# ---- list_prefetcher_flat ----
list_prefetcher_flat, signal wires on met4:
Supply wires on this layer in gray.
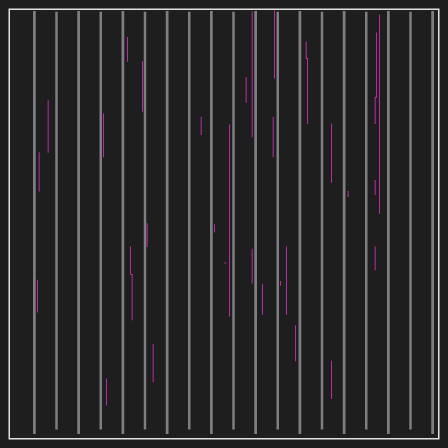

**src/rtl/list_prefetcher_if.sv**
```systemverilog
// rtl/list_prefetcher_if.sv - line-in / word-out handshake bundle for list_prefetcher
interface list_prefetcher_if #(
  parameter int DW  = 32,
  parameter int DBW = 256
);
  logic [DBW-1:0] S0_AXIS_TDATA;
  logic           S0_AXIS_TVALID;
  logic           S0_AXIS_TLAST;
  logic           S0_AXIS_TREADY;
  logic [DW-1:0]  OUT;
  logic           O_VALID;
  logic           O_LAST;
  logic           I_READY;

  modport master (
    output S0_AXIS_TDATA, S0_AXIS_TVALID, S0_AXIS_TLAST, I_READY,
    input  S0_AXIS_TREADY, OUT, O_VALID, O_LAST
  );

  modport slave (
    input  S0_AXIS_TDATA, S0_AXIS_TVALID, S0_AXIS_TLAST, I_READY,
    output S0_AXIS_TREADY, OUT, O_VALID, O_LAST
  );
endinterface

```
**src/rtl/list_prefetcher.sv**
```systemverilog
// rtl/list_prefetcher.sv - unpacks DBW-bit stream lines into DW-bit words via a DEPTH-line ring
// Optional LEVEL (unread word count) output is enabled by LIST_PREFETCHER_LEVEL_EN.
module list_prefetcher #(
  parameter int DW         = 32,
  parameter int DBW        = 256,
  parameter int DEPTH      = 2,
  parameter int WORD_ORDER = 0
) (
  input  logic ACLK,
  input  logic ARESET,
  list_prefetcher_if.slave bus
`ifdef LIST_PREFETCHER_LEVEL_EN
  ,
  output logic [$clog2(DEPTH*(DBW/DW)):0] LEVEL
`endif
);

  localparam int FS = DBW / DW;
  localparam int IW = $clog2(FS);
  localparam int PW = $clog2(DEPTH);
  localparam int CW = $clog2(DEPTH) + 1;

  logic [DBW-1:0] line_mem [DEPTH];
  logic [DEPTH-1:0] last_flag;
  logic [PW-1:0]  wr_ptr, rd_ptr, wr_ptr_nxt, rd_ptr_nxt;
  logic [IW-1:0]  word_idx, word_idx_nxt, sel;
  logic [CW-1:0]  line_cnt, line_cnt_nxt;
  logic           ready_q;
  logic           push, pop, head_done;
  logic [DW-1:0]  head_words [FS];

  // TREADY is a flop so a release on a full cycle cannot pass a new line straight through.
  assign bus.S0_AXIS_TREADY = ready_q;
  assign bus.O_VALID        = (line_cnt != '0);

  assign push      = bus.S0_AXIS_TVALID & ready_q;
  assign pop       = bus.O_VALID & bus.I_READY;
  assign head_done = pop & (word_idx == IW'(FS - 1));

  always_comb begin
    for (int i = 0; i < FS; i++) begin
      head_words[i] = line_mem[rd_ptr][i*DW +: DW];
    end
    sel = (WORD_ORDER != 0) ? (IW'(FS - 1) - word_idx) : word_idx;
  end

  assign bus.OUT    = bus.O_VALID ? head_words[sel] : '0;
  assign bus.O_LAST = bus.O_VALID & last_flag[rd_ptr] & (word_idx == IW'(FS - 1));

  always_comb begin
    wr_ptr_nxt   = wr_ptr;
    rd_ptr_nxt   = rd_ptr;
    word_idx_nxt = word_idx;
    line_cnt_nxt = line_cnt;
    if (push)      wr_ptr_nxt   = wr_ptr + 1'b1;
    if (pop)       word_idx_nxt = word_idx + 1'b1;
    if (head_done) rd_ptr_nxt   = rd_ptr + 1'b1;
    case ({push, head_done})
      2'b10:   line_cnt_nxt = line_cnt + 1'b1;
      2'b01:   line_cnt_nxt = line_cnt - 1'b1;
      default: line_cnt_nxt = line_cnt;
    endcase
  end

  always_ff @(posedge ACLK or posedge ARESET) begin
    if (ARESET) begin
      wr_ptr    <= '0;
      rd_ptr    <= '0;
      word_idx  <= '0;
      line_cnt  <= '0;
      last_flag <= '0;
      ready_q   <= 1'b0;
    end else begin
      wr_ptr   <= wr_ptr_nxt;
      rd_ptr   <= rd_ptr_nxt;
      word_idx <= word_idx_nxt;
      line_cnt <= line_cnt_nxt;
      ready_q  <= (line_cnt_nxt < CW'(DEPTH));
      if (push) last_flag[wr_ptr] <= bus.S0_AXIS_TLAST;
    end
  end

  // Line payload is left uncleared on reset; line_cnt alone decides what is valid.
  always_ff @(posedge ACLK) begin
    if (push) line_mem[wr_ptr] <= bus.S0_AXIS_TDATA;
  end

`ifdef LIST_PREFETCHER_LEVEL_EN
  localparam int LW = $clog2(DEPTH*FS) + 1;
  assign LEVEL = (LW'(line_cnt) << IW) - LW'(word_idx);
`endif

endmodule
```
**src/flat_wrapper.sv**
```systemverilog
// flat-port wrapper written by rule: the top's interface ports become plain ports
module list_prefetcher_flat 
#(
  parameter int DW         = 32,
  parameter int DBW        = 256,
  parameter int DEPTH      = 2,
  parameter int WORD_ORDER = 0
)
  (ACLK, ARESET, bus_S0_AXIS_TDATA, bus_S0_AXIS_TVALID, bus_S0_AXIS_TLAST, bus_I_READY, bus_S0_AXIS_TREADY, bus_OUT, bus_O_VALID, bus_O_LAST);
  list_prefetcher_if #(.DW(DW), .DBW(DBW)) bus_i ();
  input  logic ACLK;
  input  logic ARESET;
  input wire logic [$bits(bus_i.S0_AXIS_TDATA)-1:0] bus_S0_AXIS_TDATA;
  input wire logic [$bits(bus_i.S0_AXIS_TVALID)-1:0] bus_S0_AXIS_TVALID;
  input wire logic [$bits(bus_i.S0_AXIS_TLAST)-1:0] bus_S0_AXIS_TLAST;
  input wire logic [$bits(bus_i.I_READY)-1:0] bus_I_READY;
  output wire logic [$bits(bus_i.S0_AXIS_TREADY)-1:0] bus_S0_AXIS_TREADY;
  output wire logic [$bits(bus_i.OUT)-1:0] bus_OUT;
  output wire logic [$bits(bus_i.O_VALID)-1:0] bus_O_VALID;
  output wire logic [$bits(bus_i.O_LAST)-1:0] bus_O_LAST;
  assign bus_i.S0_AXIS_TDATA = bus_S0_AXIS_TDATA;
  assign bus_i.S0_AXIS_TVALID = bus_S0_AXIS_TVALID;
  assign bus_i.S0_AXIS_TLAST = bus_S0_AXIS_TLAST;
  assign bus_i.I_READY = bus_I_READY;
  assign bus_S0_AXIS_TREADY = bus_i.S0_AXIS_TREADY;
  assign bus_OUT = bus_i.OUT;
  assign bus_O_VALID = bus_i.O_VALID;
  assign bus_O_LAST = bus_i.O_LAST;
  list_prefetcher #(.DW(DW), .DBW(DBW), .DEPTH(DEPTH), .WORD_ORDER(WORD_ORDER)) u_core (.ACLK(ACLK), .ARESET(ARESET), .bus(bus_i));
endmodule
```
**config.mk**
```make
export PLATFORM = sky130hd
export DESIGN_NAME = list_prefetcher_flat
export DESIGN_NICKNAME = d
export VERILOG_FILES = /design/src/rtl/list_prefetcher_if.sv /design/src/rtl/list_prefetcher.sv /design/src/flat_wrapper.sv
export SDC_FILE = /design/constraint.sdc
export NUM_CORES = 1
export LEC_CHECK = 0
export CELL_PAD_IN_SITES_DETAIL_PLACEMENT = 1
export CELL_PAD_IN_SITES_GLOBAL_PLACEMENT = 2
export CORE_UTILIZATION = 30
export DETAILED_ROUTE_END_ITERATION = 16
export HOLD_SLACK_MARGIN = 0.12
export PLACE_DENSITY = 0.61
export SYNTH_ARGS = -nofsm -noshare
export SYNTH_HDL_FRONTEND = slang
export SYNTH_SLANG_ARGS = --single-unit
```
**constraint.sdc**
```tcl
create_clock -name ACLK -period 30.3 [get_ports ACLK]
set_clock_uncertainty 0.05 [all_clocks]
set_input_delay 6.06 -clock ACLK [delete_from_list [all_inputs] [get_ports ACLK]]
set_output_delay 6.06 -clock ACLK [all_outputs]
set_load 0.05 [all_outputs]
```
# ---- mole_game_ctrl_flat ----
File: config.mk
export PLATFORM = sky130hd
export DESIGN_NAME = mole_game_ctrl_flat
export DESIGN_NICKNAME = d
export VERILOG_FILES = /design/src/rtl/mole_pkg.sv /design/src/rtl/mole_game_ctrl_if.sv /design/src/rtl/mole_game_ctrl_buzzer_pulse.sv /design/src/rtl/mole_game_ctrl.sv /design/src/flat_wrapper.sv
export SDC_FILE = /design/constraint.sdc
export NUM_CORES = 1
export LEC_CHECK = 0
export CAP_MARGIN = 20
export CORE_MARGIN = 2
export CORE_UTILIZATION = 40
export CTS_CLUSTER_SIZE = 28
export DETAILED_ROUTE_END_ITERATION = 16
export GPL_TIMING_DRIVEN = 0
export PLACE_DENSITY_LB_ADDON = 0.12
export SLEW_MARGIN = 30
export SYNTH_ARGS = -nofsm -noshare
export SYNTH_HDL_FRONTEND = slang
export SYNTH_SLANG_ARGS = --single-unit
File: constraint.sdc
create_clock -name clk -period 14.7 [get_ports clk]
set_input_delay 2.94 -clock clk [delete_from_list [all_inputs] [get_ports clk]]
set_output_delay 2.94 -clock clk [all_outputs]
set_load 0.005 [all_outputs]
File: src/rtl/mole_pkg.sv
// Shared types and constants for the whack-a-mole game controller.
package mole_pkg;

   typedef enum logic [1:0] {
      ST_IDLE = 2'd0,
      ST_SHOW = 2'd1,
      ST_GAP  = 2'd2,
      ST_OVER = 2'd3
   } state_t;

   typedef enum logic [1:0] {
      SPD_NORM = 2'd0,
      SPD_FAST = 2'd1,
      SPD_SLOW = 2'd2
   } speed_t;

   localparam logic [4:0] KEY_NORM  = 5'd11;
   localparam logic [4:0] KEY_FAST  = 5'd12;
   localparam logic [4:0] KEY_SLOW  = 5'd13;
   localparam logic [4:0] KEY_STOP  = 5'd14;
   localparam logic [4:0] KEY_START = 5'd15;
   localparam logic [4:0] KEY_NONE  = 5'd16;

   // LED pattern for a mole at position p
   function automatic logic [7:0] onehot8(input logic [2:0] p);
      return 8'b1 << p;
   endfunction

   // Saturating 8-bit add of a small increment
   function automatic logic [7:0] sat_add8(input logic [7:0] a, input logic [1:0] b);
      logic [8:0] s;
      s = {1'b0, a} + {7'b0, b};
      return s[8] ? 8'hFF : s[7:0];
   endfunction

endpackage

File: src/rtl/mole_game_ctrl_if.sv
// Player-side signals of the game controller: keypad, random source, display.
interface mole_game_ctrl_if;
   logic       key_valid;
   logic [4:0] key_code;
   logic [2:0] rand_in;
   logic [7:0] led;
   logic       buzzer;
   logic [7:0] score;
   logic       game_over;
   logic [1:0] state_o;

   modport master (
      output key_valid, key_code, rand_in,
      input  led, buzzer, score, game_over, state_o
   );

   modport slave (
      input  key_valid, key_code, rand_in,
      output led, buzzer, score, game_over, state_o
   );
endinterface

File: src/rtl/mole_game_ctrl_buzzer_pulse.sv
// Retriggerable pulse: out stays high for length cycles after the last load.
module buzzer_pulse #(
   parameter int unsigned W = 32
) (
   input  logic         clk,
   input  logic         rst_n,
   input  logic         load_i,
   input  logic         clr_i,
   input  logic [W-1:0] length_i,
   output logic         out_o
);
   logic [W-1:0] cnt_q, cnt_d;

   // clear beats reload, reload beats countdown
   always_comb begin
      cnt_d = cnt_q;
      if (clr_i)              cnt_d = '0;
      else if (load_i)        cnt_d = length_i;
      else if (cnt_q != '0)   cnt_d = cnt_q - W'(1);
   end

   // count register and registered enable
   always_ff @(posedge clk or negedge rst_n) begin
      if (!rst_n) begin
         cnt_q <= '0;
         out_o <= 1'b0;
      end else begin
         cnt_q <= cnt_d;
         out_o <= (cnt_d != '0);
      end
   end
endmodule

File: src/rtl/mole_game_ctrl.sv
// Whack-a-mole game sequencer: mole timing, scoring, misses and game end.
module mole_game_ctrl import mole_pkg::*; #(
   parameter int unsigned T_FAST   = 50_000_000,
   parameter int unsigned T_NORM   = 200_000_000,
   parameter int unsigned T_SLOW   = 400_000_000,
   parameter int unsigned T_GAP    = 10_000_000,
   parameter int unsigned T_BUZZ   = 10_000_000,
   parameter int unsigned ROUNDS   = 30,
   parameter int unsigned MAX_MISS = 5
) (
   input  logic            clk,
   input  logic            rst_n,
   mole_game_ctrl_if.slave bus
);
   // timers compare against the last cycle of each phase
   localparam logic [31:0] LIM_FAST = 32'(T_FAST) - 32'd1;
   localparam logic [31:0] LIM_NORM = 32'(T_NORM) - 32'd1;
   localparam logic [31:0] LIM_SLOW = 32'(T_SLOW) - 32'd1;
   localparam logic [31:0] LIM_GAP  = 32'(T_GAP)  - 32'd1;
   localparam logic [31:0] BUZ_LEN  = 32'(T_BUZZ);
   localparam logic [7:0]  ROUNDS_C = 8'(ROUNDS);
   localparam logic [7:0]  MISS_C   = 8'(MAX_MISS);

   state_t      state_q, state_d;
   speed_t      speed_q, speed_d;
   logic [2:0]  pos_q, pos_d;
   logic [31:0] timer_q, timer_d;
   logic [7:0]  score_q, score_d;
   logic [7:0]  round_q, round_d;
   logic [7:0]  miss_q, miss_d;
   logic [7:0]  led_q, led_d;
   logic        over_q, over_d;
   logic        hit_ok, buz_load, buz_clr, buz_out;
   logic [31:0] show_lim;

   logic       kv;
   logic [4:0] kc;
   logic       key_stop, key_start, key_lo, key_hit, key_wrong, show_tmo;

   assign kv        = bus.key_valid;
   assign kc        = bus.key_code;
   assign key_stop  = kv && (kc == KEY_STOP);
   assign key_start = kv && (kc == KEY_START);
   assign key_lo    = kv && (kc < 5'd8);
   assign key_hit   = key_lo && (kc[2:0] == pos_q);
   assign key_wrong = key_lo && (kc[2:0] != pos_q);
   assign show_tmo  = (timer_q == show_lim);

   // mole display limit for the selected speed
   always_comb begin
      case (speed_q)
         SPD_FAST: show_lim = LIM_FAST;
         SPD_SLOW: show_lim = LIM_SLOW;
         default:  show_lim = LIM_NORM;
      endcase
   end

   // state and datapath registers
   always_ff @(posedge clk or negedge rst_n) begin
      if (!rst_n) begin
         state_q <= ST_IDLE;
         speed_q <= SPD_NORM;
         pos_q   <= '0;
         timer_q <= '0;
         score_q <= '0;
         round_q <= '0;
         miss_q  <= '0;
         led_q   <= '0;
         over_q  <= 1'b0;
      end else begin
         state_q <= state_d;
         speed_q <= speed_d;
         pos_q   <= pos_d;
         timer_q <= timer_d;
         score_q <= score_d;
         round_q <= round_d;
         miss_q  <= miss_d;
         led_q   <= led_d;
         over_q  <= over_d;
      end
   end

   // next state: stop key outranks a hit, a hit outranks a timeout
   always_comb begin
      state_d = state_q;
      speed_d = speed_q;
      pos_d   = pos_q;
      timer_d = timer_q;
      score_d = score_q;
      round_d = round_q;
      miss_d  = miss_q;
      hit_ok  = 1'b0;
      case (state_q)
         ST_IDLE: begin
            if (kv) begin
               case (kc)
                  KEY_FAST: speed_d = SPD_FAST;
                  KEY_SLOW: speed_d = SPD_SLOW;
                  KEY_NORM: speed_d = SPD_NORM;
                  KEY_START: begin
                     score_d = '0;
                     round_d = '0;
                     miss_d  = '0;
                     pos_d   = bus.rand_in;
                     timer_d = '0;
                     state_d = ST_SHOW;
                  end
                  default: ;
               endcase
            end
         end
         ST_SHOW: begin
            timer_d = timer_q + 32'd1;
            if (key_stop) begin
               state_d = ST_OVER;
            end else if (key_hit) begin
               hit_ok  = 1'b1;
               score_d = sat_add8(score_q, 2'd1);
               round_d = sat_add8(round_q, 2'd1);
               timer_d = '0;
               state_d = (round_d >= ROUNDS_C || miss_q >= MISS_C) ? ST_OVER : ST_GAP;
            end else begin
               // a wrong key and a timeout in one cycle count as two misses
               miss_d = sat_add8(miss_q, {1'b0, key_wrong} + {1'b0, show_tmo});
               if (show_tmo) begin
                  round_d = sat_add8(round_q, 2'd1);
                  timer_d = '0;
                  state_d = (round_d >= ROUNDS_C || miss_d >= MISS_C) ? ST_OVER : ST_GAP;
               end
            end
         end
         ST_GAP: begin
            timer_d = timer_q + 32'd1;
            if (key_stop) begin
               state_d = ST_OVER;
            end else if (timer_q == LIM_GAP) begin
               // never show the mole in the same hole twice in a row
               pos_d   = (bus.rand_in == pos_q) ? bus.rand_in + 3'd1 : bus.rand_in;
               timer_d = '0;
               state_d = ST_SHOW;
            end
         end
         ST_OVER: begin
            if (key_start) state_d = ST_IDLE;
         end
         default: state_d = ST_IDLE;
      endcase
   end

   // registered outputs are derived from the upcoming state
   always_comb begin
      led_d    = '0;
      over_d   = 1'b0;
      buz_load = hit_ok;
      buz_clr  = (state_d == ST_IDLE) || (state_d == ST_OVER);
      case (state_d)
         ST_SHOW: led_d = onehot8(pos_d);
         ST_OVER: begin
            led_d  = score_d;
            over_d = 1'b1;
         end
         default: ;
      endcase
   end

   buzzer_pulse #(.W(32)) u_buzz (
      .clk      (clk),
      .rst_n    (rst_n),
      .load_i   (buz_load),
      .clr_i    (buz_clr),
      .length_i (BUZ_LEN),
      .out_o    (buz_out)
   );

   assign bus.led       = led_q;
   assign bus.buzzer    = buz_out;
   assign bus.score     = score_q;
   assign bus.game_over = over_q;
   assign bus.state_o   = state_q;
endmodule
File: src/flat_wrapper.sv
// flat-port wrapper written by rule: the top's interface ports become plain ports
module mole_game_ctrl_flat import mole_pkg::*;
#(
   parameter int unsigned T_FAST   = 50_000_000,
   parameter int unsigned T_NORM   = 200_000_000,
   parameter int unsigned T_SLOW   = 400_000_000,
   parameter int unsigned T_GAP    = 10_000_000,
   parameter int unsigned T_BUZZ   = 10_000_000,
   parameter int unsigned ROUNDS   = 30,
   parameter int unsigned MAX_MISS = 5
)
  (clk, rst_n, bus_key_valid, bus_key_code, bus_rand_in, bus_led, bus_buzzer, bus_score, bus_game_over, bus_state_o);
  mole_game_ctrl_if bus_i ();
  input  logic clk;
  input  logic rst_n;
  input wire logic [$bits(bus_i.key_valid)-1:0] bus_key_valid;
  input wire logic [$bits(bus_i.key_code)-1:0] bus_key_code;
  input wire logic [$bits(bus_i.rand_in)-1:0] bus_rand_in;
  output wire logic [$bits(bus_i.led)-1:0] bus_led;
  output wire logic [$bits(bus_i.buzzer)-1:0] bus_buzzer;
  output wire logic [$bits(bus_i.score)-1:0] bus_score;
  output wire logic [$bits(bus_i.game_over)-1:0] bus_game_over;
  output wire logic [$bits(bus_i.state_o)-1:0] bus_state_o;
  assign bus_i.key_valid = bus_key_valid;
  assign bus_i.key_code = bus_key_code;
  assign bus_i.rand_in = bus_rand_in;
  assign bus_led = bus_i.led;
  assign bus_buzzer = bus_i.buzzer;
  assign bus_score = bus_i.score;
  assign bus_game_over = bus_i.game_over;
  assign bus_state_o = bus_i.state_o;
  mole_game_ctrl #(.T_FAST(T_FAST), .T_NORM(T_NORM), .T_SLOW(T_SLOW), .T_GAP(T_GAP), .T_BUZZ(T_BUZZ), .ROUNDS(ROUNDS), .MAX_MISS(MAX_MISS)) u_core (.clk(clk), .rst_n(rst_n), .bus(bus_i));
endmodule
mole_game_ctrl_flat, a small window of the routed layout:
Scale bar: 10 um. Region (51, 51) to (81, 81) um. Cells in gray, sequential cells in the stronger gray; small squares are vias.
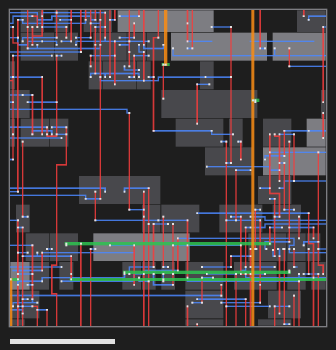
legend:
  M4:
    color: orange
  M3:
    color: green
  M1:
    color: blue
  M2:
    color: red
sequential cells in the window: 5
cells with their middle in the window: 51
most frequent: dfrtp_1 (5), nor2_1 (4), a21oi_1 (4)
netlist names of flops here include: `u_core.timer_q` (2), `u_core.u_buzz.cnt_q` (2)

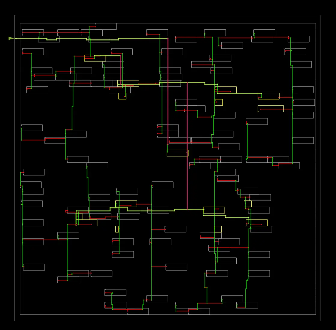
mole_game_ctrl_flat: clock wiring as the flow saved it
Late-Pin Clk Latency: 0.36 ns
Num CTS Buffers: 9

==> run_results.csv, mole_game_ctrl_flat <==
group,metric,value,unit
setup_path,max_stage_delay,0.57,ns
logic_synthesis,fp_nets,766,
floorplan,die_y,131.4,um
final_layout,fill_cells,1589,
routing,routed_wl,17150,um
pwr,vdd_ir_drop_max,110.0,uV
timing,setup_viol_count_final,0,
final_layout,final_util,46.51,%
clock_tree,cts_setup_buffers,0,
logic_synthesis,edf_count,0,
placed_design,port_buffers,29,
worst_hold_path,holdPathStages,1,
global_routing,antenna_found_initial,0,
pwr,finalPower,1.426,mW
status,status,"finished, final reports clean",
routing,wl_met1,7940,um
final_layout,nMultiInputCombCells,574,
routing,top_layer,"met4",
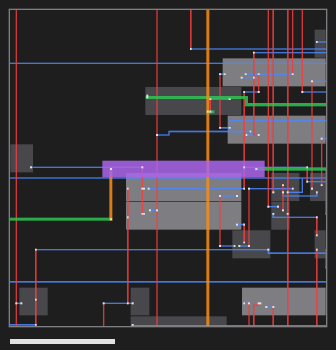
list_prefetcher_flat: a small window of the routed layout
Scale bar: 10 um. Region (116, 116) to (146, 146) um. Cells in gray, sequential cells in the stronger gray; small squares are vias.
legend:
  M4:
    color: orange
  M3:
    color: green
  M1:
    color: blue
  M5:
    color: purple
  M2:
    color: red
netlist names of flops here include: `u_core.line_mem` (5)
sequential cells in the window: 5
most frequent: edfxtp_1 (5)
cells with their middle in the window: 12

Notes on 'signal wires on met4' of list_prefetcher_flat above:
share of all routed wire: 1.7%
nets with wire on the layer: 12
wire length on this layer: 960 um
main direction: vertical

==> run_results.csv, list_prefetcher_flat <==
group,metric,value,unit
setup_path,end_kind,"output port",
routing,drt_iter0_markers,543,
logic_synthesis,ys_cells,1053,
logic_synthesis,synth_cell_types,29,
placed_design,pre_cts_ws,19.57,ns
pwr,comb_power_share,37.1,%
logic_synthesis,ys_sh_adder,0.1844,%
final_layout,flops,522,
timing,finalCritPeriodShare,37.20,%
worst_hold_path,holdPathStages,1,
placed_design,gp_routability_congestion,0.7479,
pwr,powerDensity,102.1,nW/um^2
pwr,power_leakage,8.768,nW
routing,final_antenna_net_count,0,
final_layout,fin_nets,1630,
global_routing,grt.total_usage,16.08,%
setup_path,r2r_start,"u_core.bus.S0_AXIS_TREADY",
global_routing,grt_max_degree,139,
logic_synthesis,async_flop_share,1.916,%
routing,viasPerCell,4.704,
status,status,"finished, final reports clean",
floorplan,die_y,262.5,um
setup_path,worstSetupPathType,"register to output port",
clock_tree,holdBufCountCts,0,
floorplan,die_area,68910,um^2
logic_synthesis,top_area_share,75.52,%
logic_synthesis,syn_avg_cell_area,19.33,um^2
setup_path,path_max_fanout,58,

# ---- mem_ingress_pipe ----
<file path="config.mk">
export PLATFORM = sky130hd
export DESIGN_NAME = mem_ingress_pipe
export DESIGN_NICKNAME = d
export VERILOG_FILES = /design/src/rtl/mem_ingress_pipe.sv
export SDC_FILE = /design/constraint.sdc
export NUM_CORES = 1
export LEC_CHECK = 0
export CAP_MARGIN = 5
export CORE_MARGIN = 5
export CORE_UTILIZATION = 42
export DETAILED_ROUTE_END_ITERATION = 10
export PLACE_DENSITY = 0.71
export SYNTH_ARGS = -nofsm -noshare
export SYNTH_HDL_FRONTEND = slang
export SYNTH_SLANG_ARGS = --single-unit
</file>
<file path="constraint.sdc">
create_clock -name clk -period 5.1 [get_ports clk]
set_input_delay 1.02 -clock clk [delete_from_list [all_inputs] [get_ports clk]]
set_output_delay 1.02 -clock clk [all_outputs]
set_load 0.05 [all_outputs]
</file>
<file path="src/rtl/mem_ingress_pipe.sv">
// Ingress pipeline in front of a credit-tracked memory: one stage register
// feeding the write port plus one skid register, with write pointer and level.
module mem_ingress_pipe #(
    parameter int W = 32,
    parameter int N = 16,
    localparam int ADDR_BITS = $clog2(N),
    localparam int PTR_BITS  = ADDR_BITS + 1
) (
    input  logic                 clk,
    input  logic                 rst_n,
    input  logic                 in_valid,
    input  logic [W-1:0]         in_data,
    output logic                 in_ready_r,
    input  logic                 rel,
    output logic                 mem_wen,
    output logic [ADDR_BITS-1:0] mem_waddr,
    output logic [W-1:0]         mem_wdata,
    output logic [PTR_BITS-1:0]  wptr_r,
    output logic [PTR_BITS-1:0]  level_r,
    output logic                 full_r
);

    typedef enum logic [1:0] {
        IDLE = 2'd0,
        HOLD = 2'd1,
        SKID = 2'd2
    } state_t;

    localparam logic [PTR_BITS-1:0] FULL_LVL = PTR_BITS'(N);

    state_t              state_q, state_d;
    logic [W-1:0]        s0_q, s0_d;
    logic [W-1:0]        s1_q, s1_d;
    logic [PTR_BITS-1:0] wptr_q, wptr_d;
    logic [PTR_BITS-1:0] level_q, level_d;
    logic                full_q, full_d;
    logic                in_ready_s;
    logic                busy_s;
    logic                accept_s;
    logic                write_s;

    // Output decode: ready and "holding data" come from the state flops only.
    always_comb begin
        in_ready_s = 1'b1;
        busy_s     = 1'b0;
        case (state_q)
            IDLE: begin
                in_ready_s = 1'b1;
                busy_s     = 1'b0;
            end
            HOLD: begin
                in_ready_s = 1'b1;
                busy_s     = 1'b1;
            end
            SKID: begin
                in_ready_s = 1'b0;
                busy_s     = 1'b1;
            end
            default: begin
                in_ready_s = 1'b1;
                busy_s     = 1'b0;
            end
        endcase
    end

    assign accept_s   = in_valid & in_ready_s;
    assign write_s    = busy_s & (level_q != FULL_LVL);

    assign in_ready_r = in_ready_s;
    assign mem_wen    = write_s;
    assign mem_waddr  = wptr_q[ADDR_BITS-1:0];
    assign mem_wdata  = s0_q;
    assign wptr_r     = wptr_q;
    assign level_r    = level_q;
    assign full_r     = full_q;

    // Next-state and data-register steering for the stage/skid pair.
    always_comb begin
        state_d = state_q;
        s0_d    = s0_q;
        s1_d    = s1_q;
        case (state_q)
            IDLE: begin
                if (accept_s) begin
                    state_d = HOLD;
                    s0_d    = in_data;
                end else begin
                    state_d = IDLE;
                end
            end
            HOLD: begin
                if (write_s && accept_s) begin
                    state_d = HOLD;
                    s0_d    = in_data;
                end else if (write_s) begin
                    state_d = IDLE;
                end else if (accept_s) begin
                    state_d = SKID;
                    s1_d    = in_data;
                end else begin
                    state_d = HOLD;
                end
            end
            SKID: begin
                if (write_s) begin
                    state_d = HOLD;
                    s0_d    = s1_q;
                end else begin
                    state_d = SKID;
                end
            end
            default: begin
                state_d = IDLE;
            end
        endcase
    end

    // Pointer and occupancy bookkeeping; a release at level 0 is dropped.
    always_comb begin
        wptr_d  = write_s ? (wptr_q + PTR_BITS'(1)) : wptr_q;
        level_d = level_q;
        case ({write_s, rel})
            2'b10: level_d = level_q + PTR_BITS'(1);
            2'b01: begin
                if (level_q != {PTR_BITS{1'b0}}) begin
                    level_d = level_q - PTR_BITS'(1);
                end else begin
                    level_d = level_q;
                end
            end
            default: level_d = level_q;
        endcase
        full_d = (level_d == FULL_LVL);
    end

    // Control state register with asynchronous reset.
    always_ff @(posedge clk or negedge rst_n) begin
        if (!rst_n) begin
            state_q <= IDLE;
            wptr_q  <= {PTR_BITS{1'b0}};
            level_q <= {PTR_BITS{1'b0}};
            full_q  <= 1'b0;
        end else begin
            state_q <= state_d;
            wptr_q  <= wptr_d;
            level_q <= level_d;
            full_q  <= full_d;
        end
    end

    // Datapath registers carry no reset; their contents only matter once loaded.
    always_ff @(posedge clk) begin
        s0_q <= s0_d;
        s1_q <= s1_d;
    end

endmodule
</file>
# ---- ft600_tx_fifo_drain_flat ----
**src/rtl/ft600_tx_fifo_drain_if.sv**
```systemverilog
// FIFO read port plus FT600 245-mode synchronous write bus, bundled for the drain.
`timescale 1ns/1ps
interface ft600_tx_fifo_drain_if #(
  parameter int unsigned DATA_WIDTH = 16
);
  logic                      fifo_r_en;
  logic [DATA_WIDTH-1:0]     fifo_data;
  logic                      fifo_empty;
  logic                      ft_txe_n;
  logic                      ft_wr_n;
  logic [DATA_WIDTH/8-1:0]   ft_be;
  logic [DATA_WIDTH-1:0]     ft_data;

  // Drain side: reads the FIFO, drives the FT600 bus
  modport master (
    output fifo_r_en, ft_wr_n, ft_be, ft_data,
    input  fifo_data, fifo_empty, ft_txe_n
  );

  // FIFO/FT600 side
  modport slave (
    input  fifo_r_en, ft_wr_n, ft_be, ft_data,
    output fifo_data, fifo_empty, ft_txe_n
  );
endinterface

```
**src/rtl/ft600_tx_fifo_drain.sv**
```systemverilog
// Drains a synchronous FIFO onto the FT600 host-bound write bus.
// A 2-entry prefetch buffer hides the FIFO read latency so one beat per clock
// is sustained; bursts are capped at MAX_BURST beats followed by a GAP_CYCLES gap.
`timescale 1ns/1ps
module ft600_tx_fifo_drain #(
  parameter int unsigned DATA_WIDTH = 16,
  parameter int unsigned MAX_BURST  = 256,
  parameter int unsigned GAP_CYCLES = 2
) (
  input  logic                   clk,
  input  logic                   rst,
  ft600_tx_fifo_drain_if.master  bus,
  output logic                   busy,
  output logic [31:0]            beats_sent
);

  // beat_cnt only spans 0..MAX_BURST-1 (it clears on reaching MAX_BURST)
  localparam int unsigned BCW = (MAX_BURST  > 1) ? $clog2(MAX_BURST)  : 1;
  localparam int unsigned GCW = (GAP_CYCLES > 1) ? $clog2(GAP_CYCLES) : 1;
  localparam logic [BCW-1:0] BURST_LAST = BCW'(MAX_BURST - 1);
  localparam logic [GCW-1:0] GAP_LAST   = GCW'(GAP_CYCLES - 1);

  typedef enum logic [1:0] {
    ST_IDLE  = 2'd0,
    ST_BURST = 2'd1,
    ST_GAP   = 2'd2
  } state_t;

  state_t                r_state;
  state_t                w_state_nxt;
  logic [BCW-1:0]        r_beat_cnt;
  logic [BCW-1:0]        w_beat_cnt_nxt;
  logic [GCW-1:0]        r_gap_cnt;
  logic [GCW-1:0]        w_gap_cnt_nxt;

  logic [DATA_WIDTH-1:0] r_buf0;      // buffer head
  logic [DATA_WIDTH-1:0] r_buf1;      // second entry
  logic [1:0]            r_count;
  logic                  r_inflight;
  logic [31:0]           r_beats_sent;

  logic                  w_pop;
  logic                  w_push;
  logic                  w_rd;
  logic [2:0]            w_occupancy;

  // Handshake decode: beat acceptance, buffer push and FIFO read issue
  always_comb begin
    w_push      = r_inflight;
    w_pop       = (r_count != 2'd0) && !bus.ft_txe_n && (r_state != ST_GAP);
    w_occupancy = {1'b0, r_count} + {2'b00, r_inflight};
    // rst gates the strobe so no read is issued while the block is held in reset
    w_rd        = !rst && !bus.fifo_empty && ((w_occupancy < 3'd2) || w_pop);
  end

  assign bus.fifo_r_en = w_rd;
  assign bus.ft_wr_n   = ~w_pop;
  assign bus.ft_be     = w_pop ? '1 : '0;
  assign bus.ft_data   = (r_count != 2'd0) ? r_buf0 : '0;
  assign busy          = (r_count != 2'd0) || r_inflight || (r_state != ST_IDLE);
  assign beats_sent    = r_beats_sent;

  // Prefetch buffer: head shifts forward on pop, returning FIFO word lands at tail
  always_ff @(posedge clk or posedge rst) begin
    if (rst) begin
      r_buf0     <= '0;
      r_buf1     <= '0;
      r_count    <= '0;
      r_inflight <= 1'b0;
    end else begin
      r_inflight <= w_rd;
      case ({w_push, w_pop})
        2'b01: begin
          r_buf0  <= r_buf1;
          r_count <= r_count - 2'd1;
        end
        2'b10: begin
          if (r_count == 2'd0) r_buf0 <= bus.fifo_data;
          else                 r_buf1 <= bus.fifo_data;
          r_count <= r_count + 2'd1;
        end
        2'b11: begin
          // pop implies count >= 1; with two held the second moves up
          if (r_count == 2'd2) begin
            r_buf0 <= r_buf1;
            r_buf1 <= bus.fifo_data;
          end else begin
            r_buf0 <= bus.fifo_data;
          end
        end
        default: ;
      endcase
    end
  end

  // Running count of accepted beats, wraps naturally at 2^32
  always_ff @(posedge clk or posedge rst) begin
    if (rst) r_beats_sent <= '0;
    else if (w_pop) r_beats_sent <= r_beats_sent + 32'd1;
  end

  // Burst FSM state register
  always_ff @(posedge clk or posedge rst) begin
    if (rst) begin
      r_state    <= ST_IDLE;
      r_beat_cnt <= '0;
      r_gap_cnt  <= '0;
    end else begin
      r_state    <= w_state_nxt;
      r_beat_cnt <= w_beat_cnt_nxt;
      r_gap_cnt  <= w_gap_cnt_nxt;
    end
  end

  // Burst FSM next state: count beats toward MAX_BURST, then hold off for the gap
  always_comb begin
    w_state_nxt    = r_state;
    w_beat_cnt_nxt = r_beat_cnt;
    w_gap_cnt_nxt  = r_gap_cnt;
    case (r_state)
      ST_IDLE: begin
        // beat_cnt persists across IDLE so a paused burst still counts toward the cap
        if (w_pop) begin
          if (r_beat_cnt == BURST_LAST) begin
            w_state_nxt    = ST_GAP;
            w_beat_cnt_nxt = '0;
            w_gap_cnt_nxt  = '0;
          end else begin
            w_state_nxt    = ST_BURST;
            w_beat_cnt_nxt = r_beat_cnt + BCW'(1);
          end
        end
      end
      ST_BURST: begin
        if (w_pop) begin
          if (r_beat_cnt == BURST_LAST) begin
            w_state_nxt    = ST_GAP;
            w_beat_cnt_nxt = '0;
            w_gap_cnt_nxt  = '0;
          end else begin
            w_beat_cnt_nxt = r_beat_cnt + BCW'(1);
          end
        end else if ((r_count == 2'd0) && !r_inflight && bus.fifo_empty) begin
          w_state_nxt = ST_IDLE;
        end
      end
      ST_GAP: begin
        if (r_gap_cnt == GAP_LAST) begin
          w_state_nxt   = ST_IDLE;
          w_gap_cnt_nxt = '0;
        end else begin
          w_gap_cnt_nxt = r_gap_cnt + GCW'(1);
        end
      end
      default: w_state_nxt = ST_IDLE;
    endcase
  end

  // The read-issue rule must never let a returning word meet a full buffer
  a_no_overflow: assert property (@(posedge clk) disable iff (rst)
    !(w_push && !w_pop && (r_count == 2'd2)))
    else $error("prefetch buffer overflow");

endmodule

```
**src/flat_wrapper.sv**
```systemverilog
// flat-port wrapper written by rule: the top's interface ports become plain ports
module ft600_tx_fifo_drain_flat 
#(
  parameter int unsigned DATA_WIDTH = 16,
  parameter int unsigned MAX_BURST  = 256,
  parameter int unsigned GAP_CYCLES = 2
)
  (clk, rst, busy, beats_sent, bus_fifo_r_en, bus_ft_wr_n, bus_ft_be, bus_ft_data, bus_fifo_data, bus_fifo_empty, bus_ft_txe_n);
  ft600_tx_fifo_drain_if #(.DATA_WIDTH(DATA_WIDTH)) bus_i ();
  input  logic clk;
  input  logic rst;
  output logic busy;
  output logic [31:0] beats_sent;
  output wire logic [$bits(bus_i.fifo_r_en)-1:0] bus_fifo_r_en;
  output wire logic [$bits(bus_i.ft_wr_n)-1:0] bus_ft_wr_n;
  output wire logic [$bits(bus_i.ft_be)-1:0] bus_ft_be;
  output wire logic [$bits(bus_i.ft_data)-1:0] bus_ft_data;
  input wire logic [$bits(bus_i.fifo_data)-1:0] bus_fifo_data;
  input wire logic [$bits(bus_i.fifo_empty)-1:0] bus_fifo_empty;
  input wire logic [$bits(bus_i.ft_txe_n)-1:0] bus_ft_txe_n;
  assign bus_fifo_r_en = bus_i.fifo_r_en;
  assign bus_ft_wr_n = bus_i.ft_wr_n;
  assign bus_ft_be = bus_i.ft_be;
  assign bus_ft_data = bus_i.ft_data;
  assign bus_i.fifo_data = bus_fifo_data;
  assign bus_i.fifo_empty = bus_fifo_empty;
  assign bus_i.ft_txe_n = bus_ft_txe_n;
  ft600_tx_fifo_drain #(.DATA_WIDTH(DATA_WIDTH), .MAX_BURST(MAX_BURST), .GAP_CYCLES(GAP_CYCLES)) u_core (.clk(clk), .rst(rst), .bus(bus_i), .busy(busy), .beats_sent(beats_sent));
endmodule
```
**config.mk**
```make
export PLATFORM = sky130hd
export DESIGN_NAME = ft600_tx_fifo_drain_flat
export DESIGN_NICKNAME = d
export VERILOG_FILES = /design/src/rtl/ft600_tx_fifo_drain_if.sv /design/src/rtl/ft600_tx_fifo_drain.sv /design/src/flat_wrapper.sv
export SDC_FILE = /design/constraint.sdc
export NUM_CORES = 1
export LEC_CHECK = 0
export CORE_UTILIZATION = 40
export DETAILED_ROUTE_END_ITERATION = 12
export GPL_TIMING_DRIVEN = 0
export PLACE_DENSITY_LB_ADDON = 0.25
export SETUP_SLACK_MARGIN = 0.5
export SLEW_MARGIN = 20
export SYNTH_ARGS = -nofsm -noshare
export SYNTH_HDL_FRONTEND = slang
export SYNTH_SLANG_ARGS = --single-unit
```
**constraint.sdc**
```tcl
create_clock -name clk -period 3.25 [get_ports clk]
set_input_delay 0.325 -clock clk [delete_from_list [all_inputs] [get_ports clk]]
set_output_delay 0.325 -clock clk [all_outputs]
set_load 0.01 [all_outputs]
```
# ---- fib_main ----
[config.mk]
export PLATFORM = sky130hd
export DESIGN_NAME = fib_main
export DESIGN_NICKNAME = d
export VERILOG_FILES = /design/src/rtl/fib_main_pkg.sv /design/src/rtl/fib_main_step.sv /design/src/rtl/fib_main.sv
export SDC_FILE = /design/constraint.sdc
export NUM_CORES = 1
export LEC_CHECK = 0
export ABC_CLOCK_PERIOD_IN_PS = 4350
export CAP_MARGIN = 20
export CELL_PAD_IN_SITES_DETAIL_PLACEMENT = 1
export CELL_PAD_IN_SITES_GLOBAL_PLACEMENT = 1
export CORE_UTILIZATION = 30
export CTS_BUF_LIST = sky130_fd_sc_hd__clkbuf_8
export DETAILED_ROUTE_END_ITERATION = 16
export PLACE_DENSITY_LB_ADDON = 0.1
export SYNTH_ARGS = -nofsm -noshare
export SYNTH_HDL_FRONTEND = slang
export SYNTH_SLANG_ARGS = --single-unit
[constraint.sdc]
create_clock -name clk -period 4.35 [get_ports clk]
set_input_delay 1.0875 -clock clk [delete_from_list [all_inputs] [get_ports clk]]
set_output_delay 1.0875 -clock clk [all_outputs]
set_load 0.01 [all_outputs]
[src/rtl/fib_main_pkg.sv]
// rtl/fib_main_pkg.sv - shared state encoding and default widths for the fib_main kernel
package fib_main_pkg;

  typedef enum logic [1:0] {
    IDLE = 2'd0,
    LOOP = 2'd1,
    DONE = 2'd2
  } state_t;

  localparam int N_W_DEF = 6;
  localparam int D_W_DEF = 32;

endpackage

[src/rtl/fib_main_step.sv]
// rtl/fib_main_step.sv - combinational (a,b) <- (a+b, a) step; FIB_MAIN_SATURATE_EN selects saturating add
module fib_main_step
  import fib_main_pkg::*;
#(
  parameter int D_W = D_W_DEF
) (
  input  logic [D_W-1:0] a,
  input  logic [D_W-1:0] b,
  output logic [D_W-1:0] a_next,
  output logic [D_W-1:0] b_next
);

`ifdef FIB_MAIN_SATURATE_EN
  logic [D_W:0] sum;

  // Widened add; a carry out pins the result to all-ones so a saturated value stays saturated
  always_comb begin
    sum    = {1'b0, a} + {1'b0, b};
    a_next = sum[D_W] ? {D_W{1'b1}} : sum[D_W-1:0];
    b_next = a;
  end
`else
  // Plain modular add; the carry out is deliberately dropped
  always_comb begin
    a_next = a + b;
    b_next = a;
  end
`endif

endmodule

[src/rtl/fib_main.sv]
// rtl/fib_main.sv - iterative Fibonacci accumulator top (FSM, n counter, result strobe); option FIB_MAIN_SATURATE_EN
module fib_main
  import fib_main_pkg::*;
#(
  parameter int N_W = N_W_DEF,
  parameter int D_W = D_W_DEF
) (
  input  logic           clk,
  input  logic           rst,
  input  logic           r_enable,
  input  logic           controlArr,
  input  logic [N_W-1:0] init_n,
  input  logic [D_W-1:0] init_a,
  input  logic [D_W-1:0] init_b,
  output logic           w_enable,
  output logic [D_W-1:0] result
);

  state_t         state_q, state_d;
  logic [N_W-1:0] n_q, n_d;
  logic [D_W-1:0] a_q, a_d;
  logic [D_W-1:0] b_q, b_d;
  logic [D_W-1:0] result_q, result_d;
  logic           w_enable_q, w_enable_d;

  logic [D_W-1:0] a_step;
  logic [D_W-1:0] b_step;

  fib_main_step #(
    .D_W(D_W)
  ) u_step (
    .a      (a_q),
    .b      (b_q),
    .a_next (a_step),
    .b_next (b_step)
  );

  // Next-state logic: start is level-sensitive in IDLE, hold freezes LOOP, DONE emits the strobe
  always_comb begin
    state_d    = state_q;
    n_d        = n_q;
    a_d        = a_q;
    b_d        = b_q;
    result_d   = result_q;
    w_enable_d = 1'b0;
    case (state_q)
      IDLE: begin
        if (r_enable) begin
          n_d     = init_n;
          a_d     = init_a;
          b_d     = init_b;
          state_d = LOOP;
        end
      end
      LOOP: begin
        if (!controlArr) begin
          if (n_q == '0) begin
            state_d = DONE;
          end else begin
            a_d = a_step;
            b_d = b_step;
            n_d = n_q - N_W'(1);
          end
        end
      end
      DONE: begin
        result_d   = b_q;
        w_enable_d = 1'b1;
        state_d    = IDLE;
      end
      default: begin
        state_d = IDLE;
      end
    endcase
  end

  // State and datapath registers; reset aborts any run without a strobe
  always_ff @(posedge clk) begin
    if (rst) begin
      state_q    <= IDLE;
      n_q        <= '0;
      a_q        <= '0;
      b_q        <= '0;
      result_q   <= '0;
      w_enable_q <= 1'b0;
    end else begin
      state_q    <= state_d;
      n_q        <= n_d;
      a_q        <= a_d;
      b_q        <= b_d;
      result_q   <= result_d;
      w_enable_q <= w_enable_d;
    end
  end

  assign w_enable = w_enable_q;
  assign result   = result_q;

endmodule

# ---- uart_rx_byte_fifo ----
<file path="config.mk">
export PLATFORM = sky130hd
export DESIGN_NAME = uart_rx_byte_fifo
export DESIGN_NICKNAME = d
export VERILOG_FILES = /design/src/rtl/uart_rx_byte_fifo.sv
export SDC_FILE = /design/constraint.sdc
export NUM_CORES = 1
export LEC_CHECK = 0
export CAP_MARGIN = 20
export CORE_MARGIN = 2
export CORE_UTILIZATION = 30
export DETAILED_ROUTE_END_ITERATION = 8
export PLACE_DENSITY = 0.53
export SETUP_SLACK_MARGIN = 0.02
export SLEW_MARGIN = 5
export SYNTH_ARGS = -nofsm -noshare
export SYNTH_HDL_FRONTEND = slang
export SYNTH_SLANG_ARGS = --single-unit
</file>
<file path="constraint.sdc">
create_clock -name clk_in -period 2.72 [get_ports clk_in]
set_clock_uncertainty 0.1 [all_clocks]
set_input_delay 0.272 -clock clk_in [delete_from_list [all_inputs] [get_ports clk_in]]
set_output_delay 0.272 -clock clk_in [all_outputs]
set_load 0.01 [all_outputs]
</file>
<file path="src/rtl/uart_rx_byte_fifo.sv">
// 8N1 UART receiver feeding a first-word-fall-through byte FIFO.
// Optional build macro: UART_RX_MAJORITY_VOTE_EN (2-of-3 vote around each data/stop sample).
module uart_rx_byte_fifo #(
  parameter UART_CLK_TICKS_PER_BIT = 5'd20,
  parameter UART_CLK_TICKS_WIDTH   = 3'd5,
  parameter FIFO_DEPTH_BASE2       = 4
) (
  input  logic                      clk_in,
  input  logic                      reset,
  input  logic                      uart_rx,
  output logic [7:0]                data_out,
  output logic                      data_valid,
  input  logic                      data_ready,
  output logic                      rx_running,
  output logic                      frame_error,
  output logic                      overflow,
  output logic [FIFO_DEPTH_BASE2:0] fifo_count,
  output logic [2:0]                rx_state
);

  localparam int TW    = UART_CLK_TICKS_WIDTH;
  localparam int AW    = FIFO_DEPTH_BASE2;
  localparam int DEPTH = 1 << AW;

  localparam logic [TW-1:0] TICK_LAST = TW'(UART_CLK_TICKS_PER_BIT - 1);
  localparam logic [TW-1:0] TICK_HALF = TW'(UART_CLK_TICKS_PER_BIT / 2);

  typedef enum logic [2:0] {
    S_IDLE      = 3'd0,
    S_START     = 3'd1,
    S_DATA      = 3'd2,
    S_STOP      = 3'd3,
    S_WAIT_IDLE = 3'd4
  } state_t;

  state_t          state;
  logic [1:0]      rx_sync;
  logic            rx_s;
  logic [TW-1:0]   tick;
  logic [2:0]      bit_cnt;
  logic [7:0]      shreg;
  logic            nominal_tick;
  logic            sample_fire;
  logic            sample_bit;
  logic            push;

  logic [7:0]      mem [DEPTH];
  logic [AW-1:0]   wr_ptr;
  logic [AW-1:0]   rd_ptr;
  logic            full;
  logic            pop;
  logic            push_ok;

  always_ff @(posedge clk_in or negedge reset) begin
    if (!reset) rx_sync <= 2'b11;
    else        rx_sync <= {rx_sync[0], uart_rx};
  end
  assign rx_s = rx_sync[1];

  assign nominal_tick = ((state == S_DATA) || (state == S_STOP)) && (tick == TICK_LAST);

`ifdef UART_RX_MAJORITY_VOTE_EN
  // Decision lands one cycle after the nominal tick so rx_s at N+1 can join the vote.
  logic [1:0] rx_hist;
  logic       vote_pend;

  always_ff @(posedge clk_in or negedge reset) begin
    if (!reset) begin
      rx_hist   <= 2'b11;
      vote_pend <= 1'b0;
    end else begin
      rx_hist   <= {rx_hist[0], rx_s};
      vote_pend <= nominal_tick;
    end
  end

  assign sample_fire = vote_pend;
  assign sample_bit  = (rx_hist[1] & rx_hist[0]) | (rx_hist[1] & rx_s) | (rx_hist[0] & rx_s);
`else
  assign sample_fire = nominal_tick;
  assign sample_bit  = rx_s;
`endif

  assign push = (state == S_STOP) && sample_fire && sample_bit;

  always_ff @(posedge clk_in or negedge reset) begin
    if (!reset) begin
      state       <= S_IDLE;
      tick        <= '0;
      bit_cnt     <= 3'd0;
      shreg       <= 8'h00;
      frame_error <= 1'b0;
    end else begin
      frame_error <= 1'b0;
      case (state)
        S_IDLE: begin
          tick    <= '0;
          bit_cnt <= 3'd0;
          if (!rx_s) state <= S_START;
        end
        S_START: begin
          if (tick == TICK_HALF) begin
            tick  <= '0;
            state <= rx_s ? S_IDLE : S_DATA;
          end else begin
            tick <= tick + 1'b1;
          end
        end
        S_DATA: begin
          tick <= (tick == TICK_LAST) ? '0 : tick + 1'b1;
          if (sample_fire) begin
            shreg   <= {sample_bit, shreg[7:1]};
            bit_cnt <= bit_cnt + 1'b1;
            if (bit_cnt == 3'd7) state <= S_STOP;
          end
        end
        S_STOP: begin
          tick <= (tick == TICK_LAST) ? '0 : tick + 1'b1;
          if (sample_fire) begin
            if (sample_bit) begin
              state <= S_IDLE;
            end else begin
              frame_error <= 1'b1;
              state       <= S_WAIT_IDLE;
            end
          end
        end
        S_WAIT_IDLE: begin
          tick <= '0;
          if (rx_s) state <= S_IDLE;
        end
        default: state <= S_IDLE;
      endcase
    end
  end

  assign rx_running = (state != S_IDLE);
  assign rx_state   = state;

  // Handshake: a byte transfers on a rising edge where data_valid && data_ready;
  // data_out/data_valid hold until that edge, and data_ready while empty is ignored.
  assign data_valid = (fifo_count != '0);
  assign full       = (fifo_count == (AW+1)'(DEPTH));
  assign pop        = data_valid && data_ready;
  assign push_ok    = push && (!full || pop);
  assign data_out   = data_valid ? mem[rd_ptr] : 8'h00;

  always_ff @(posedge clk_in) begin
    if (push_ok) mem[wr_ptr] <= shreg;
  end

  always_ff @(posedge clk_in or negedge reset) begin
    if (!reset) begin
      wr_ptr     <= '0;
      rd_ptr     <= '0;
      fifo_count <= '0;
      overflow   <= 1'b0;
    end else begin
      overflow <= push && full && !pop;
      if (push_ok) wr_ptr <= wr_ptr + 1'b1;
      if (pop)     rd_ptr <= rd_ptr + 1'b1;
      fifo_count <= fifo_count + {{AW{1'b0}}, push_ok} - {{AW{1'b0}}, pop};
    end
  end

endmodule
</file>
# ---- gearbox_serializer ----
File: config.mk
export PLATFORM = sky130hd
export DESIGN_NAME = gearbox_serializer
export DESIGN_NICKNAME = d
export VERILOG_FILES = /design/src/rtl/gearbox_serializer.sv
export SDC_FILE = /design/constraint.sdc
export NUM_CORES = 1
export LEC_CHECK = 0
export CORE_MARGIN = 1
export CORE_UTILIZATION = 64
export CTS_CLUSTER_SIZE = 24
export DETAILED_ROUTE_END_ITERATION = 10
export DONT_BUFFER_PORTS = 1
export PLACE_DENSITY_LB_ADDON = 0.1
export RECOVER_POWER = 50
export SLEW_MARGIN = 20
export SYNTH_ARGS = -nofsm -noshare
export SYNTH_HDL_FRONTEND = slang
export SYNTH_SLANG_ARGS = --single-unit
export TNS_END_PERCENT = 50
File: constraint.sdc
create_clock -name clk -period 3.77 [get_ports clk]
set_clock_uncertainty 0.05 [all_clocks]
set_input_delay 0.754 -clock clk [delete_from_list [all_inputs] [get_ports clk]]
set_output_delay 0.754 -clock clk [all_outputs]
set_load 0.03 [all_outputs]
File: src/rtl/gearbox_serializer.sv
// Pops 20-bit gearbox words and emits them LSB-first, LANES bits per cycle.
// Optional underrun counter: define GEARBOX_SERIALIZER_UNDERRUN_CNT_EN.
module gearbox_serializer #(
    parameter int          LANES        = 4,
    parameter logic [19:0] IDLE_PATTERN = 20'hC14FA
) (
    input  logic             clk,
    input  logic             res,
    input  logic             valid_in,
    input  logic [19:0]      data_in,
    output logic             shift_out,
    output logic [LANES-1:0] ser_out,
    output logic             ser_valid,
    output logic             word_start
`ifdef GEARBOX_SERIALIZER_UNDERRUN_CNT_EN
    ,
    output logic [15:0]      underrun_cnt
`endif
);

    localparam int N  = 20 / LANES;
    localparam int CW = (N > 1) ? $clog2(N) : 1;
    localparam logic [CW-1:0] LAST = CW'(N - 1);

    generate
        if (LANES < 1 || LANES > 20 || (20 % LANES) != 0) begin : g_bad_lanes
            $error("gearbox_serializer: LANES must divide 20");
        end
    endgenerate

    logic [CW-1:0] cnt_q, cnt_d;
    logic [19:0]   shreg_q, shreg_d;
    logic          ser_valid_q, ser_valid_d;
    logic          word_start_q, word_start_d;
    logic          boundary;

    assign boundary  = (cnt_q == LAST);
    assign shift_out = valid_in & boundary & ~res;

    always_comb begin
        cnt_d        = cnt_q + CW'(1);
        shreg_d      = shreg_q >> LANES;
        ser_valid_d  = ser_valid_q;
        word_start_d = 1'b0;
        if (boundary) begin
            cnt_d        = '0;
            shreg_d      = shift_out ? data_in : IDLE_PATTERN;
            ser_valid_d  = shift_out;
            word_start_d = shift_out;
        end
    end

    always_ff @(posedge clk) begin
        if (res) begin
            cnt_q        <= LAST;
            shreg_q      <= '0;
            ser_valid_q  <= 1'b0;
            word_start_q <= 1'b0;
        end else begin
            cnt_q        <= cnt_d;
            shreg_q      <= shreg_d;
            ser_valid_q  <= ser_valid_d;
            word_start_q <= word_start_d;
        end
    end

    assign ser_out    = shreg_q[LANES-1:0];
    assign ser_valid  = ser_valid_q;
    assign word_start = word_start_q;

`ifdef GEARBOX_SERIALIZER_UNDERRUN_CNT_EN
    logic [15:0] underrun_cnt_q, underrun_cnt_d;

    // Only a data word followed by an idle boundary counts as an underrun.
    always_comb begin
        underrun_cnt_d = underrun_cnt_q;
        if (boundary && ser_valid_q && !shift_out && underrun_cnt_q != 16'hFFFF)
            underrun_cnt_d = underrun_cnt_q + 16'd1;
    end

    always_ff @(posedge clk) begin
        if (res) underrun_cnt_q <= '0;
        else     underrun_cnt_q <= underrun_cnt_d;
    end

    assign underrun_cnt = underrun_cnt_q;
`endif

endmodule


==> gallery <==
Metal 1.
Supply wires on this layer in gray.
panel A
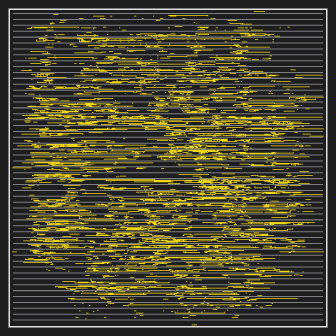
panel B
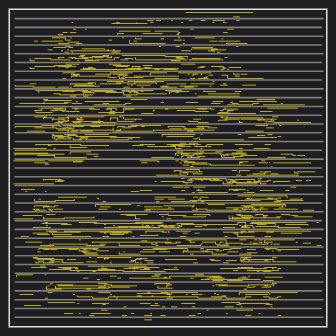
panel C
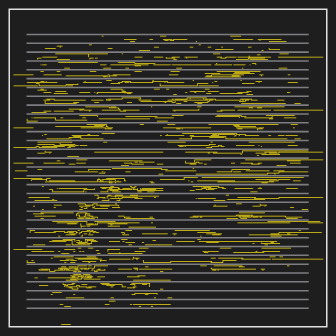
panel D
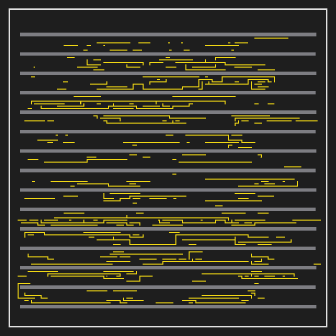
panel E
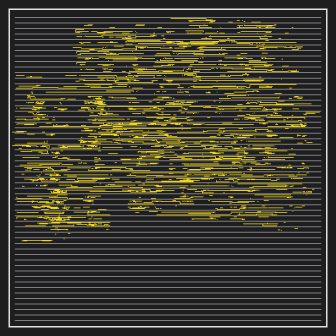
panel E: uart_rx_byte_fifo
panel D: gearbox_serializer
panel C: mem_ingress_pipe
panel B: ft600_tx_fifo_drain_flat
panel A: fib_main

Key to panel D:
longest straight run: 27.1 um
nets with wire on the layer: 112
share of all routed wire: 46%
main direction: horizontal

gearbox_serializer, clock wiring as the flow saved it:
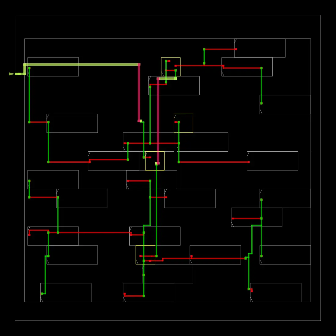
Seq cells: 25
Num CTS Buffers: 3
Sink Count: 25

==> run_results.csv, gearbox_serializer <==
group,metric,value,unit
worst_hold_path,holdPathStages,1,
clock_tree,postCtsResizedCells,0,
routing,avgRoutedWirePerCell,15.32,um
logic_synthesis,most_common_cell,"dfxtp_1",
status,status,"finished, final reports clean",
logic_synthesis,synth-seq-cells,25,
clock_tree,cts_tree,"yes",
logic_synthesis,ys_sh_xor,0,%
logic_synthesis,common_cells,"25 x dfxtp_1, 19 x a21oi_1, 12 x inv_1, 9 x a21bo_2",
clock_tree,cts_setup_buffers,0,
logic_synthesis,top_area_share,43.86,%
logic_synthesis,ys_sh_aoi,27.52,%
timing,rsz0062_at_grt,"no",
timing,tightest_slew,1.127,ns
final_layout,final_cells,117,
floorplan,floorplan.core_util,72.38,%
logic_synthesis,simple_gate_share,11.40,%
final_layout,top_register,"shreg_q",
floorplan,die_w,44.23,um
logic_synthesis,synthMuxAreaShare,0,%
setup_path,r2r_end,"shreg_q[12]",
global_routing,grt.overflow.total,0,
setup_path,path_cells,"inv_1 -> ha_1 -> clkbuf_1 -> and2_0 -> a311oi_2",
clock_tree,path_clk_slew,0.14,ns
final_layout,finalInstanceArea,1072,um^2
setup_path,end_kind,"register",
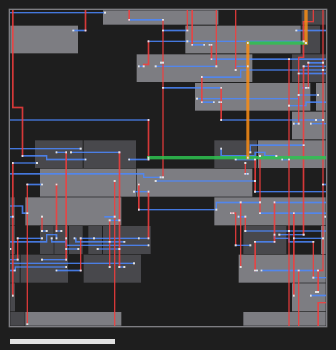
mem_ingress_pipe: a small window of the routed layout
Scale bar: 10 um. Region (34, 34) to (64, 64) um. Cells in gray, sequential cells in the stronger gray; small squares are vias.
legend:
  M2:
    color: red
  M4:
    color: orange
  M1:
    color: blue
  M3:
    color: green
cells with their middle in the window: 26
sequential cells in the window: 13
netlist names of flops here include: `mem_wdata` (5), `s1_q` (5), `state_q` (2)
most frequent: edfxtp_1 (10)

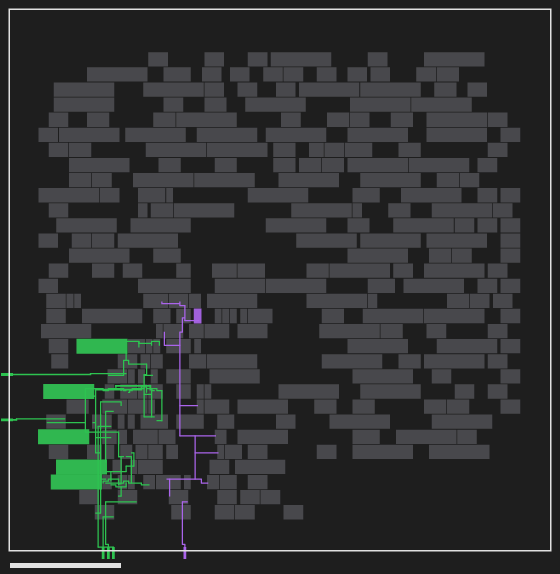
mem_ingress_pipe: nets reached from selected ports
Scale bar: 20 um.
legend:
  `mem_wen`:
    color: purple
    bits: 1
    direction: output
    end_cells: 1
    wire: 80.2 um
  `level_r`:
    color: green
    bits: 5
    direction: output
    end_cells: 5
    wire: 280 um
num ports: 85
IO buf count: 84

==> run_results.csv, mem_ingress_pipe <==
group,metric,value,unit
status,status,"finished, final reports clean",
setup_path,cp.depth,7,
final_layout,area_delta_synth_final,35.14,%
setup_path,cp-startpoint,"level_r[0]",
setup_path,worst_setup_path_start_kind,"register",
logic_synthesis,ys_top_logic_family,"multiplexers",
clock_tree,ctsLongestPathBuffers,2,
routing,drt_iter0_markers,83,
routing,viasPerCell,4.935,
final_layout,num-clock-buffers,9,
routing,wl_met2,2748,um
final_layout,layout.nonclk_buf_share,19.79,%
routing,top_layer,"met4",
placed_design,placedCellCount,368,
floorplan,rows,31,
final_layout,signal_buffers,86,
routing,wl_met1,2817,um
logic_synthesis,simple_gate_share,5.004,%
final_layout,comb_area,868.3,um^2
floorplan,tap_cells,99,
floorplan,die_area,9466,um^2
floorplan,die_y,97.30,um
global_routing,grt.overflow.total,0,
final_layout,final_cells,384,
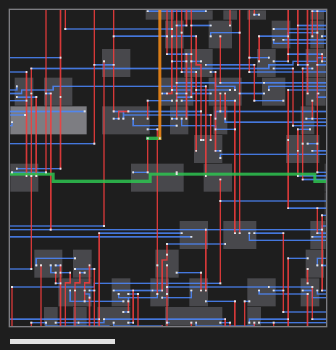
fib_main: a small window of the routed layout
Scale bar: 10 um. Region (58, 58) to (88, 88) um. Cells in gray, sequential cells in the stronger gray; small squares are vias.
legend:
  M1:
    color: blue
  M2:
    color: red
  M3:
    color: green
  M4:
    color: orange
sequential cells in the window: 1
netlist names of flops here include: `a_q` (1)
most frequent: nand3_1 (4), a21oi_1 (4), buf_4 (4)
cells with their middle in the window: 40

==> run_results.csv, fib_main <==
group,metric,value,unit
final_layout,comb_area,3841,um^2
global_routing,grt-busiest-layer,"met2",
routing,drt_iter0_markers,257,
logic_synthesis,synth_cell_types,60,
logic_synthesis,simple_gate_share,24.11,%
worst_hold_path,hp-class,"register to register",
status,status,"finished, final reports clean",
logic_synthesis,ys_sh_xor,2.401,%
logic_synthesis,flop_cell,"dfxtp_1",
timing,hold_viol,0,
floorplan,die_y,145.8,um
logic_synthesis,ys_cells,833,
logic_synthesis,most_common_cell,"nand2_1",
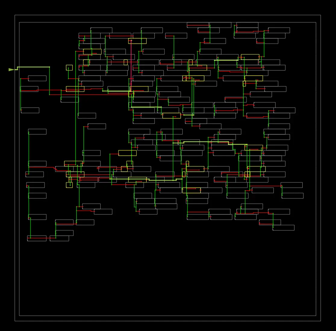
uart_rx_byte_fifo: clock wiring as the flow saved it
CLK BUF: 18

==> run_results.csv, uart_rx_byte_fifo <==
group,metric,value,unit
floorplan,die_y,156.0,um
placed_design,port_buffers,23,
setup_path,max_stage_delay,0.43,ns
setup_path,worstSetupPathType,"register to output port",
routing,top_layer,"met4",
timing,tightest_slew,0.8163,ns
routing,wl_met1,6186,um
routing,drt_iter0_markers,199,
clock_tree,insertion_delay,0.43,ns
timing,totalNegativeSetupSlack,0,ns
worst_hold_path,holdPathEnd,"rx_sync[0]",
status,status,"finished, final reports clean",
logic_synthesis,yosysSeqAreaShare,68.45,%
clock_tree,cts.sinks,164,
logic_synthesis,synthMuxAreaShare,14.43,%
timing,setup_viol_count_final,0,
clock_tree,cts_tree,"yes",
routing,drc,0,
final_layout,largestRegisters,"mem (128), shreg (8)",
placed_design,dp_hpwl,8695,um
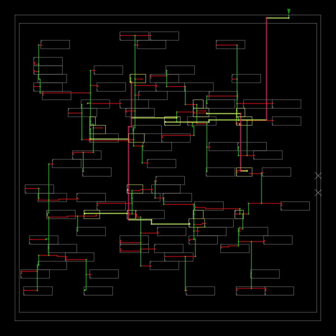
ft600_tx_fifo_drain_flat: clock wiring as the flow saved it
CLK BUF: 10
Num CTS Buffers: 9
Sink Count: 78
Late-Pin Clk Latency: 0.35 ns

==> run_results.csv, ft600_tx_fifo_drain_flat <==
group,metric,value,unit
global_routing,grt_pass1_vias,2744,
routing,final_antenna_net_count,0,
logic_synthesis,ys_sh_xor,9.292,%
final_layout,seq_area_share,40.60,%
logic_synthesis,topCellsByArea,"dfrtp_1 53%, xnor2_1 7.9%, mux2_2 5.5%, a22o_1 4.1%, a21o_2 3.8%",
routing,drc,2,
clock_tree,postCtsResizedCells,5,
logic_synthesis,common_cells,"78 x dfrtp_1, 33 x xnor2_1, 22 x nand4_1, 20 x and2_1, 18 x mux2_2",
logic_synthesis,yosysTopAreaCell,"dfrtp_1",
floorplan,rows,34,
setup_path,cp-startpoint,"u_core.r_count[0]",
clock_tree,cts_tree,"yes",
setup_path,worst_setup_path_start_kind,"register",
status,violations,"DRC",
floorplan,coreArea,8806,um^2
placed_design,placedCellCount,492,
final_layout,final_util,54.59,%
status,status,"finished, violations left",
timing,holdWs,0.3901,ns
logic_synthesis,simple_gate_share,16.54,%

# ---- sync_offset_ctrl ----
`config.mk`:
```
export PLATFORM = sky130hd
export DESIGN_NAME = sync_offset_ctrl
export DESIGN_NICKNAME = d
export VERILOG_FILES = /design/src/rtl/sync_pkg.sv /design/src/rtl/offset_axis.sv /design/src/rtl/sync_offset_ctrl.sv
export SDC_FILE = /design/constraint.sdc
export NUM_CORES = 1
export LEC_CHECK = 0
export CAP_MARGIN = 40
export CORE_ASPECT_RATIO = 0.6
export CORE_MARGIN = 5
export CORE_UTILIZATION = 55
export DETAILED_ROUTE_END_ITERATION = 12
export PLACE_DENSITY_LB_ADDON = 0.15
export SLEW_MARGIN = 0
export SYNTH_ARGS = -nofsm -noshare
export SYNTH_HDL_FRONTEND = slang
export SYNTH_SLANG_ARGS = --single-unit
```
`constraint.sdc`:
```
create_clock -name clk -period 2.9 [get_ports clk]
set_input_delay 0.58 -clock clk [delete_from_list [all_inputs] [get_ports clk]]
set_output_delay 0.58 -clock clk [all_outputs]
set_load 0.02 [all_outputs]
```
`src/rtl/sync_pkg.sv`:
```
// Shared types and helpers for the sync offset controller.
// Offsets are 4-bit two's complement; clamping works on a 5-bit sum.
package sync_pkg;

    localparam int OFFW = 4;

    typedef logic signed [OFFW-1:0] off_t;

    typedef enum logic [1:0] {
        IDLE,
        DELAY,
        REPEAT
    } axis_state_e;

    function automatic off_t clamp(
        input logic signed [OFFW:0] v,
        input int                   mn,
        input int                   mx
    );
        off_t r;
        if (int'(v) < mn) begin
            r = off_t'(mn);
        end else if (int'(v) > mx) begin
            r = off_t'(mx);
        end else begin
            r = off_t'(v);
        end
        return r;
    endfunction

endpackage

```
`src/rtl/offset_axis.sv`:
```
// One offset axis: button direction decode, frame-based auto-repeat
// FSM and the clamped next value for a step.
module offset_axis
    import sync_pkg::*;
#(
    parameter int MINV      = -8,
    parameter int MAXV      = 7,
    parameter int REP_DELAY = 20,
    parameter int REP_RATE  = 4,
    parameter int FCW       = 6
) (
    input  logic clk,
    input  logic rst_n,
    input  logic vb_rise_i,
    input  logic inc_i,
    input  logic dec_i,
    input  off_t cur_i,
    output logic step_o,
    output off_t nxt_o
);

    axis_state_e          state_q, state_d;
    logic [FCW-1:0]       cnt_q, cnt_d;
    logic                 up_q, up_d;
    logic                 hold;
    logic                 up;
    logic signed [OFFW:0] ext;
    logic signed [OFFW:0] sum;

    assign hold = inc_i ^ dec_i;
    assign up   = inc_i;
    assign ext  = {cur_i[OFFW-1], cur_i};
    // 5-bit sum so that 7+1 and -8-1 saturate instead of wrapping
    assign sum   = up ? ext + (OFFW+1)'(1) : ext - (OFFW+1)'(1);
    assign nxt_o = clamp(sum, MINV, MAXV);

    always_comb begin
        state_d = state_q;
        cnt_d   = cnt_q;
        up_d    = up_q;
        step_o  = 1'b0;
        if (!hold) begin
            state_d = IDLE;
        end else if (vb_rise_i) begin
            unique case (state_q)
                IDLE: begin
                    step_o  = 1'b1;
                    cnt_d   = FCW'(REP_DELAY - 1);
                    state_d = DELAY;
                    up_d    = up;
                end
                DELAY, REPEAT: begin
                    if (up != up_q) begin
                        step_o  = 1'b1;
                        cnt_d   = FCW'(REP_DELAY - 1);
                        state_d = DELAY;
                        up_d    = up;
                    end else if (cnt_q == '0) begin
                        step_o  = 1'b1;
                        cnt_d   = FCW'(REP_RATE - 1);
                        state_d = REPEAT;
                    end else begin
                        cnt_d = cnt_q - 1'b1;
                    end
                end
                default: state_d = IDLE;
            endcase
        end
    end

    always_ff @(posedge clk) begin
        if (!rst_n) begin
            state_q <= IDLE;
            cnt_q   <= '0;
            up_q    <= 1'b0;
        end else begin
            state_q <= state_d;
            cnt_q   <= cnt_d;
            up_q    <= up_d;
        end
    end

endmodule

```
`src/rtl/sync_offset_ctrl.sv`:
```
// Owns hoffset/voffset for sync_shifter; every change is committed
// on the rising edge of vblank so the shifter never sees a mid-frame step.
module sync_offset_ctrl
    import sync_pkg::*;
#(
    parameter int HMIN      = -8,
    parameter int HMAX      = 7,
    parameter int VMIN      = -8,
    parameter int VMAX      = 7,
    parameter int REP_DELAY = 20,
    parameter int REP_RATE  = 4,
    parameter int FCW       = 6
) (
    input  logic                   clk,
    input  logic                   rst_n,
    input  logic                   vblank_i,
    input  logic                   btn_left_i,
    input  logic                   btn_right_i,
    input  logic                   btn_up_i,
    input  logic                   btn_down_i,
    input  logic                   btn_center_i,
    input  logic                   cfg_valid_i,
    input  logic signed [OFFW-1:0] cfg_h_i,
    input  logic signed [OFFW-1:0] cfg_v_i,
    output logic                   cfg_ready_o,
    output logic signed [OFFW-1:0] hoffset_o,
    output logic signed [OFFW-1:0] voffset_o,
    output logic                   changed_o
);

    logic vblank_q;
    logic center_q;
    logic pend_q, pend_d;
    logic ready_q, ready_d;
    logic chg_q, chg_d;
    off_t h_q, h_d, v_q, v_d;
    off_t sh_q, sh_d, sv_q, sv_d;
    off_t h_nxt, v_nxt;
    logic h_step, v_step;
    logic vb_rise, acc, c_rise;

    assign vb_rise = vblank_i & ~vblank_q;
    assign c_rise  = btn_center_i & ~center_q;
    assign acc     = cfg_valid_i & ready_q;

    offset_axis #(
        .MINV      (HMIN),
        .MAXV      (HMAX),
        .REP_DELAY (REP_DELAY),
        .REP_RATE  (REP_RATE),
        .FCW       (FCW)
    ) u_h (
        .clk       (clk),
        .rst_n     (rst_n),
        .vb_rise_i (vb_rise),
        .inc_i     (btn_right_i),
        .dec_i     (btn_left_i),
        .cur_i     (h_q),
        .step_o    (h_step),
        .nxt_o     (h_nxt)
    );

    offset_axis #(
        .MINV      (VMIN),
        .MAXV      (VMAX),
        .REP_DELAY (REP_DELAY),
        .REP_RATE  (REP_RATE),
        .FCW       (FCW)
    ) u_v (
        .clk       (clk),
        .rst_n     (rst_n),
        .vb_rise_i (vb_rise),
        .inc_i     (btn_up_i),
        .dec_i     (btn_down_i),
        .cur_i     (v_q),
        .step_o    (v_step),
        .nxt_o     (v_nxt)
    );

    always_comb begin
        h_d     = h_q;
        v_d     = v_q;
        sh_d    = sh_q;
        sv_d    = sv_q;
        pend_d  = pend_q;
        ready_d = ready_q;
        if (vb_rise && pend_q) begin
            h_d     = sh_q;
            v_d     = sv_q;
            pend_d  = 1'b0;
            ready_d = 1'b1;
        end else if (vb_rise && !acc && !c_rise) begin
            if (h_step) h_d = h_nxt;
            if (v_step) v_d = v_nxt;
        end
        // A write landing on the vb_rise cycle waits for the next frame
        if (acc) begin
            sh_d    = clamp({cfg_h_i[OFFW-1], cfg_h_i}, HMIN, HMAX);
            sv_d    = clamp({cfg_v_i[OFFW-1], cfg_v_i}, VMIN, VMAX);
            pend_d  = 1'b1;
            ready_d = 1'b0;
        end
        if (c_rise) begin
            sh_d   = '0;
            sv_d   = '0;
            pend_d = 1'b1;
        end
        chg_d = (h_d != h_q) || (v_d != v_q);
    end

    always_ff @(posedge clk) begin
        if (!rst_n) begin
            vblank_q <= 1'b0;
            center_q <= 1'b0;
            pend_q   <= 1'b0;
            ready_q  <= 1'b1;
            chg_q    <= 1'b0;
            h_q      <= '0;
            v_q      <= '0;
            sh_q     <= '0;
            sv_q     <= '0;
        end else begin
            vblank_q <= vblank_i;
            center_q <= btn_center_i;
            pend_q   <= pend_d;
            ready_q  <= ready_d;
            chg_q    <= chg_d;
            h_q      <= h_d;
            v_q      <= v_d;
            sh_q     <= sh_d;
            sv_q     <= sv_d;
        end
    end

    assign cfg_ready_o = ready_q;
    assign hoffset_o   = h_q;
    assign voffset_o   = v_q;
    assign changed_o   = chg_q;

endmodule

```
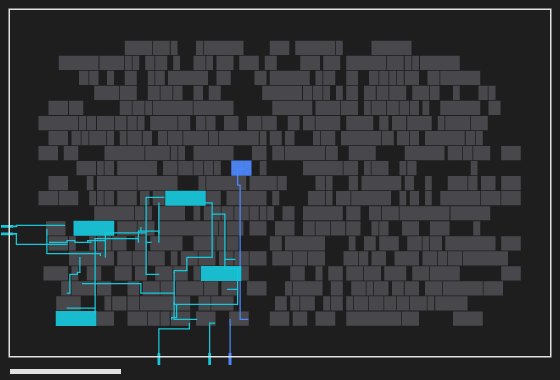
sync_offset_ctrl: nets reached from selected ports
Scale bar: 20 um.
legend:
  `hoffset_o`:
    color: cyan
    bits: 4
    direction: output
    end_cells: 4
    wire: 239 um
  `cfg_valid_i`:
    color: blue
    bits: 1
    direction: input
    end_cells: 2
    wire: 36.7 um

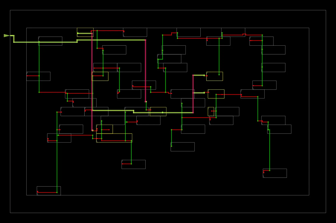
sync_offset_ctrl: clock wiring as the flow saved it
Num CTS Buffers: 5
Seq cells: 39
Layout Skew: 0.005586 ns
CLK BUF: 6

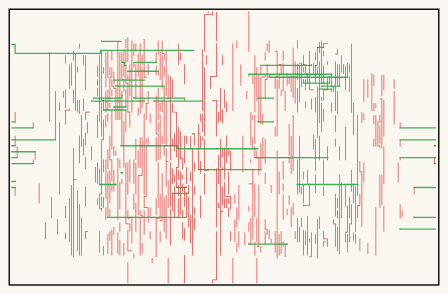
sync_offset_ctrl: wiring by layer
Two of the layers only.
legend:
  M2:
    color: red
    wire_length: 2630 um
  M3:
    color: green
    wire_length: 383 um

==> run_results.csv <==
group,metric,value,unit
pwr,top_power_group,"sequential cells",
setup_path,r2r_start,"voffset_o[3]",
pwr,swShare,30.73,%
logic_synthesis,synthMuxAreaShare,2.072,%
timing,finalCritPeriodShare,97.47,%
clock_tree,path_clk_slew,0.07,ns
global_routing,grt.overflow.total,0,
logic_synthesis,async_flop_share,0,%
final_layout,nMultiInputCombCells,242,
global_routing,grt_pass1_vias,2206,
clock_tree,insertion_delay,0.30,ns
final_layout,seq_area,780.7,um^2
clock_tree,postCtsResizedCells,1,
timing,hold_viol,0,
routing,viasPerCell,5.667,
worst_hold_path,holdPathStages,2,
logic_synthesis,common_cells,"39 x dfxtp_1, 35 x nand2_1, 23 x a21oi_1, 21 x inv_1, 21 x o21ai_0",
worst_hold_path,hp-start,"sv_q[1]",
timing,setup_viol_count_final,0,
floorplan,num_io_pins,27,
pwr,powerComb,460,uW
placed_design,dp_hpwl,4797,um
floorplan,tap_cells,63,
floorplan,die_w,97.67,um
status,status,"finished, final reports clean",
placed_design,pre_cts_ws,-0.3090,ns
setup_path,path_max_fanout,8,
clock_tree,ctsRootBufferMaster,"clkbuf_8",


==> gallery <==
Metal 1.
Supply wires on this layer in gray.
Plate I
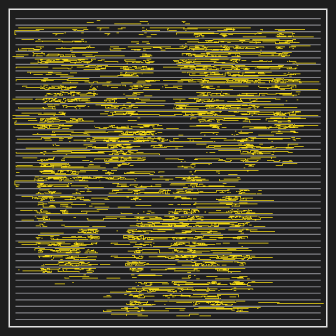
Plate II
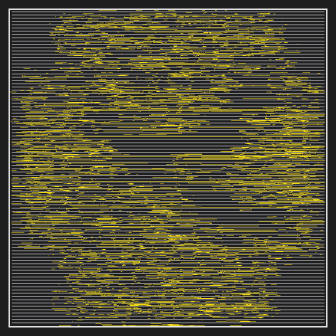
Plate III
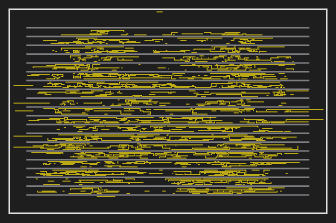
list_prefetcher_flat: Plate II
sync_offset_ctrl: Plate III
mole_game_ctrl_flat: Plate I


==> layout pictures side by side <==
A small window of the routed layout.
image #1
Scale bar: 10 um. Region (34, 16) to (64, 46) um. Cells in gray, sequential cells in the stronger gray; small squares are vias.
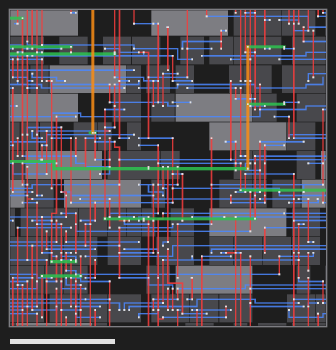
image #2
Scale bar: 10 um. Region (34, 34) to (64, 64) um. Cells in gray, sequential cells in the stronger gray; small squares are vias.
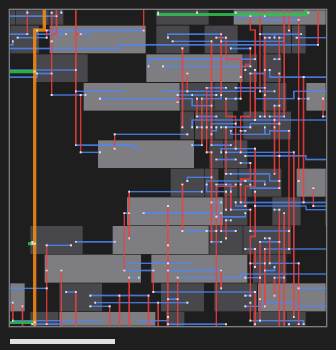
image #3
Scale bar: 10 um. Region (63, 63) to (93, 93) um. Cells in gray, sequential cells in the stronger gray; small squares are vias.
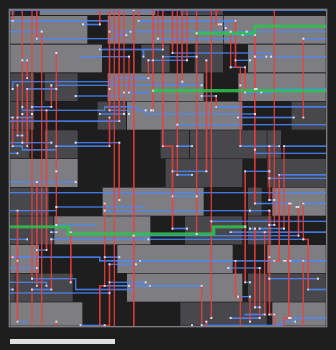
image #2 -> ft600_tx_fifo_drain_flat
image #1 -> sync_offset_ctrl
image #3 -> uart_rx_byte_fifo
Of these, smallest die: image #1
Of these, largest die: image #3

Key to image #1:
legend:
  M1:
    color: blue
  M4:
    color: orange
  M3:
    color: green
  M2:
    color: red
sequential cells in the window: 10
cells with their middle in the window: 80
most frequent: nand2_1 (13), buf_4 (11), dfxtp_1 (10)
netlist names of flops here include: `sv_q` (2)

No activity file was given, so power comes from the tool's default toggle rates.
